==================== arb_rr_8x3
Figure 1. Clock nets (arb_rr_8x3).
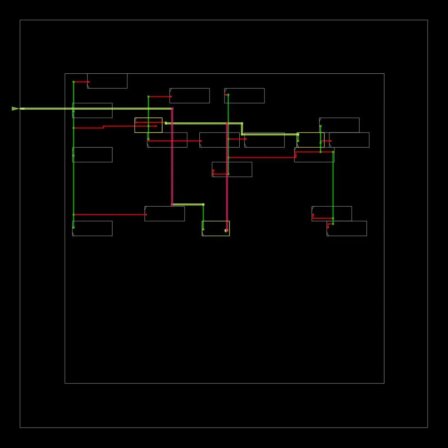

File: config.mk
export PLATFORM = sky130hd
export DESIGN_NAME = arb_rr_8x3
export DESIGN_NICKNAME = d
export VERILOG_FILES = /design/src/rtl/arb_rr_8x3.sv
export SDC_FILE = /design/constraint.sdc
export NUM_CORES = 1
export LEC_CHECK = 0
export ABC_AREA = 0
export CAP_MARGIN = 20
export CELL_PAD_IN_SITES_DETAIL_PLACEMENT = 1
export CELL_PAD_IN_SITES_GLOBAL_PLACEMENT = 1
export CORE_MARGIN = 8
export CORE_UTILIZATION = 41
export CTS_BUF_LIST = sky130_fd_sc_hd__clkbuf_8
export CTS_CLUSTER_DIAMETER = 120
export DETAILED_ROUTE_END_ITERATION = 16
export PLACE_DENSITY_LB_ADDON = 0.1
export SLEW_MARGIN = 20
export SYNTH_ARGS = -nofsm -noshare
export SYNTH_HDL_FRONTEND = slang
export SYNTH_SLANG_ARGS = --single-unit
File: constraint.sdc
create_clock -name clk -period 5.45 [get_ports clk]
set_clock_uncertainty 0.05 [all_clocks]
set_input_delay 0.8175 -clock clk [delete_from_list [all_inputs] [get_ports clk]]
set_output_delay 0.8175 -clock clk [all_outputs]
set_load 0.01 [all_outputs]
File: src/rtl/arb_rr_8x3.sv
// 8-requester round-robin arbiter with registered one-hot grant and 3-bit index.
// Define ARB_TIMEOUT_EN to revoke grants held for MAX_HOLD cycles.
module arb_rr_8x3 #(
    parameter int MAX_HOLD = 16,
    parameter int CNT_W    = 8
) (
    input  logic       clk,
    input  logic       rst_n,
    input  logic       en,
    input  logic [7:0] req,
    input  logic       done,
    output logic [7:0] gnt,
    output logic [2:0] gnt_idx,
    output logic       gnt_valid,
    output logic       timeout
);

    typedef enum logic {
        ST_IDLE  = 1'b0,
        ST_GRANT = 1'b1
    } state_t;

    state_t     state_r;
    logic [2:0] ptr_r;
    logic [7:0] gnt_r;
    logic [2:0] gnt_idx_r;
    logic       gnt_valid_r;
    logic       win_found_s;
    logic [2:0] win_idx_s;
    logic [2:0] cand_s;
    logic       expire_s;
    logic       release_s;

    // Out-of-range configurations leave this block populated as a marker for review.
    if (MAX_HOLD < 2 || MAX_HOLD > 256 || (2 ** CNT_W) < MAX_HOLD) begin : g_bad_params
    end

    // Winner search: walk downward so the candidate closest to ptr is written last.
    always_comb begin
        win_found_s = 1'b0;
        win_idx_s   = 3'd0;
        cand_s      = 3'd0;
        for (int k = 7; k >= 0; k--) begin
            cand_s = ptr_r + 3'(k);
            if (req[cand_s]) begin
                win_found_s = 1'b1;
                win_idx_s   = cand_s;
            end else begin
                win_found_s = win_found_s;
            end
        end
    end

`ifdef ARB_TIMEOUT_EN
    logic [CNT_W-1:0] hold_cnt_r;
    logic             timeout_r;

    assign expire_s = (state_r == ST_GRANT) && !done &&
                      (hold_cnt_r == CNT_W'(MAX_HOLD - 1));

    // Hold counter: zero outside a held grant, so every new grant starts from zero.
    always_ff @(posedge clk) begin
        if (!rst_n) begin
            hold_cnt_r <= {CNT_W{1'b0}};
        end else if (state_r == ST_GRANT && !release_s) begin
            hold_cnt_r <= hold_cnt_r + {{(CNT_W-1){1'b0}}, 1'b1};
        end else begin
            hold_cnt_r <= {CNT_W{1'b0}};
        end
    end

    // Timeout pulse lines up with the grant change it causes.
    always_ff @(posedge clk) begin
        if (!rst_n) begin
            timeout_r <= 1'b0;
        end else begin
            timeout_r <= expire_s;
        end
    end

    assign timeout = timeout_r;
`else
    assign expire_s = 1'b0;
    assign timeout  = 1'b0;
`endif

    assign release_s = (state_r == ST_GRANT) && (done || expire_s);

    // Arbitration FSM: grant from IDLE, or hand over directly on release.
    always_ff @(posedge clk) begin
        if (!rst_n) begin
            state_r     <= ST_IDLE;
            ptr_r       <= 3'd0;
            gnt_r       <= 8'h00;
            gnt_idx_r   <= 3'd0;
            gnt_valid_r <= 1'b0;
        end else begin
            case (state_r)
                ST_IDLE, ST_GRANT: begin
                    if (state_r == ST_GRANT && !release_s) begin
                        state_r <= ST_GRANT;
                    end else if (en && win_found_s) begin
                        state_r     <= ST_GRANT;
                        ptr_r       <= win_idx_s + 3'd1;
                        gnt_r       <= 8'd1 << win_idx_s;
                        gnt_idx_r   <= win_idx_s;
                        gnt_valid_r <= 1'b1;
                    end else begin
                        state_r     <= ST_IDLE;
                        gnt_r       <= 8'h00;
                        gnt_idx_r   <= 3'd0;
                        gnt_valid_r <= 1'b0;
                    end
                end
                default: begin
                    state_r     <= ST_IDLE;
                    gnt_r       <= 8'h00;
                    gnt_idx_r   <= 3'd0;
                    gnt_valid_r <= 1'b0;
                end
            endcase
        end
    end

    assign gnt       = gnt_r;
    assign gnt_idx   = gnt_idx_r;
    assign gnt_valid = gnt_valid_r;

endmodule
==================== barrel_rotate_detect_32
[src/rtl/barrel_rotate_detect_32.sv]
`default_nettype none
// ============================================================================
// Module      : barrel_rotate_detect_32
// Description : Sequential rotation-amount detector. Accepts an original word
//               and a rotated word, then tests one candidate left-rotate
//               amount per clock (0..31). Reports the smallest matching
//               left-rotate amount and the equivalent right-rotate amount,
//               or reports no match.
// Ports       : clk        rising-edge clock
//               rst_n      asynchronous active-low reset
//               in_valid   request presents ref_data / rot_data
//               in_ready   block can accept a request (IDLE)
//               ref_data   original (unrotated) word, 32 bits
//               rot_data   candidate rotated word, 32 bits
//               out_valid  result available (DONE)
//               out_ready  consumer accepts the result
//               found      some k satisfies rotl(ref, k) == rot
//               left_amt   smallest such k, 0 when not found
//               right_amt  (32 - left_amt) mod 32, 0 when not found
// Revision    : 1.0 - initial release
// ============================================================================
module barrel_rotate_detect_32 (
    input  logic        clk,
    input  logic        rst_n,
    input  logic        in_valid,
    output logic        in_ready,
    input  logic [31:0] ref_data,
    input  logic [31:0] rot_data,
    output logic        out_valid,
    input  logic        out_ready,
    output logic        found,
    output logic [4:0]  left_amt,
    output logic [4:0]  right_amt
);

    typedef enum logic [1:0] {
        S_IDLE   = 2'd0,
        S_SEARCH = 2'd1,
        S_DONE   = 2'd2
    } state_t;

    state_t      r_state;
    logic [31:0] r_ref;
    logic [31:0] r_rot;
    logic [4:0]  r_cnt;
    logic        r_found;
    logic [4:0]  r_left;
    logic [4:0]  r_right;

    logic [4:0]  w_rsh;
    logic [31:0] w_rotl;
    logic        w_match;

    // Right-shift companion of the left shift: (32 - cnt) mod 32. At cnt = 0
    // both shifts are zero and the OR simply returns r_ref, so no special
    // case is needed. The same value is the equivalent right-rotate amount.
    assign w_rsh   = 5'd0 - r_cnt;
    assign w_rotl  = (r_ref << r_cnt) | (r_ref >> w_rsh);
    assign w_match = (w_rotl == r_rot);

    // Handshake flags come straight from the state register so there is no
    // combinational path from in_valid or out_ready.
    assign in_ready  = (r_state == S_IDLE);
    assign out_valid = (r_state == S_DONE);
    assign found     = r_found;
    assign left_amt  = r_left;
    assign right_amt = r_right;

    always_ff @(posedge clk or negedge rst_n) begin
        if (!rst_n) begin
            r_state <= S_IDLE;
            r_ref   <= 32'd0;
            r_rot   <= 32'd0;
            r_cnt   <= 5'd0;
            r_found <= 1'b0;
            r_left  <= 5'd0;
            r_right <= 5'd0;
        end else begin
            case (r_state)
                S_IDLE: begin
                    if (in_valid) begin
                        r_ref   <= ref_data;
                        r_rot   <= rot_data;
                        r_cnt   <= 5'd0;
                        r_state <= S_SEARCH;
                    end
                end
                S_SEARCH: begin
                    // Candidates are tried in ascending order, so the first
                    // hit is the smallest amount for periodic patterns.
                    if (w_match) begin
                        r_found <= 1'b1;
                        r_left  <= r_cnt;
                        r_right <= w_rsh;
                        r_state <= S_DONE;
                    end else if (r_cnt == 5'd31) begin
                        r_found <= 1'b0;
                        r_left  <= 5'd0;
                        r_right <= 5'd0;
                        r_state <= S_DONE;
                    end else begin
                        r_cnt <= r_cnt + 5'd1;
                    end
                end
                S_DONE: begin
                    if (out_ready) begin
                        r_state <= S_IDLE;
                    end
                end
                default: begin
                    r_state <= S_IDLE;
                end
            endcase
        end
    end

endmodule
`default_nettype wire

[config.mk]
export PLATFORM = sky130hd
export DESIGN_NAME = barrel_rotate_detect_32
export DESIGN_NICKNAME = d
export VERILOG_FILES = /design/src/rtl/barrel_rotate_detect_32.sv
export SDC_FILE = /design/constraint.sdc
export NUM_CORES = 1
export LEC_CHECK = 0
export ABC_AREA = 1
export ABC_CLOCK_PERIOD_IN_PS = 3260
export CAP_MARGIN = 40
export CELL_PAD_IN_SITES_DETAIL_PLACEMENT = 1
export CELL_PAD_IN_SITES_GLOBAL_PLACEMENT = 2
export CORE_MARGIN = 5
export CORE_UTILIZATION = 28
export CTS_CLUSTER_DIAMETER = 30
export DETAILED_ROUTE_END_ITERATION = 7
export GPL_ROUTABILITY_DRIVEN = 0
export GPL_TIMING_DRIVEN = 0
export MAX_ROUTING_LAYER = met4
export PLACE_DENSITY_LB_ADDON = 0.05
export RECOVER_POWER = 100
export SLEW_MARGIN = 5
export SYNTH_ARGS = -nofsm -noshare
export SYNTH_HDL_FRONTEND = slang
export SYNTH_SLANG_ARGS = --single-unit
[constraint.sdc]
create_clock -name clk -period 3.26 [get_ports clk]
set_clock_uncertainty 0.1 [all_clocks]
set_input_delay 0.978 -clock clk [delete_from_list [all_inputs] [get_ports clk]]
set_output_delay 0.978 -clock clk [all_outputs]
set_load 0.02 [all_outputs]
==================== alu_serial_seq
`config.mk`:
```
export PLATFORM = sky130hd
export DESIGN_NAME = alu_serial_seq
export DESIGN_NICKNAME = d
export VERILOG_FILES = /design/src/rtl/alu_serial_seq.sv
export SDC_FILE = /design/constraint.sdc
export NUM_CORES = 1
export LEC_CHECK = 0
export CORE_MARGIN = 5
export CORE_UTILIZATION = 35
export DETAILED_ROUTE_END_ITERATION = 12
export GPL_TIMING_DRIVEN = 1
export PLACE_DENSITY = 0.69
export SLEW_MARGIN = 20
export SYNTH_ARGS = -nofsm -noshare
export SYNTH_HDL_FRONTEND = slang
export SYNTH_SLANG_ARGS = --single-unit
```
`constraint.sdc`:
```
create_clock -name clk -period 1.63 [get_ports clk]
set_clock_uncertainty 0.15 [all_clocks]
set_input_delay 0.2445 -clock clk [delete_from_list [all_inputs] [get_ports clk]]
set_output_delay 0.2445 -clock clk [all_outputs]
set_load 0.05 [all_outputs]
```
`src/rtl/alu_serial_seq.sv`:
```
// Bit-serial ALU sequencer: streams a WIDTH-bit operation LSB first through an
// external 1-bit ALU slice and assembles the result plus zero/carry/overflow.
//
// state | meaning
// IDLE  | ready for a command (start_ready=1)
// RUN   | one operand bit per clock through the slice
// DONE  | result and flags valid, waiting for out_ready
module alu_serial_seq #(
  parameter int WIDTH = 8
) (
  input  logic             clk,
  input  logic             rst_n,
  input  logic             start_valid,
  output logic             start_ready,
  input  logic [WIDTH-1:0] a,
  input  logic [WIDTH-1:0] b,
  input  logic [3:0]       ctrl,
  output logic             out_valid,
  input  logic             out_ready,
  output logic [WIDTH-1:0] result,
  output logic             zero,
  output logic             carry,
  output logic             overflow,
  output logic             alu_in1,
  output logic             alu_in2,
  output logic             alu_carryIn,
  output logic             alu_ainvert,
  output logic             alu_binvert,
  output logic [1:0]       alu_op,
  input  logic             alu_result,
  input  logic             alu_carryOut
);

  localparam int CW = (WIDTH > 1) ? $clog2(WIDTH) : 1;

  typedef enum logic [1:0] {IDLE, RUN, DONE} state_t;

  state_t           state, state_nxt;
  logic [WIDTH-1:0] a_sh, b_sh;
  logic [3:0]       ctrl_r;
  logic             cin_r;
  logic [CW-1:0]    cnt;
  logic             last_bit, is_arith, accept;

  assign last_bit = (cnt == CW'(WIDTH - 1));
  assign is_arith = (ctrl_r[1:0] == 2'b10);
  assign accept   = (state == IDLE) && start_ready && start_valid;

  // zero is only meaningful alongside a valid result
  assign zero = out_valid & ~(|result);

  always_comb begin
    state_nxt   = state;
    alu_in1     = 1'b0;
    alu_in2     = 1'b0;
    alu_carryIn = 1'b0;
    alu_ainvert = 1'b0;
    alu_binvert = 1'b0;
    alu_op      = 2'b00;
    case (state)
      IDLE: if (accept) state_nxt = RUN;
      RUN: begin
        alu_in1     = a_sh[0];
        alu_in2     = b_sh[0];
        alu_carryIn = cin_r;
        alu_ainvert = ctrl_r[3];
        alu_binvert = ctrl_r[2];
        alu_op      = ctrl_r[1:0];
        if (last_bit) state_nxt = DONE;
      end
      DONE: if (out_ready) state_nxt = IDLE;
      default: state_nxt = IDLE;
    endcase
  end

  always_ff @(posedge clk or negedge rst_n) begin
    if (!rst_n) begin
      state       <= IDLE;
      start_ready <= 1'b0;
      out_valid   <= 1'b0;
      a_sh        <= '0;
      b_sh        <= '0;
      ctrl_r      <= '0;
      cin_r       <= 1'b0;
      cnt         <= '0;
      result      <= '0;
      carry       <= 1'b0;
      overflow    <= 1'b0;
    end else begin
      state       <= state_nxt;
      start_ready <= (state_nxt == IDLE);
      out_valid   <= (state_nxt == DONE);
      if (accept) begin
        a_sh     <= a;
        b_sh     <= b;
        ctrl_r   <= ctrl;
        cin_r    <= ctrl[2];
        cnt      <= '0;
        result   <= '0;
        carry    <= 1'b0;
        overflow <= 1'b0;
      end else if (state == RUN) begin
        result <= {alu_result, result[WIDTH-1:1]};
        a_sh   <= {1'b0, a_sh[WIDTH-1:1]};
        b_sh   <= {1'b0, b_sh[WIDTH-1:1]};
        cin_r  <= is_arith & alu_carryOut;
        cnt    <= cnt + CW'(1);
        if (last_bit) begin
          carry    <= is_arith & alu_carryOut;
          overflow <= is_arith & (cin_r ^ alu_carryOut);
        end
      end
    end
  end

endmodule
```
==================== display_scanner
## src/rtl/display_scanner_pkg.sv

```systemverilog
// Shared constants for the seven-segment display scanner: hex decode table,
// segment bit positions and the per-slot state encoding.
package display_scanner_pkg;

  localparam int SEG_A  = 0;
  localparam int SEG_B  = 1;
  localparam int SEG_C  = 2;
  localparam int SEG_D  = 3;
  localparam int SEG_E  = 4;
  localparam int SEG_F  = 5;
  localparam int SEG_G  = 6;
  localparam int SEG_DP = 7;

  // Active-high {g,f,e,d,c,b,a} pattern for each hex value 0..F
  localparam logic [6:0] HEX7SEG [16] = '{
    7'h3F, 7'h06, 7'h5B, 7'h4F, 7'h66, 7'h6D, 7'h7D, 7'h07,
    7'h7F, 7'h6F, 7'h77, 7'h7C, 7'h39, 7'h5E, 7'h79, 7'h71
  };

  typedef enum logic {
    ST_BLANK = 1'b0,
    ST_DRIVE = 1'b1
  } slot_state_t;

endpackage

```

## src/rtl/display_scanner_hex7seg_lut.sv

```systemverilog
// Combinational hex digit to active-high seven-segment pattern lookup.
module hex7seg_lut
  import display_scanner_pkg::*;
(
  input  logic [3:0] hex,
  output logic [6:0] segs
);

  assign segs = HEX7SEG[hex];

endmodule

```

## src/rtl/display_scanner.sv

```systemverilog
// Time-multiplexed seven-segment driver: one shared segment bus, one anode
// per digit, a blank lead-in per slot and a per-frame input snapshot.
module display_scanner
  import display_scanner_pkg::*;
#(
  parameter int N_DIGITS       = 4,
  parameter int REFRESH_DIV    = 50000,
  parameter int BLANK_CYCLES   = 16,
  parameter int SEG_ACTIVE_LOW = 1,
  parameter int AN_ACTIVE_LOW  = 1
) (
  input  logic                  clk,
  input  logic                  rst,
  input  logic                  en,
  input  logic [4*N_DIGITS-1:0] digits,
  input  logic [N_DIGITS-1:0]   dps,
  input  logic [N_DIGITS-1:0]   blank_mask,
  output logic [7:0]            seg,
  output logic [N_DIGITS-1:0]   an,
  output logic                  frame_start
);

  localparam int CNT_W = $clog2(REFRESH_DIV);
  localparam int IDX_W = (N_DIGITS > 1) ? $clog2(N_DIGITS) : 1;
  localparam logic [CNT_W-1:0] CNT_LAST = CNT_W'(REFRESH_DIV - 1);
  localparam logic [IDX_W-1:0] IDX_LAST = IDX_W'(N_DIGITS - 1);
  localparam logic [7:0] SEG_OFF = (SEG_ACTIVE_LOW != 0) ? 8'hFF : 8'h00;
  localparam logic [N_DIGITS-1:0] AN_OFF = (AN_ACTIVE_LOW != 0) ? {N_DIGITS{1'b1}} : {N_DIGITS{1'b0}};

  logic [CNT_W-1:0]      cnt;
  logic [IDX_W-1:0]      idx;
  logic                  load_pending;
  logic [4*N_DIGITS-1:0] snap_digits;
  logic [N_DIGITS-1:0]   snap_dps;
  logic [N_DIGITS-1:0]   snap_mask;

  slot_state_t         slot_state;
  logic                take_snap;
  logic                drive;
  logic [3:0]          cur_digit;
  logic [6:0]          cur_segs;
  logic [7:0]          seg_on;
  logic [N_DIGITS-1:0] an_on;

  generate
    if (BLANK_CYCLES == 0) begin : g_no_blank
      assign slot_state = ST_DRIVE;
    end else begin : g_blank
      assign slot_state = (cnt < CNT_W'(BLANK_CYCLES)) ? ST_BLANK : ST_DRIVE;
    end
  endgenerate

  assign take_snap = en && (load_pending || (idx == IDX_LAST && cnt == CNT_LAST));
  assign drive     = en && (slot_state == ST_DRIVE) && !snap_mask[idx];
  assign cur_digit = snap_digits[4*idx +: 4];

  hex7seg_lut u_lut (
    .hex  (cur_digit),
    .segs (cur_segs)
  );

  always_comb begin
    seg_on                = 8'h00;
    seg_on[SEG_G:SEG_A]   = cur_segs;
    seg_on[SEG_DP]        = snap_dps[idx];
    an_on                 = '0;
    an_on[idx]            = 1'b1;
  end

  // Slot/digit counters, frame snapshot and registered display outputs;
  // polarity is applied by XOR with the idle pattern so both senses share logic.
  always_ff @(posedge clk or posedge rst) begin
    if (rst) begin
      cnt          <= '0;
      idx          <= '0;
      load_pending <= 1'b1;
      snap_digits  <= '0;
      snap_dps     <= '0;
      snap_mask    <= '0;
      seg          <= SEG_OFF;
      an           <= AN_OFF;
      frame_start  <= 1'b0;
    end else begin
      frame_start <= take_snap;
      seg         <= (drive ? seg_on : 8'h00) ^ SEG_OFF;
      an          <= (drive ? an_on : '0) ^ AN_OFF;
      if (en) begin
        if (cnt == CNT_LAST) begin
          cnt <= '0;
          idx <= (idx == IDX_LAST) ? '0 : idx + 1'b1;
        end else begin
          cnt <= cnt + 1'b1;
        end
      end
      if (take_snap) begin
        snap_digits  <= digits;
        snap_dps     <= dps;
        snap_mask    <= blank_mask;
        load_pending <= 1'b0;
      end
    end
  end

endmodule

```

## config.mk

```make
export PLATFORM = sky130hd
export DESIGN_NAME = display_scanner
export DESIGN_NICKNAME = d
export VERILOG_FILES = /design/src/rtl/display_scanner_pkg.sv /design/src/rtl/display_scanner_hex7seg_lut.sv /design/src/rtl/display_scanner.sv
export SDC_FILE = /design/constraint.sdc
export NUM_CORES = 1
export LEC_CHECK = 0
export CORE_ASPECT_RATIO = 1.1
export CORE_MARGIN = 2
export CORE_UTILIZATION = 35
export DETAILED_ROUTE_END_ITERATION = 7
export HOLD_SLACK_MARGIN = 0.1
export SETUP_SLACK_MARGIN = 0.05
export SLEW_MARGIN = 20
export SYNTH_ARGS = -nofsm -noshare
export SYNTH_HDL_FRONTEND = slang
export SYNTH_SLANG_ARGS = --single-unit
```

## constraint.sdc

```tcl
create_clock -name clk -period 4.6 [get_ports clk]
set_input_delay 0.92 -clock clk [delete_from_list [all_inputs] [get_ports clk]]
set_output_delay 0.92 -clock clk [all_outputs]
set_load 0.05 [all_outputs]
```

Figure 2. Ports around the boundary (barrel_rotate_detect_32).
Scale: 2 px per µm. Pins as bars across the die edge, other pins in gray.
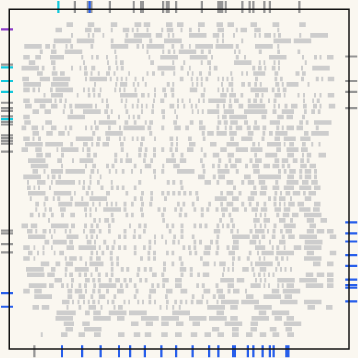
legend:
  right_amt:
    color: cyan
    pins: 5
    direction: output
    edge: 4 west, 1 north
  clk:
    color: purple
    pins: 1
    direction: input
    edge: west
  ref_data:
    color: blue
    pins: 32
    direction: input
    edge: 20 south, 9 east, 2 west, 1 north

Figure 3. Placement by cell class (barrel_rotate_detect_32).
Scale: 1.5 px per µm.
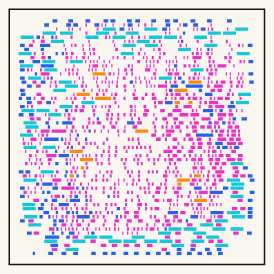
legend:
  sequential cells:
    color: cyan
    cells: 81
    share_of_their_area: 21%
  clock drivers and dummy loads:
    color: orange
    cells: 16
    share_of_their_area: 3.2%
  remaining buffers and delay cells:
    color: blue
    cells: 188
    share_of_their_area: 19%
  remaining logic cells:
    color: magenta
    cells: 942
    share_of_their_area: 57%
post-route cell area: 10,200 µm²
Site Rows: 58
Core Region: 25,000 µm²
utilization of the core after routing: 0.407
flop share of the area: 0.199

==> results.txt, barrel_rotate_detect_32 <==
run results: result of the run=finished, violations left, violated checks=capacitance limit, slew limit, setup timing, clock latency on the worst-skew pair=0.37 ns, Data buffer area share=0.182, total overflow reported by the global router=0, register-to-register setup slack=-0.10 ns, mean routed wirelength per cell=~25 µm, # Cells Yosys=around 1,100, RSZ-0062 raised after global routing=true, Resize count post-CTS=between 150 and 200, Critical Path Stages=22, relative area of clock buffers and inverters in the final design=0.0308, Max-Cap Viols=1, area fraction in compound gates=0.0404, count of nets after finishing=between 1,000 and 1,500, Final Max-Slew Violation Tally=35, post-layout period usage of the worst path=1.03, final wirelength=between 30,000 and 40,000 µm, largest cells by area after synthesis=nand3_1 32%, dfrtp_1 29%, nand2_1 12%, Critical path destination=r_cnt[0], Required @ worst endpoint=about 3.4 ns, biggest area consumer among synthesized cells=nand3_1, number of distinct library cells after synthesis=27, sink count of the clock tree=between 80 and 90, Multiplexer share=0.0492, critical register-to-register path endpoint=r_cnt[0], final setup margin=-0.103 ns, clk_buf instances=10, GR met1 Demand/Resource=0.376, Setup Viol. Count Final=20, flip-flop and latch count after synthesis=~81
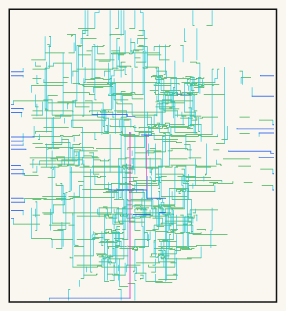
Figure 4: display_scanner, routed metal, one color a layer.
Scale: 3 px per µm.
legend:
  M3:
    color: blue
    wire_length: 189 µm
  M2:
    color: cyan
    wire_length: 2,310 µm
  M4:
    color: magenta
    wire_length: 73.4 µm
  M1:
    color: green
    wire_length: 2,310 µm

==> results.txt, display_scanner <==
run results: most common logic cells in the final layout=43 x dfrtp_1, 39 x clkdlybuf4s50_1, 27 x mux2_2, 21 x nand2_1, 13 x dfstp_2, number of detailed-route iterations in the first pass=4, Ant. Diodes=0, final period demand of the worst path=2.74 ns, Setup Viol. Count Final=0, Routed met3 length=approximately 190 µm, Critical Path Stages=5, total routing usage reported by global routing=0.123, registers with the most flip-flops=cnt x16, snap_digits x16, seg x8, Synth Warn #=0, FILL cells=732, Top Family by Delay on Critical Path=simple AND/OR/NAND/NOR gates, total overflow reported by the global router=0, arrival time at the worst endpoint=approximately 3.0 ns, sequential cell area in the final layout=~1400 µm², wire length of the first global-routing pass=around 8400 µm, remaining max-slew budget at the tightest pin=0.430, global routing usage on met3=0.0280, result of the run=completed, sink count of the clock tree=around 56, cts bufs inserted=5, x dimension of the die=just under 90 µm, Syn Area/Cell=roughly 12 µm², comb. cell area=roughly 1300 µm², RSZ-0062 raised after global routing=false, count of endpoints failing hold in the final timing report=0, critical path class=in2reg
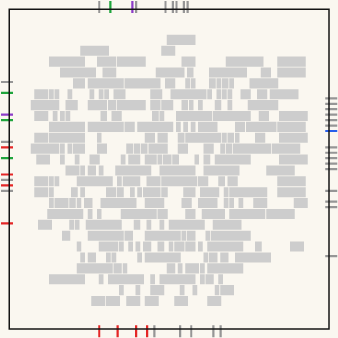
Figure 5: alu_serial_seq, ports around the boundary.
Scale: 4 px per µm. Pins as bars across the die edge, other pins in gray.
legend:
  ctrl:
    color: green
    pins: 4
    direction: input
    edge: 3 west, 1 north
  zero:
    color: blue
    pins: 1
    direction: output
    edge: east
  b:
    color: red
    pins: 8
    direction: input
    edge: 4 west, 4 south
  alu_op:
    color: purple
    pins: 2
    direction: output
    edge: 1 north, 1 west
all pins by edge: 16 east, 12 west, 9 north, 9 south

Figure 6. Routed metal, one color a layer (alu_serial_seq).
Scale: 3 px per µm.
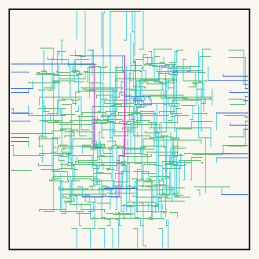
legend:
  M4:
    color: magenta
    wire_length: 89.1 µm
  M1:
    color: green
    wire_length: 1,900 µm
  M3:
    color: blue
    wire_length: 250 µm
  M2:
    color: cyan
    wire_length: 1,950 µm

==> results.txt, alu_serial_seq <==
run results: die extent in y=79.5 µm, violated checks=setup timing, count leader, synth=nand2_1, Worst Setup SP=result[1], clk_buf instances=7, Resize count post-CTS=10, Final Max-Slew Violation Tally=0, Syn Area/Cell=8.96 µm², total cell area at the placement stage=between 2000 and 3000 µm², number of detailed-route iterations in the first pass=4, sequential cell area fraction in the yosys report=0.562, drt initial violations=roughly 76, x dimension of the die=~80 µm, worst stage delay on the critical path=around 0.43 ns, global routing usage on met3=0.0418, number of nets at floorplan=between 200 and 250, area fraction in compound gates=0.0983, HP Class=in2async, number of buffers inserted by port buffering=between 40 and 50, final setup margin=-0.260 ns, list of most frequent post-synthesis cells=66 x nand2_1, 38 x dfrtp_1, 14 x nor2_1, Setup Viol. Count Final=7, result of the run=finished, violations left, cell class with the largest area share=sequential cells, utilization of the core after routing=0.571
Figure 7. Local utilization (arb_rr_8x3).
Scale: 4 px per µm. The die is cut into 8 by 8 equal tiles; black is low, pale yellow is high, 0 to 100% covered.
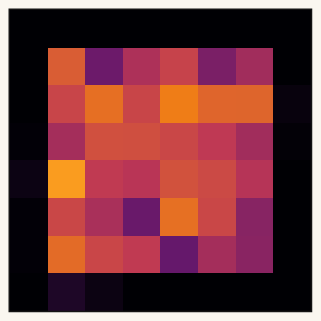
emptiest ninth of the die: south-east
fullest tile: 78%
mean over tiles: 29%
nearly empty tiles: 38%

Notes on Figure 1 above:
clock latency on the worst-skew pair: 0.25 ns
layout sequential cell count: 16

==> results.txt, arb_rr_8x3 <==
run results: Setup Buffers After CTS=0, number of buffers inserted by port buffering=23, result of the run=completed, warning total across the stage logs=30, biggest area consumer among synthesized cells=dfxtp_1, flip-flop and latch count after synthesis=16, CP most frequent cell=ha_1, Highest Clock Rate=roughly 250 MHz, maximum buffer depth of the clock tree=2, register-to-register setup slack=about 1.4 ns, number of H-tree branching levels=1, sink count of the clock tree=16, top logic cell by instance count in the layout=clkdlybuf4s50_1, global routing usage on met3=0.0360, GR met1 Demand/Resource=0.188, Clock Pin Slew Worst Setup and Hold Paths=~0.060 ns, Setup Viol. Count Final=0

==================== uart_sync_fifo_flat
--- src/rtl/uart_pkg.sv ---
// rtl/uart_pkg.sv - shared FIFO defaults and threshold helper for the UART datapaths
package uart_pkg;

    localparam int FIFO_WIDTH     = 8;
    localparam int FIFO_DEPTH     = 16;
    localparam int FIFO_AE_THRESH = 2;

    // at_least=1: count >= thresh (almost_full); at_least=0: count <= thresh (almost_empty)
    function automatic logic thresh_hit(input int count, input int thresh, input logic at_least);
        return at_least ? (count >= thresh) : (count <= thresh);
    endfunction

endpackage

--- src/rtl/uart_sync_fifo_if.sv ---
// rtl/uart_sync_fifo_if.sv - FIFO access bundle; master drives requests, slave is the FIFO
interface uart_sync_fifo_if #(
    parameter int WIDTH = 8,
    parameter int DEPTH = 16
);
    localparam int AW = $clog2(DEPTH);

    logic             flush;
    logic             wr_en;
    logic [WIDTH-1:0] wr_data;
    logic             rd_en;
    logic [WIDTH-1:0] rd_data;
    logic             rd_valid;
    logic             full;
    logic             empty;
    logic             almost_full;
    logic             almost_empty;
    logic [AW:0]      count;
    logic             overflow;
    logic             underflow;

    modport master (
        output flush, wr_en, wr_data, rd_en,
        input  rd_data, rd_valid, full, empty, almost_full, almost_empty,
               count, overflow, underflow
    );

    modport slave (
        input  flush, wr_en, wr_data, rd_en,
        output rd_data, rd_valid, full, empty, almost_full, almost_empty,
               count, overflow, underflow
    );
endinterface

--- src/rtl/uart_fifo_mem.sv ---
// rtl/uart_fifo_mem.sv - DEPTH x WIDTH storage, synchronous write, asynchronous read
module uart_fifo_mem #(
    parameter int WIDTH = 8,
    parameter int DEPTH = 16,
    localparam int AW   = $clog2(DEPTH)
) (
    input  logic             clk,
    input  logic             we,
    input  logic [AW-1:0]    waddr,
    input  logic [WIDTH-1:0] wdata,
    input  logic [AW-1:0]    raddr,
    output logic [WIDTH-1:0] rdata
);
    logic [WIDTH-1:0] mem_q [DEPTH];

    always_ff @(posedge clk) begin
        if (we) begin
            mem_q[waddr] <= wdata;
        end
    end

    assign rdata = mem_q[raddr];
endmodule

--- src/rtl/uart_sync_fifo.sv ---
// rtl/uart_sync_fifo.sv - single-clock FIFO with optional first-word-fall-through,
// fill level, almost thresholds, flush and sticky overflow/underflow.
module uart_sync_fifo
    import uart_pkg::*;
#(
    parameter int WIDTH     = FIFO_WIDTH,
    parameter int DEPTH     = FIFO_DEPTH,
    parameter int FWFT      = 0,
    parameter int AF_THRESH = DEPTH - 2,
    parameter int AE_THRESH = FIFO_AE_THRESH
) (
    input  logic             clk,
    input  logic             rst,
    uart_sync_fifo_if.slave  fifo
);
    localparam int          AW     = $clog2(DEPTH);
    localparam logic [AW:0] ONE    = (AW+1)'(1);
    localparam logic        AF_RST = thresh_hit(0, AF_THRESH, 1'b1);
    localparam logic        AE_RST = thresh_hit(0, AE_THRESH, 1'b0);

    logic [AW:0]      wr_ptr_q, wr_ptr_d;
    logic [AW:0]      rd_ptr_q, rd_ptr_d;
    logic [AW:0]      count_q, count_d;
    logic             full_q, full_d;
    logic             empty_q, empty_d;
    logic             af_q, af_d;
    logic             ae_q, ae_d;
    logic             ov_q, ov_d;
    logic             un_q, un_d;
    logic             rd_valid_q, rd_valid_d;
    logic [WIDTH-1:0] rd_data_q, rd_data_d;

    logic             rd_ok;
    logic             wr_ok;
    logic             mem_we;
    logic [WIDTH-1:0] mem_rdata;

    // A full FIFO still takes a write when a read frees a slot in the same cycle.
    assign rd_ok  = fifo.rd_en & ~empty_q;
    assign wr_ok  = fifo.wr_en & (~full_q | rd_ok);
    assign mem_we = wr_ok & ~fifo.flush;

    uart_fifo_mem #(
        .WIDTH (WIDTH),
        .DEPTH (DEPTH)
    ) u_mem (
        .clk   (clk),
        .we    (mem_we),
        .waddr (wr_ptr_q[AW-1:0]),
        .wdata (fifo.wr_data),
        .raddr (rd_ptr_q[AW-1:0]),
        .rdata (mem_rdata)
    );

    always_comb begin
        wr_ptr_d   = wr_ptr_q;
        rd_ptr_d   = rd_ptr_q;
        count_d    = count_q;
        ov_d       = ov_q;
        un_d       = un_q;
        rd_valid_d = 1'b0;
        rd_data_d  = rd_data_q;

        if (fifo.flush) begin
            wr_ptr_d = '0;
            rd_ptr_d = '0;
            count_d  = '0;
            ov_d     = 1'b0;
            un_d     = 1'b0;
        end else begin
            if (wr_ok) begin
                wr_ptr_d = wr_ptr_q + ONE;
            end
            if (rd_ok) begin
                rd_ptr_d   = rd_ptr_q + ONE;
                rd_valid_d = 1'b1;
                rd_data_d  = mem_rdata;
            end
            case ({wr_ok, rd_ok})
                2'b10:   count_d = count_q + ONE;
                2'b01:   count_d = count_q - ONE;
                default: count_d = count_q;
            endcase
            if (fifo.wr_en & ~wr_ok) begin
                ov_d = 1'b1;
            end
            if (fifo.rd_en & empty_q) begin
                un_d = 1'b1;
            end
        end

        full_d  = (wr_ptr_d[AW] != rd_ptr_d[AW]) && (wr_ptr_d[AW-1:0] == rd_ptr_d[AW-1:0]);
        empty_d = (wr_ptr_d == rd_ptr_d);
        af_d    = thresh_hit(int'(count_d), AF_THRESH, 1'b1);
        ae_d    = thresh_hit(int'(count_d), AE_THRESH, 1'b0);
    end

    always_ff @(posedge clk or posedge rst) begin
        if (rst) begin
            wr_ptr_q   <= '0;
            rd_ptr_q   <= '0;
            count_q    <= '0;
            full_q     <= 1'b0;
            empty_q    <= 1'b1;
            af_q       <= AF_RST;
            ae_q       <= AE_RST;
            ov_q       <= 1'b0;
            un_q       <= 1'b0;
            rd_valid_q <= 1'b0;
            rd_data_q  <= '0;
        end else begin
            wr_ptr_q   <= wr_ptr_d;
            rd_ptr_q   <= rd_ptr_d;
            count_q    <= count_d;
            full_q     <= full_d;
            empty_q    <= empty_d;
            af_q       <= af_d;
            ae_q       <= ae_d;
            ov_q       <= ov_d;
            un_q       <= un_d;
            rd_valid_q <= rd_valid_d;
            rd_data_q  <= rd_data_d;
        end
    end

    // FWFT shows the head word straight from storage; otherwise the registered copy.
    assign fifo.rd_data      = (FWFT != 0) ? mem_rdata : rd_data_q;
    assign fifo.rd_valid     = (FWFT != 0) ? ~empty_q : rd_valid_q;
    assign fifo.full         = full_q;
    assign fifo.empty        = empty_q;
    assign fifo.almost_full  = af_q;
    assign fifo.almost_empty = ae_q;
    assign fifo.count        = count_q;
    assign fifo.overflow     = ov_q;
    assign fifo.underflow    = un_q;
endmodule
--- src/flat_wrapper.sv ---
// flat-port wrapper written by rule: the top's interface ports become plain ports
module uart_sync_fifo_flat import uart_pkg::*;
#(
    parameter int WIDTH     = FIFO_WIDTH,
    parameter int DEPTH     = FIFO_DEPTH,
    parameter int FWFT      = 0,
    parameter int AF_THRESH = DEPTH - 2,
    parameter int AE_THRESH = FIFO_AE_THRESH
)
  (clk, rst, fifo_flush, fifo_wr_en, fifo_wr_data, fifo_rd_en, fifo_rd_data, fifo_rd_valid, fifo_full, fifo_empty, fifo_almost_full, fifo_almost_empty, fifo_count, fifo_overflow, fifo_underflow);
  uart_sync_fifo_if #(.WIDTH(WIDTH), .DEPTH(DEPTH)) fifo_i ();
  input  logic clk;
  input  logic rst;
  input wire logic [$bits(fifo_i.flush)-1:0] fifo_flush;
  input wire logic [$bits(fifo_i.wr_en)-1:0] fifo_wr_en;
  input wire logic [$bits(fifo_i.wr_data)-1:0] fifo_wr_data;
  input wire logic [$bits(fifo_i.rd_en)-1:0] fifo_rd_en;
  output wire logic [$bits(fifo_i.rd_data)-1:0] fifo_rd_data;
  output wire logic [$bits(fifo_i.rd_valid)-1:0] fifo_rd_valid;
  output wire logic [$bits(fifo_i.full)-1:0] fifo_full;
  output wire logic [$bits(fifo_i.empty)-1:0] fifo_empty;
  output wire logic [$bits(fifo_i.almost_full)-1:0] fifo_almost_full;
  output wire logic [$bits(fifo_i.almost_empty)-1:0] fifo_almost_empty;
  output wire logic [$bits(fifo_i.count)-1:0] fifo_count;
  output wire logic [$bits(fifo_i.overflow)-1:0] fifo_overflow;
  output wire logic [$bits(fifo_i.underflow)-1:0] fifo_underflow;
  assign fifo_i.flush = fifo_flush;
  assign fifo_i.wr_en = fifo_wr_en;
  assign fifo_i.wr_data = fifo_wr_data;
  assign fifo_i.rd_en = fifo_rd_en;
  assign fifo_rd_data = fifo_i.rd_data;
  assign fifo_rd_valid = fifo_i.rd_valid;
  assign fifo_full = fifo_i.full;
  assign fifo_empty = fifo_i.empty;
  assign fifo_almost_full = fifo_i.almost_full;
  assign fifo_almost_empty = fifo_i.almost_empty;
  assign fifo_count = fifo_i.count;
  assign fifo_overflow = fifo_i.overflow;
  assign fifo_underflow = fifo_i.underflow;
  uart_sync_fifo #(.WIDTH(WIDTH), .DEPTH(DEPTH), .FWFT(FWFT), .AF_THRESH(AF_THRESH), .AE_THRESH(AE_THRESH)) u_core (.clk(clk), .rst(rst), .fifo(fifo_i));
endmodule
--- config.mk ---
export PLATFORM = sky130hd
export DESIGN_NAME = uart_sync_fifo_flat
export DESIGN_NICKNAME = d
export VERILOG_FILES = /design/src/rtl/uart_pkg.sv /design/src/rtl/uart_sync_fifo_if.sv /design/src/rtl/uart_fifo_mem.sv /design/src/rtl/uart_sync_fifo.sv /design/src/flat_wrapper.sv
export SDC_FILE = /design/constraint.sdc
export NUM_CORES = 1
export LEC_CHECK = 0
export CORE_UTILIZATION = 59
export DETAILED_ROUTE_END_ITERATION = 12
export PLACE_DENSITY = 0.78
export SYNTH_ARGS = -nofsm -noshare
export SYNTH_HDL_FRONTEND = slang
export SYNTH_SLANG_ARGS = --single-unit
export TNS_END_PERCENT = 1
--- constraint.sdc ---
create_clock -name clk -period 7.1 [get_ports clk]
set_input_delay 1.42 -clock clk [delete_from_list [all_inputs] [get_ports clk]]
set_output_delay 1.42 -clock clk [all_outputs]
set_load 0.01 [all_outputs]
==================== memory_flat
==> src/rtl/memory_if.sv <==
// memory_if -- data-memory bus between the memory stage and the memory.
//
// Handshake: the master raises mem_req together with mem_we/mem_addr/
// mem_wstrb/mem_wdata and keeps all of them stable until it samples
// mem_ack high on a rising clock edge.  That edge completes the transfer.
// For reads, mem_rdata is taken on that same edge.  The slave may assert
// mem_ack in the first cycle of mem_req.  mem_ack seen while mem_req is
// low has no meaning and is ignored.
//
// Signals:
//   mem_req   master->slave  transfer request
//   mem_we    master->slave  1 = write, 0 = read
//   mem_addr  master->slave  word-aligned byte address
//   mem_wstrb master->slave  byte-lane write strobes (0000 for reads)
//   mem_wdata master->slave  write data, already replicated onto lanes
//   mem_rdata slave->master  read data (whole word)
//   mem_ack   slave->master  transfer complete
interface memory_if;
    logic        mem_req;
    logic        mem_we;
    logic [31:0] mem_addr;
    logic [3:0]  mem_wstrb;
    logic [31:0] mem_wdata;
    logic [31:0] mem_rdata;
    logic        mem_ack;

    modport master (
        output mem_req, mem_we, mem_addr, mem_wstrb, mem_wdata,
        input  mem_rdata, mem_ack
    );

    modport slave (
        input  mem_req, mem_we, mem_addr, mem_wstrb, mem_wdata,
        output mem_rdata, mem_ack
    );
endinterface

==> src/rtl/memory.sv <==
// memory -- pipeline memory stage.
//
// Takes one operation per enable pulse from the execute stage, performs at
// most one data-memory transfer, and hands a registered result to the write
// stage with a one-cycle done pulse.
//
// Ports:
//   clk, rst              clock (rising edge), asynchronous active-high reset
//   enable                start pulse, honoured only while idle
//   mode                  00/11 none, 01 load, 10 store
//   funct3                access size: 000 b, 001 h, 010 w, 100 bu, 101 hu
//   wselector_in, pc_in,
//   rd_in                 passed through to the write stage on capture
//   result                ALU result; byte address for loads/stores
//   sdata                 store data
//   done                  one-cycle completion pulse
//   wselector, pc, rd,
//   data, fault           registered results for the write stage
//   bus                   data-memory bus (master side)
//   state_dbg             current FSM state (0 IDLE, 1 ACCESS, 2 FINISH)
module memory (
    input  logic        clk,
    input  logic        rst,
    input  logic        enable,
    input  logic [1:0]  mode,
    input  logic [2:0]  funct3,
    input  logic [2:0]  wselector_in,
    input  logic [31:0] pc_in,
    input  logic [31:0] result,
    input  logic [31:0] sdata,
    input  logic [4:0]  rd_in,
    output logic        done,
    output logic [2:0]  wselector,
    output logic [31:0] pc,
    output logic [31:0] data,
    output logic [4:0]  rd,
    output logic        fault,
    memory_if.master    bus,
    output logic [1:0]  state_dbg
);

    typedef enum logic [1:0] {
        IDLE   = 2'd0,
        ACCESS = 2'd1,
        FINISH = 2'd2
    } state_t;

    state_t state, state_nxt;

    // Captured access shape, needed to pick the load lane on ack.
    logic [2:0] f3_q;
    logic [1:0] off_q;

    logic        capture;
    logic        is_mem;
    logic        is_store;
    logic        cap_fault;
    logic        legal_mem;
    logic [3:0]  st_strb;
    logic [31:0] st_data;
    logic [31:0] rd_shift;
    logic [31:0] load_data;

    assign capture   = (state == IDLE) && enable;
    assign is_mem    = (mode == 2'b01) || (mode == 2'b10);
    assign is_store  = (mode == 2'b10);
    assign legal_mem = is_mem && !cap_fault;

    // Illegal size codes and misaligned halves/words.  Only meaningful
    // when the operation actually touches memory.
    always_comb begin
        cap_fault = 1'b0;
        case (funct3)
            3'b001, 3'b101:         cap_fault = result[0];
            3'b010:                 cap_fault = |result[1:0];
            3'b011, 3'b110, 3'b111: cap_fault = 1'b1;
            default:                cap_fault = 1'b0;
        endcase
    end

    // Store lane placement.  funct3[1:0] gives the size, so the unsigned
    // codes behave as their signed counterparts for stores.
    always_comb begin
        st_strb = 4'b1111;
        st_data = sdata;
        case (funct3[1:0])
            2'b00: begin
                st_strb = 4'b0001 << result[1:0];
                st_data = {4{sdata[7:0]}};
            end
            2'b01: begin
                st_strb = result[1] ? 4'b1100 : 4'b0011;
                st_data = {2{sdata[15:0]}};
            end
            default: begin
                st_strb = 4'b1111;
                st_data = sdata;
            end
        endcase
    end

    // Load lane extraction from the returned word.
    assign rd_shift = bus.mem_rdata >> {off_q, 3'b000};

    always_comb begin
        load_data = bus.mem_rdata;
        case (f3_q)
            3'b000:  load_data = {{24{rd_shift[7]}}, rd_shift[7:0]};
            3'b100:  load_data = {24'd0, rd_shift[7:0]};
            3'b001:  load_data = off_q[1] ? {{16{bus.mem_rdata[31]}}, bus.mem_rdata[31:16]}
                                          : {{16{bus.mem_rdata[15]}}, bus.mem_rdata[15:0]};
            3'b101:  load_data = off_q[1] ? {16'd0, bus.mem_rdata[31:16]}
                                          : {16'd0, bus.mem_rdata[15:0]};
            default: load_data = bus.mem_rdata;
        endcase
    end

    // FSM: state register
    always_ff @(posedge clk or posedge rst) begin
        if (rst) state <= IDLE;
        else     state <= state_nxt;
    end

    // FSM: next state
    always_comb begin
        state_nxt = state;
        case (state)
            IDLE:    if (enable) state_nxt = legal_mem ? ACCESS : FINISH;
            ACCESS:  if (bus.mem_ack) state_nxt = FINISH;
            FINISH:  state_nxt = IDLE;
            default: state_nxt = IDLE;
        endcase
    end

    // FSM: outputs.  Decoding from the state register lets reset drop
    // mem_req immediately, without waiting for an edge.
    always_comb begin
        done        = (state == FINISH);
        bus.mem_req = (state == ACCESS);
        state_dbg   = state;
    end

    // Datapath registers
    always_ff @(posedge clk or posedge rst) begin
        if (rst) begin
            wselector     <= '0;
            pc            <= '0;
            rd            <= '0;
            data          <= '0;
            fault         <= 1'b0;
            f3_q          <= '0;
            off_q         <= '0;
            bus.mem_we    <= 1'b0;
            bus.mem_addr  <= '0;
            bus.mem_wstrb <= '0;
            bus.mem_wdata <= '0;
        end else if (capture) begin
            wselector     <= wselector_in;
            pc            <= pc_in;
            rd            <= rd_in;
            f3_q          <= funct3;
            off_q         <= result[1:0];
            fault         <= is_mem && cap_fault;
            bus.mem_addr  <= {result[31:2], 2'b00};
            bus.mem_we    <= legal_mem && is_store;
            bus.mem_wstrb <= (legal_mem && is_store) ? st_strb : 4'b0000;
            bus.mem_wdata <= (legal_mem && is_store) ? st_data : 32'd0;
            // Loads keep the old value here; it is replaced on ack.
            if (!is_mem)        data <= result;
            else if (cap_fault) data <= '0;
            else if (is_store)  data <= sdata;
        end else if (state == ACCESS && bus.mem_ack && !bus.mem_we) begin
            data <= load_data;
        end
    end

endmodule

==> src/flat_wrapper.sv <==
// flat-port wrapper written by rule: the top's interface ports become plain ports
module memory_flat 
  (clk, rst, enable, mode, funct3, wselector_in, pc_in, result, sdata, rd_in, done, wselector, pc, data, rd, fault, state_dbg, bus_mem_req, bus_mem_we, bus_mem_addr, bus_mem_wstrb, bus_mem_wdata, bus_mem_rdata, bus_mem_ack);
  memory_if bus_i ();
  input  logic clk;
  input  logic rst;
  input  logic enable;
  input  logic [1:0] mode;
  input  logic [2:0] funct3;
  input  logic [2:0] wselector_in;
  input  logic [31:0] pc_in;
  input  logic [31:0] result;
  input  logic [31:0] sdata;
  input  logic [4:0] rd_in;
  output logic done;
  output logic [2:0] wselector;
  output logic [31:0] pc;
  output logic [31:0] data;
  output logic [4:0] rd;
  output logic fault;
  output logic [1:0] state_dbg;
  output wire logic [$bits(bus_i.mem_req)-1:0] bus_mem_req;
  output wire logic [$bits(bus_i.mem_we)-1:0] bus_mem_we;
  output wire logic [$bits(bus_i.mem_addr)-1:0] bus_mem_addr;
  output wire logic [$bits(bus_i.mem_wstrb)-1:0] bus_mem_wstrb;
  output wire logic [$bits(bus_i.mem_wdata)-1:0] bus_mem_wdata;
  input wire logic [$bits(bus_i.mem_rdata)-1:0] bus_mem_rdata;
  input wire logic [$bits(bus_i.mem_ack)-1:0] bus_mem_ack;
  assign bus_mem_req = bus_i.mem_req;
  assign bus_mem_we = bus_i.mem_we;
  assign bus_mem_addr = bus_i.mem_addr;
  assign bus_mem_wstrb = bus_i.mem_wstrb;
  assign bus_mem_wdata = bus_i.mem_wdata;
  assign bus_i.mem_rdata = bus_mem_rdata;
  assign bus_i.mem_ack = bus_mem_ack;
  memory u_core (.clk(clk), .rst(rst), .enable(enable), .mode(mode), .funct3(funct3), .wselector_in(wselector_in), .pc_in(pc_in), .result(result), .sdata(sdata), .rd_in(rd_in), .done(done), .wselector(wselector), .pc(pc), .data(data), .rd(rd), .fault(fault), .bus(bus_i), .state_dbg(state_dbg));
endmodule
==> config.mk <==
export PLATFORM = sky130hd
export DESIGN_NAME = memory_flat
export DESIGN_NICKNAME = d
export VERILOG_FILES = /design/src/rtl/memory_if.sv /design/src/rtl/memory.sv /design/src/flat_wrapper.sv
export SDC_FILE = /design/constraint.sdc
export NUM_CORES = 1
export LEC_CHECK = 0
export ABC_AREA = 0
export CAP_MARGIN = 40
export CORE_ASPECT_RATIO = 1.1
export CORE_MARGIN = 2
export CORE_UTILIZATION = 24
export CTS_CLUSTER_SIZE = 8
export DETAILED_ROUTE_END_ITERATION = 10
export PLACE_DENSITY = 0.51
export SLEW_MARGIN = 40
export SYNTH_ARGS = -nofsm -noshare
export SYNTH_HDL_FRONTEND = slang
export SYNTH_SLANG_ARGS = --single-unit
==> constraint.sdc <==
create_clock -name clk -period 5.57 [get_ports clk]
set_clock_uncertainty 0.15 [all_clocks]
set_input_delay 1.114 -clock clk [delete_from_list [all_inputs] [get_ports clk]]
set_output_delay 1.114 -clock clk [all_outputs]
set_load 0.02 [all_outputs]
==================== cdb_broadcast_arbiter
File: src/rtl/cdb_pkg.sv
// Shared constants for the common-data-bus stage.
// Opcode encodings and the default write-back mask.
package cdb_pkg;

  localparam logic [3:0] OP_ADD = 4'd0;
  localparam logic [3:0] OP_SUB = 4'd1;
  localparam logic [3:0] OP_MUL = 4'd4;
  localparam logic [3:0] OP_DIV = 4'd5;

  localparam logic [15:0] WB_MASK_DEFAULT =
    (16'd1 << OP_ADD) | (16'd1 << OP_SUB) |
    (16'd1 << OP_MUL) | (16'd1 << OP_DIV);

  function automatic logic wbEnable(
    input logic [15:0] mask,
    input logic [3:0]  op,
    input logic        destNonZero
  );
    return mask[op] & destNonZero;
  endfunction

endpackage

File: src/rtl/rr_arbiter.sv
// Combinational round-robin arbiter.
// Searches upward from ptr, wrapping at N-1.
module rr_arbiter #(
  parameter int N = 4,
  localparam int IW = $clog2(N)
) (
  input  logic [N-1:0]  req,
  input  logic [IW-1:0] ptr,
  output logic [N-1:0]  gnt,
  output logic [IW-1:0] gnt_idx
);

  // first requester at or above ptr wins
  always_comb begin
    int   j;
    logic found;
    gnt     = '0;
    gnt_idx = '0;
    found   = 1'b0;
    j       = 0;
    for (int k = 0; k < N; k++) begin
      j = int'(ptr) + k;
      if (j >= N) j = j - N;
      if (!found && req[j]) begin
        found   = 1'b1;
        gnt[j]  = 1'b1;
        gnt_idx = j[IW-1:0];
      end
    end
  end

endmodule

File: src/rtl/cdb_broadcast_arbiter.sv
// Common-data-bus stage: per-channel holding buffers,
// round-robin broadcast and register-bank write port.
module cdb_broadcast_arbiter
  import cdb_pkg::*;
#(
  parameter int          NUM_SRC = 4,
  parameter int          DATA_W  = 16,
  parameter int          TAG_W   = 3,
  parameter int          REG_AW  = 3,
  parameter logic [15:0] WB_MASK = WB_MASK_DEFAULT,
  localparam int         SW      = $clog2(NUM_SRC)
) (
  input  logic                        clock,
  input  logic                        reset_n,
  input  logic                        flush,
  input  logic [NUM_SRC-1:0]          src_valid,
  output logic [NUM_SRC-1:0]          src_ready,
  input  logic [NUM_SRC*TAG_W-1:0]    src_tag,
  input  logic [NUM_SRC*REG_AW-1:0]   src_dest,
  input  logic [NUM_SRC*4-1:0]        src_op,
  input  logic [NUM_SRC*DATA_W-1:0]   src_data,
  output logic                        cdb_valid,
  output logic [TAG_W-1:0]            cdb_tag,
  output logic [DATA_W-1:0]           cdb_data,
  output logic [SW-1:0]               cdb_src,
  output logic                        rf_we,
  output logic [REG_AW-1:0]           rf_addr,
  output logic [DATA_W-1:0]           rf_data,
  output logic [15:0]                 bcast_count
);

  logic [NUM_SRC-1:0] holdValid;
  logic [TAG_W-1:0]   holdTag  [NUM_SRC];
  logic [REG_AW-1:0]  holdDest [NUM_SRC];
  logic [3:0]         holdOp   [NUM_SRC];
  logic [DATA_W-1:0]  holdData [NUM_SRC];

  logic [SW-1:0]      rrPtr;
  logic [NUM_SRC-1:0] gnt;
  logic [SW-1:0]      gntIdx;
  logic               anyHeld;

  logic               cdbValid;
  logic [TAG_W-1:0]   cdbTag;
  logic [DATA_W-1:0]  cdbData;
  logic [SW-1:0]      cdbSrc;
  logic               rfWe;
  logic [REG_AW-1:0]  rfAddr;
  logic [DATA_W-1:0]  rfData;
  logic [15:0]        bcastCount;

  assign anyHeld = |holdValid;

  rr_arbiter #(.N(NUM_SRC)) uArb (
    .req     (holdValid),
    .ptr     (rrPtr),
    .gnt     (gnt),
    .gnt_idx (gntIdx)
  );

  // buffers, broadcast registers, pointer and counter
  always_ff @(posedge clock or negedge reset_n) begin
    if (!reset_n) begin
      holdValid  <= '0;
      rrPtr      <= '0;
      cdbValid   <= 1'b0;
      cdbTag     <= '0;
      cdbData    <= '0;
      cdbSrc     <= '0;
      rfWe       <= 1'b0;
      rfAddr     <= '0;
      rfData     <= '0;
      bcastCount <= '0;
      for (int i = 0; i < NUM_SRC; i++) begin
        holdTag[i]  <= '0;
        holdDest[i] <= '0;
        holdOp[i]   <= '0;
        holdData[i] <= '0;
      end
    end else if (flush) begin
      holdValid <= '0;
      cdbValid  <= 1'b0;
      rfWe      <= 1'b0;
    end else begin
      for (int i = 0; i < NUM_SRC; i++) begin
        if (gnt[i]) begin
          holdValid[i] <= 1'b0;
        end else if (src_valid[i] && !holdValid[i]) begin
          holdValid[i] <= 1'b1;
          holdTag[i]   <= src_tag[i*TAG_W +: TAG_W];
          holdDest[i]  <= src_dest[i*REG_AW +: REG_AW];
          holdOp[i]    <= src_op[i*4 +: 4];
          holdData[i]  <= src_data[i*DATA_W +: DATA_W];
        end
      end
      cdbValid <= anyHeld;
      rfWe     <= 1'b0;
      if (anyHeld) begin
        cdbTag     <= holdTag[gntIdx];
        cdbData    <= holdData[gntIdx];
        cdbSrc     <= gntIdx;
        rfAddr     <= holdDest[gntIdx];
        rfData     <= holdData[gntIdx];
        rfWe       <= wbEnable(WB_MASK, holdOp[gntIdx],
                               |holdDest[gntIdx]);
        bcastCount <= bcastCount + 16'd1;
        rrPtr      <= (gntIdx == SW'(NUM_SRC - 1))
                      ? '0 : gntIdx + 1'b1;
      end
    end
  end

  assign src_ready   = ~holdValid;
  assign cdb_valid   = cdbValid;
  assign cdb_tag     = cdbTag;
  assign cdb_data    = cdbData;
  assign cdb_src     = cdbSrc;
  assign rf_we       = rfWe;
  assign rf_addr     = rfAddr;
  assign rf_data     = rfData;
  assign bcast_count = bcastCount;

endmodule

File: config.mk
export PLATFORM = sky130hd
export DESIGN_NAME = cdb_broadcast_arbiter
export DESIGN_NICKNAME = d
export VERILOG_FILES = /design/src/rtl/cdb_pkg.sv /design/src/rtl/rr_arbiter.sv /design/src/rtl/cdb_broadcast_arbiter.sv
export SDC_FILE = /design/constraint.sdc
export NUM_CORES = 1
export LEC_CHECK = 0
export ABC_AREA = 0
export CAP_MARGIN = 20
export CORE_MARGIN = 5
export CORE_UTILIZATION = 50
export DETAILED_ROUTE_END_ITERATION = 6
export PLACE_DENSITY = 0.89
export SYNTH_ARGS = -nofsm -noshare
export SYNTH_HDL_FRONTEND = slang
export SYNTH_SLANG_ARGS = --single-unit
export TNS_END_PERCENT = 1
File: constraint.sdc
create_clock -name clock -period 4.4 [get_ports clock]
set_input_delay 1.1 -clock clock [delete_from_list [all_inputs] [get_ports clock]]
set_output_delay 1.1 -clock clock [all_outputs]
set_load 0.01 [all_outputs]
==================== tdm_demux_1x4
$ cat src/rtl/tdm_demux_1x4.sv
// Purpose: splits a framed TDM sample stream into four channels and publishes each complete frame atomically.
// Latency: a..d and frame_valid update on the clock edge that accepts the slot-3 beat, so they are visible 1 clock after it.
// Backpressure: none. Beats are taken whenever din_valid is high, and the block holds all state while din_valid is low.
module tdm_demux_1x4 #(
    parameter int WIDTH       = 1,
    parameter int STRICT_SYNC = 0,
    parameter int CNT_W       = 8
) (
    input  logic             clk,
    input  logic             rst_n,
    input  logic [WIDTH-1:0] din,
    input  logic             din_valid,
    input  logic             frame_sync,
    output logic [WIDTH-1:0] a,
    output logic [WIDTH-1:0] b,
    output logic [WIDTH-1:0] c,
    output logic [WIDTH-1:0] d,
    output logic             frame_valid,
    output logic             locked,
    output logic [1:0]       slot,
    output logic             sync_err,
    output logic [CNT_W-1:0] frame_cnt
);

    typedef enum logic {HUNT = 1'b0, LOCKED = 1'b1} state_t;

    state_t           state, state_nxt;
    logic [1:0]       slot_nxt;
    logic [WIDTH-1:0] shadow0, shadow1, shadow2;
    logic [WIDTH-1:0] shadow0_nxt, shadow1_nxt, shadow2_nxt;
    logic [WIDTH-1:0] a_nxt, b_nxt, c_nxt, d_nxt;
    logic             frame_valid_nxt, sync_err_nxt;
    logic [CNT_W-1:0] frame_cnt_nxt;

    always_ff @(posedge clk or negedge rst_n) begin
        if (!rst_n) begin
            state       <= HUNT;
            locked      <= 1'b0;
            slot        <= 2'd0;
            shadow0     <= '0;
            shadow1     <= '0;
            shadow2     <= '0;
            a           <= '0;
            b           <= '0;
            c           <= '0;
            d           <= '0;
            frame_valid <= 1'b0;
            sync_err    <= 1'b0;
            frame_cnt   <= '0;
        end else begin
            state       <= state_nxt;
            locked      <= (state_nxt == LOCKED);
            slot        <= slot_nxt;
            shadow0     <= shadow0_nxt;
            shadow1     <= shadow1_nxt;
            shadow2     <= shadow2_nxt;
            a           <= a_nxt;
            b           <= b_nxt;
            c           <= c_nxt;
            d           <= d_nxt;
            frame_valid <= frame_valid_nxt;
            sync_err    <= sync_err_nxt;
            frame_cnt   <= frame_cnt_nxt;
        end
    end

    always_comb begin
        state_nxt       = state;
        slot_nxt        = slot;
        shadow0_nxt     = shadow0;
        shadow1_nxt     = shadow1;
        shadow2_nxt     = shadow2;
        a_nxt           = a;
        b_nxt           = b;
        c_nxt           = c;
        d_nxt           = d;
        frame_valid_nxt = 1'b0;
        sync_err_nxt    = 1'b0;
        frame_cnt_nxt   = frame_cnt;
        if (din_valid) begin
            case (state)
                HUNT: begin
                    if (frame_sync) begin
                        shadow0_nxt = din;
                        slot_nxt    = 2'd1;
                        state_nxt   = LOCKED;
                    end
                end
                LOCKED: begin
                    // An early sync restarts the frame. It takes priority over completing slot 3.
                    if (frame_sync && slot != 2'd0) begin
                        sync_err_nxt = 1'b1;
                        shadow0_nxt  = din;
                        slot_nxt     = 2'd1;
                    end else if (slot == 2'd0) begin
                        if (!frame_sync && STRICT_SYNC != 0) begin
                            sync_err_nxt = 1'b1;
                            state_nxt    = HUNT;
                            slot_nxt     = 2'd0;
                        end else begin
                            shadow0_nxt = din;
                            slot_nxt    = 2'd1;
                        end
                    end else if (slot == 2'd3) begin
                        a_nxt           = shadow0;
                        b_nxt           = shadow1;
                        c_nxt           = shadow2;
                        d_nxt           = din;
                        frame_valid_nxt = 1'b1;
                        frame_cnt_nxt   = frame_cnt + CNT_W'(1);
                        slot_nxt        = 2'd0;
                    end else begin
                        if (slot == 2'd1) shadow1_nxt = din;
                        else              shadow2_nxt = din;
                        slot_nxt = slot + 2'd1;
                    end
                end
                default: state_nxt = HUNT;
            endcase
        end
    end

endmodule
$ cat config.mk
export PLATFORM = sky130hd
export DESIGN_NAME = tdm_demux_1x4
export DESIGN_NICKNAME = d
export VERILOG_FILES = /design/src/rtl/tdm_demux_1x4.sv
export SDC_FILE = /design/constraint.sdc
export NUM_CORES = 1
export LEC_CHECK = 0
export CORE_MARGIN = 3
export CORE_UTILIZATION = 50
export DETAILED_ROUTE_END_ITERATION = 16
export DONT_BUFFER_PORTS = 1
export SYNTH_ARGS = -nofsm -noshare
export SYNTH_HDL_FRONTEND = slang
export SYNTH_SLANG_ARGS = --single-unit
$ cat constraint.sdc
create_clock -name clk -period 3.1 [get_ports clk]
set_input_delay 0.465 -clock clk [delete_from_list [all_inputs] [get_ports clk]]
set_output_delay 0.465 -clock clk [all_outputs]
set_load 0.005 [all_outputs]

==> screenshots <==
Placement by cell class.
picture 1
Scale: 2 px per µm.
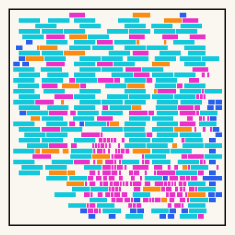
picture 2
Scale: 6 px per µm.
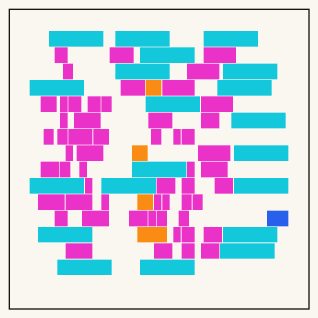
picture 3
Scale: 2 px per µm.
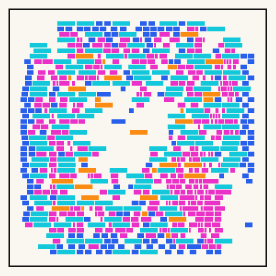
picture 4
Scale: 1.5 px per µm.
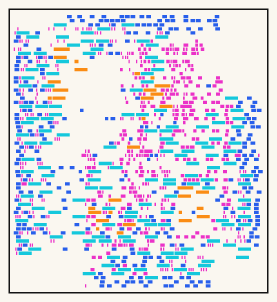
memory_flat is picture 4.
cdb_broadcast_arbiter is picture 3.
uart_sync_fifo_flat is picture 1.
tdm_demux_1x4 is picture 2.
The one with the largest die is picture 4.
The one with the smallest die is picture 2.

Key to picture 3:
legend:
  remaining buffers and delay cells:
    color: blue
    cells: 174
    share_of_their_area: 20%
  remaining logic cells:
    color: magenta
    cells: 337
    share_of_their_area: 34%
  clock drivers and dummy loads:
    color: orange
    cells: 30
    share_of_their_area: 6.5%
  sequential cells:
    color: cyan
    cells: 144
    share_of_their_area: 40%

Figure 8. Local utilization (cdb_broadcast_arbiter).
Scale: 3 px per µm. The die is cut into 13 by 13 equal tiles; black is low, pale yellow is high, 0 to 100% covered.
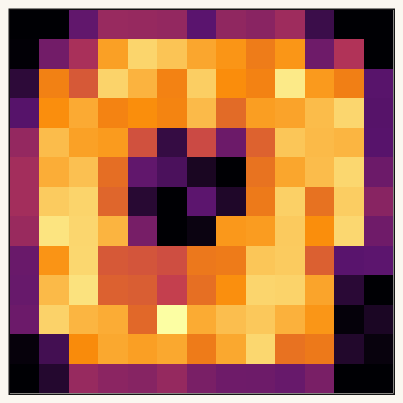
nearly empty tiles: 8.9%
mean over tiles: 55%
emptiest ninth of the die: center
Core Region: 13,700 µm²
utilization of the core after routing: 0.671

==> results.txt, cdb_broadcast_arbiter <==
run results: smallest hold slack=between 0.4 and 0.5 ns, starting utilization of the core area=0.506, number of remaining DRC errors=0, FA/HA/MAJ Cells, Area Fraction=0.0162, slowest library cell on the worst path=mux4_2, Multiplexer share=0.279, result of the run=completed, Resize count post-CTS=0, GR met1 Demand/Resource=0.255, # IOs=173, Highest Clock Rate=approximately 250 MHz, worst min-delay path endpoint=cdb_tag[1], remaining max-slew budget at the tightest pin=0.472, critical path class=reg2reg, wl on met1=about 6700 µm, Worst Clk Skew=roughly 0.011 ns, final cell count without fillers=between 800 and 900, area fraction in compound gates=0.0568, Sequential Power=approximately 2400 µW, Critical Path Source Type=flip-flop, count of endpoints failing hold in the final timing report=0, largest family of logic cells by area=multiplexers, area share, top type=0.519, Ant. Diodes=0, # Cells Yosys=522, maximum buffer depth of the clock tree=2, arrival time at the worst endpoint=about 4.2 ns, Worst Setup SP=rrPtr[1], Syn Area/Cell=between 10 and 15 µm²
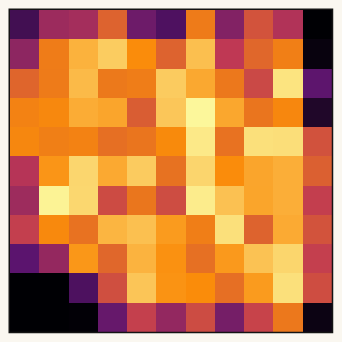
Figure 9: uart_sync_fifo_flat, local utilization.
Scale: 3 px per µm. The die is cut into 11 by 11 equal tiles; black is low, pale yellow is high, 0 to 100% covered.
emptiest ninth of the die: south-west
nearly empty tiles: 5.0%
tiles over 75% full: 37%
fullest tile: 98%
mean over tiles: 63%

Figure 10. Ports around the boundary (uart_sync_fifo_flat).
Scale: 3 px per µm. Pins as bars across the die edge, other pins in gray.
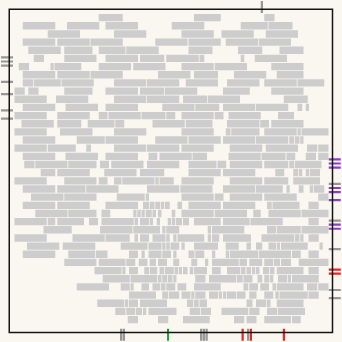
legend:
  fifo_full:
    color: green
    pins: 1
    direction: output
    edge: south
  fifo_count:
    color: red
    pins: 5
    direction: output
    edge: 3 south, 2 east
  fifo_rd_data:
    color: purple
    pins: 8
    direction: output
    edge: east
all pins by edge: 15 east, 10 south, 7 west, 1 north
x dimension of the die: 107 µm
number of buffers inserted by port buffering: 32

==> results.txt, uart_sync_fifo_flat <==
run results: Top Layer Used=met4, Top FF cell, synth=edfxtp_1, power in combinational cells=~250 µW, Site Rows=38, flop share of the area=0.616, GR met1 Demand/Resource=0.325, final wirelength=12,300 µm, Worst Path Max Fanout=9, Resize count post-CTS=0, number of cells on the worst hold path=2, relative contribution of the clock network to total power=0.389, post-layout period usage of the worst path=0.578, share of final-layout standard cells stronger than drive strength 1=0.142, chip area=11,500 µm², cts bufs inserted=17, worst hold start=u_core.fifo.rd_data[6], Worst Setup SP=fifo_rd_en, result of the run=completed, final antenna-violating net count=0, number of distinct library cells after synthesis=around 52, top logic cell by instance count in the layout=edfxtp_1, TritonCTS clock tree=built, number of H-tree branching levels=4, flip-flop and latch count after synthesis=158, multi-input combinational gate total=183, post-route total power=roughly 2200 µW, worst min-delay path endpoint=u_core.fifo.rd_data[6], worst stage delay on the critical path=between 0.5 and 0.6 ns, Critical Path Stages=12, Max power group=registers, number of antenna violations at the first check in global routing=0, critical path class=in2reg, setup tns final=0 ns, Max-Cap Viols=0, smallest hold slack=approximately 0.50 ns, utilization of the core after routing=0.688, biggest area consumer among synthesized cells=edfxtp_1, layout sequential cell count=158, count of buffers not belonging to the clock network in the layout=35, met2 routed wirelength=roughly 6200 µm, cts-stage hold buffer count=0, final period demand of the worst path=~4.1 ns, RSZ-0062 raised after global routing=false, area fraction in compound gates=0.0490, GRT Max-Usage Layer=met2, vias in the first global route=3,347, Sequential Power=approximately 1100 µW, maximum buffer depth of the clock tree=2, count leader, synth=edfxtp_1, routed via count=3,407
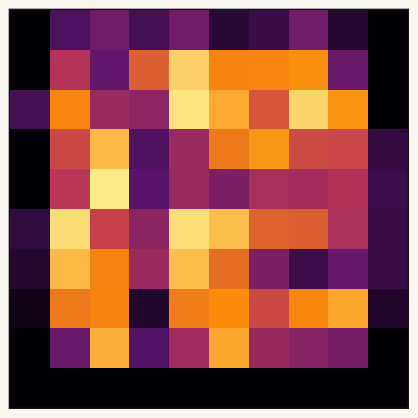
Figure 11: tdm_demux_1x4, local utilization.
Scale: 8 px per µm. The die is cut into 10 by 10 equal tiles; black is low, pale yellow is high, 0 to 100% covered.
nearly empty tiles: 19%
fullest tile: 96%
mean over tiles: 40%
tiles over 75% full: 17%
emptiest ninth of the die: south-east
Core Region: 1760 µm²
utilization of the core after routing: 0.576
starting utilization of the core area: 0.541

Figure 12. Routed metal, one color a layer (tdm_demux_1x4).
Scale: 6 px per µm.
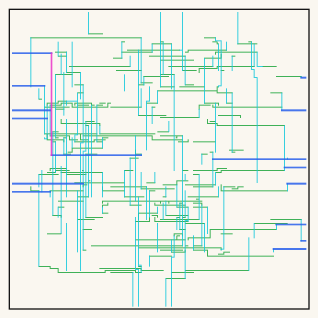
legend:
  M1:
    color: green
    wire_length: 685 µm
  M2:
    color: cyan
    wire_length: 689 µm
  M3:
    color: blue
    wire_length: 93.8 µm
  M4:
    color: magenta
    wire_length: 17.0 µm

==> results.txt, tdm_demux_1x4 <==
run results: setup tns final=0 ns, Max power group=registers, list of most frequent post-synthesis cells=20 x dfrtp_1, 7 x ha_1, 6 x nor3_1, 6 x xor2_1, drt initial violations=2, layout sequential cell count=20, wl on met1=~700 µm, placed instance count=a little over 100, max FFs per register=8, slowest library cell on the worst path=dfrtp_1, Worst Path Max Fanout=9, result of the run=completed, GRT Max-Usage Layer=met2, arrival time at the worst endpoint=between 2 and 2.5 ns, non-clock inverter instance count of the final layout=4, RSZ-0062 raised after global routing=false, cells traversed along the worst timing path=inv_1, ha_1, nand4bb_1, or2_1, mux2_4, Cells after Synth=around 78
Figure 13. Ports around the boundary (memory_flat).
Scale: 2 px per µm. Pins as bars across the die edge, other pins in gray.
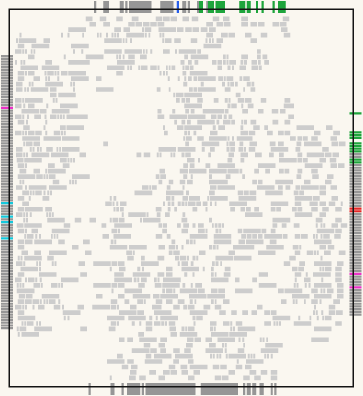
legend:
  enable:
    color: blue
    pins: 1
    direction: input
    edge: north
  bus_mem_rdata:
    color: green
    pins: 32
    direction: input
    edge: 22 north, 10 east
  wselector_in:
    color: magenta
    pins: 3
    direction: input
    edge: 2 east, 1 west
  mode:
    color: red
    pins: 2
    direction: input
    edge: east
  bus_mem_wstrb:
    color: cyan
    pins: 4
    direction: output
    edge: west

==> results.txt, memory_flat <==
run results: Max-Cap Viols=0, HP Class=reg2reg, count of buffers not belonging to the clock network in the layout=slightly above 300, result of the run=completed, non-clock inverter instance count of the final layout=8, relative contribution of the clock network to total power=0.289, most common logic cells in the final layout=288 x clkdlybuf4s50_1, 273 x nand2_1, 146 x dfrtp_1, 43 x o31ai_1, 39 x a221oi_1, cells traversed along the worst timing path=clkdlybuf4s50_1, or4_1, a21oi_4, buf_4, nand3_2, o21ai_0, Synth Warn #=0, start of the worst register-to-register path=u_core.state_dbg[1], Setup Buffers After CTS=0, GRT Max-Usage Layer=met2, number of detailed-route iterations in the first pass=6, area growth from synthesis to layout=52.4%, post-route cell area=approximately 11,000 µm², final wirelength=30,500 µm, # IOs=about 290, parity-gate share of the synthesized area counting xor and xnor cells=0, Worst Setup SP=result[0], global routing usage on met3=0.0637, worst stage delay on the critical path=slightly below 0.8 ns, Required @ worst endpoint=about 5.8 ns, FILL cells=3,167, share of total power in sequential cells=0.332, final setup margin=roughly 1.8 ns, maximum buffer depth of the clock tree=2, x dimension of the die=~170 µm, Sequential Power=1500 µW, final cell count without fillers=between 1,000 and 1,500, routed via count=~7,000, Worst Path Max Fanout=29, placed instance count=approximately 1,500, vias in the first global route=between 7,000 and 8,000, GR met1 Demand/Resource=0.241, total overflow reported by the global router=0, Cells after Synth=between 800 and 900, Core Region=30,300 µm², smallest hold slack=0.326 ns, cts-stage hold buffer count=0, number of H-tree branching levels=4


==> screenshots <==
Clock nets.
image #1
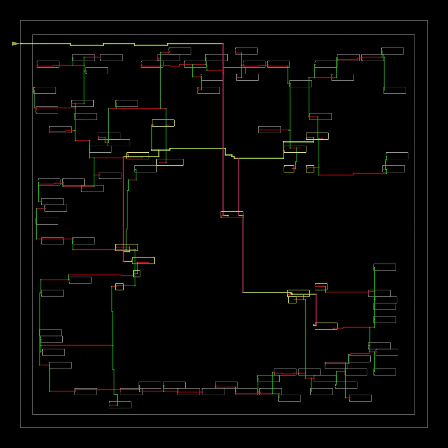
image #2
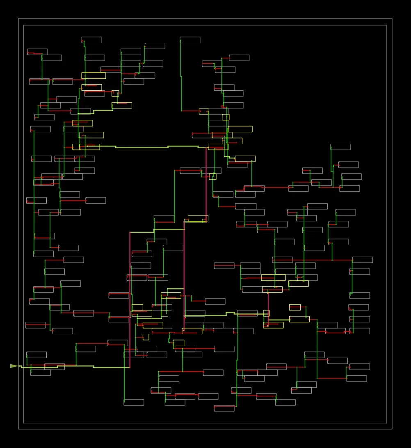
image #3
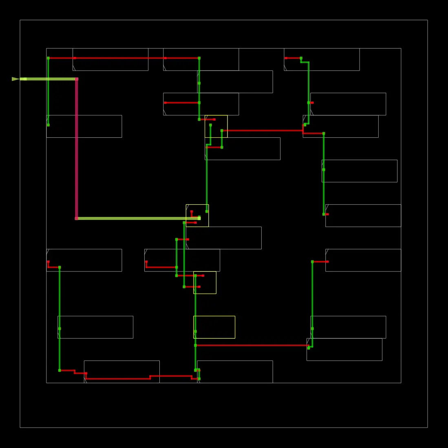
image #4
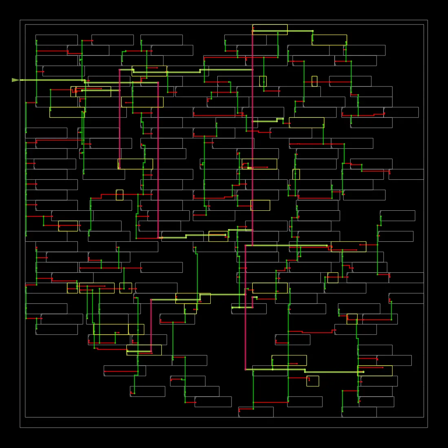
image #5
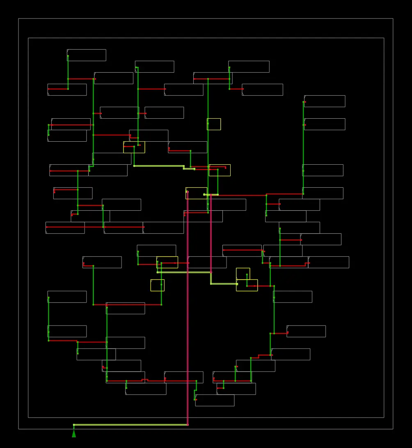
image #6
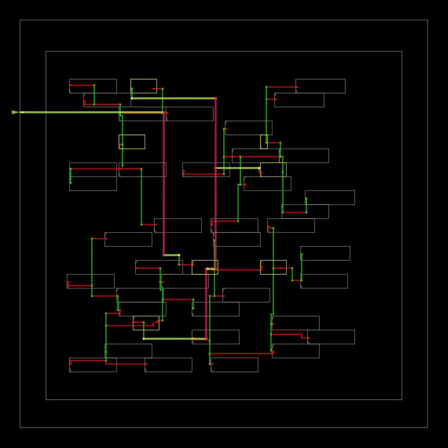
- uart_sync_fifo_flat = image #4
- display_scanner = image #5
- memory_flat = image #2
- tdm_demux_1x4 = image #3
- barrel_rotate_detect_32 = image #1
- alu_serial_seq = image #6


## Gallery

Ports around the boundary.
(a)
Scale: 4 px per µm. Pins as bars across the die edge, other pins in gray.
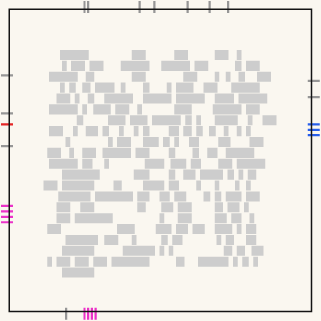
(b)
Scale: 3 px per µm. Pins as bars across the die edge, other pins in gray.
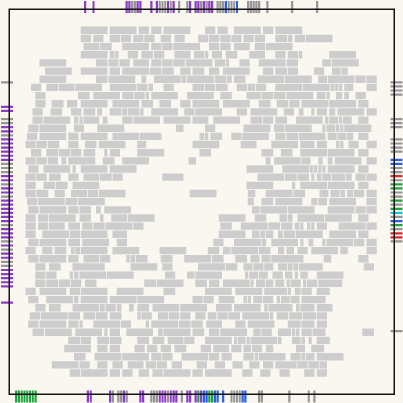
(c)
Scale: 4 px per µm. Pins as bars across the die edge, other pins in gray.
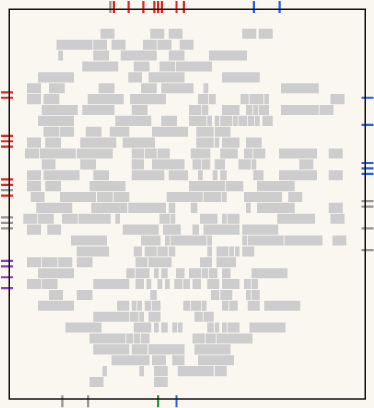
(d)
Scale: 8 px per µm. Pins as bars across the die edge, other pins in gray.
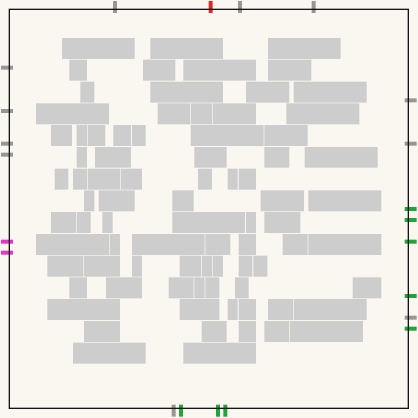
- arb_rr_8x3 = (a)
- tdm_demux_1x4 = (d)
- cdb_broadcast_arbiter = (b)
- display_scanner = (c)
- largest die: (b)

No activity file was given, so power comes from the tool's default toggle rates.
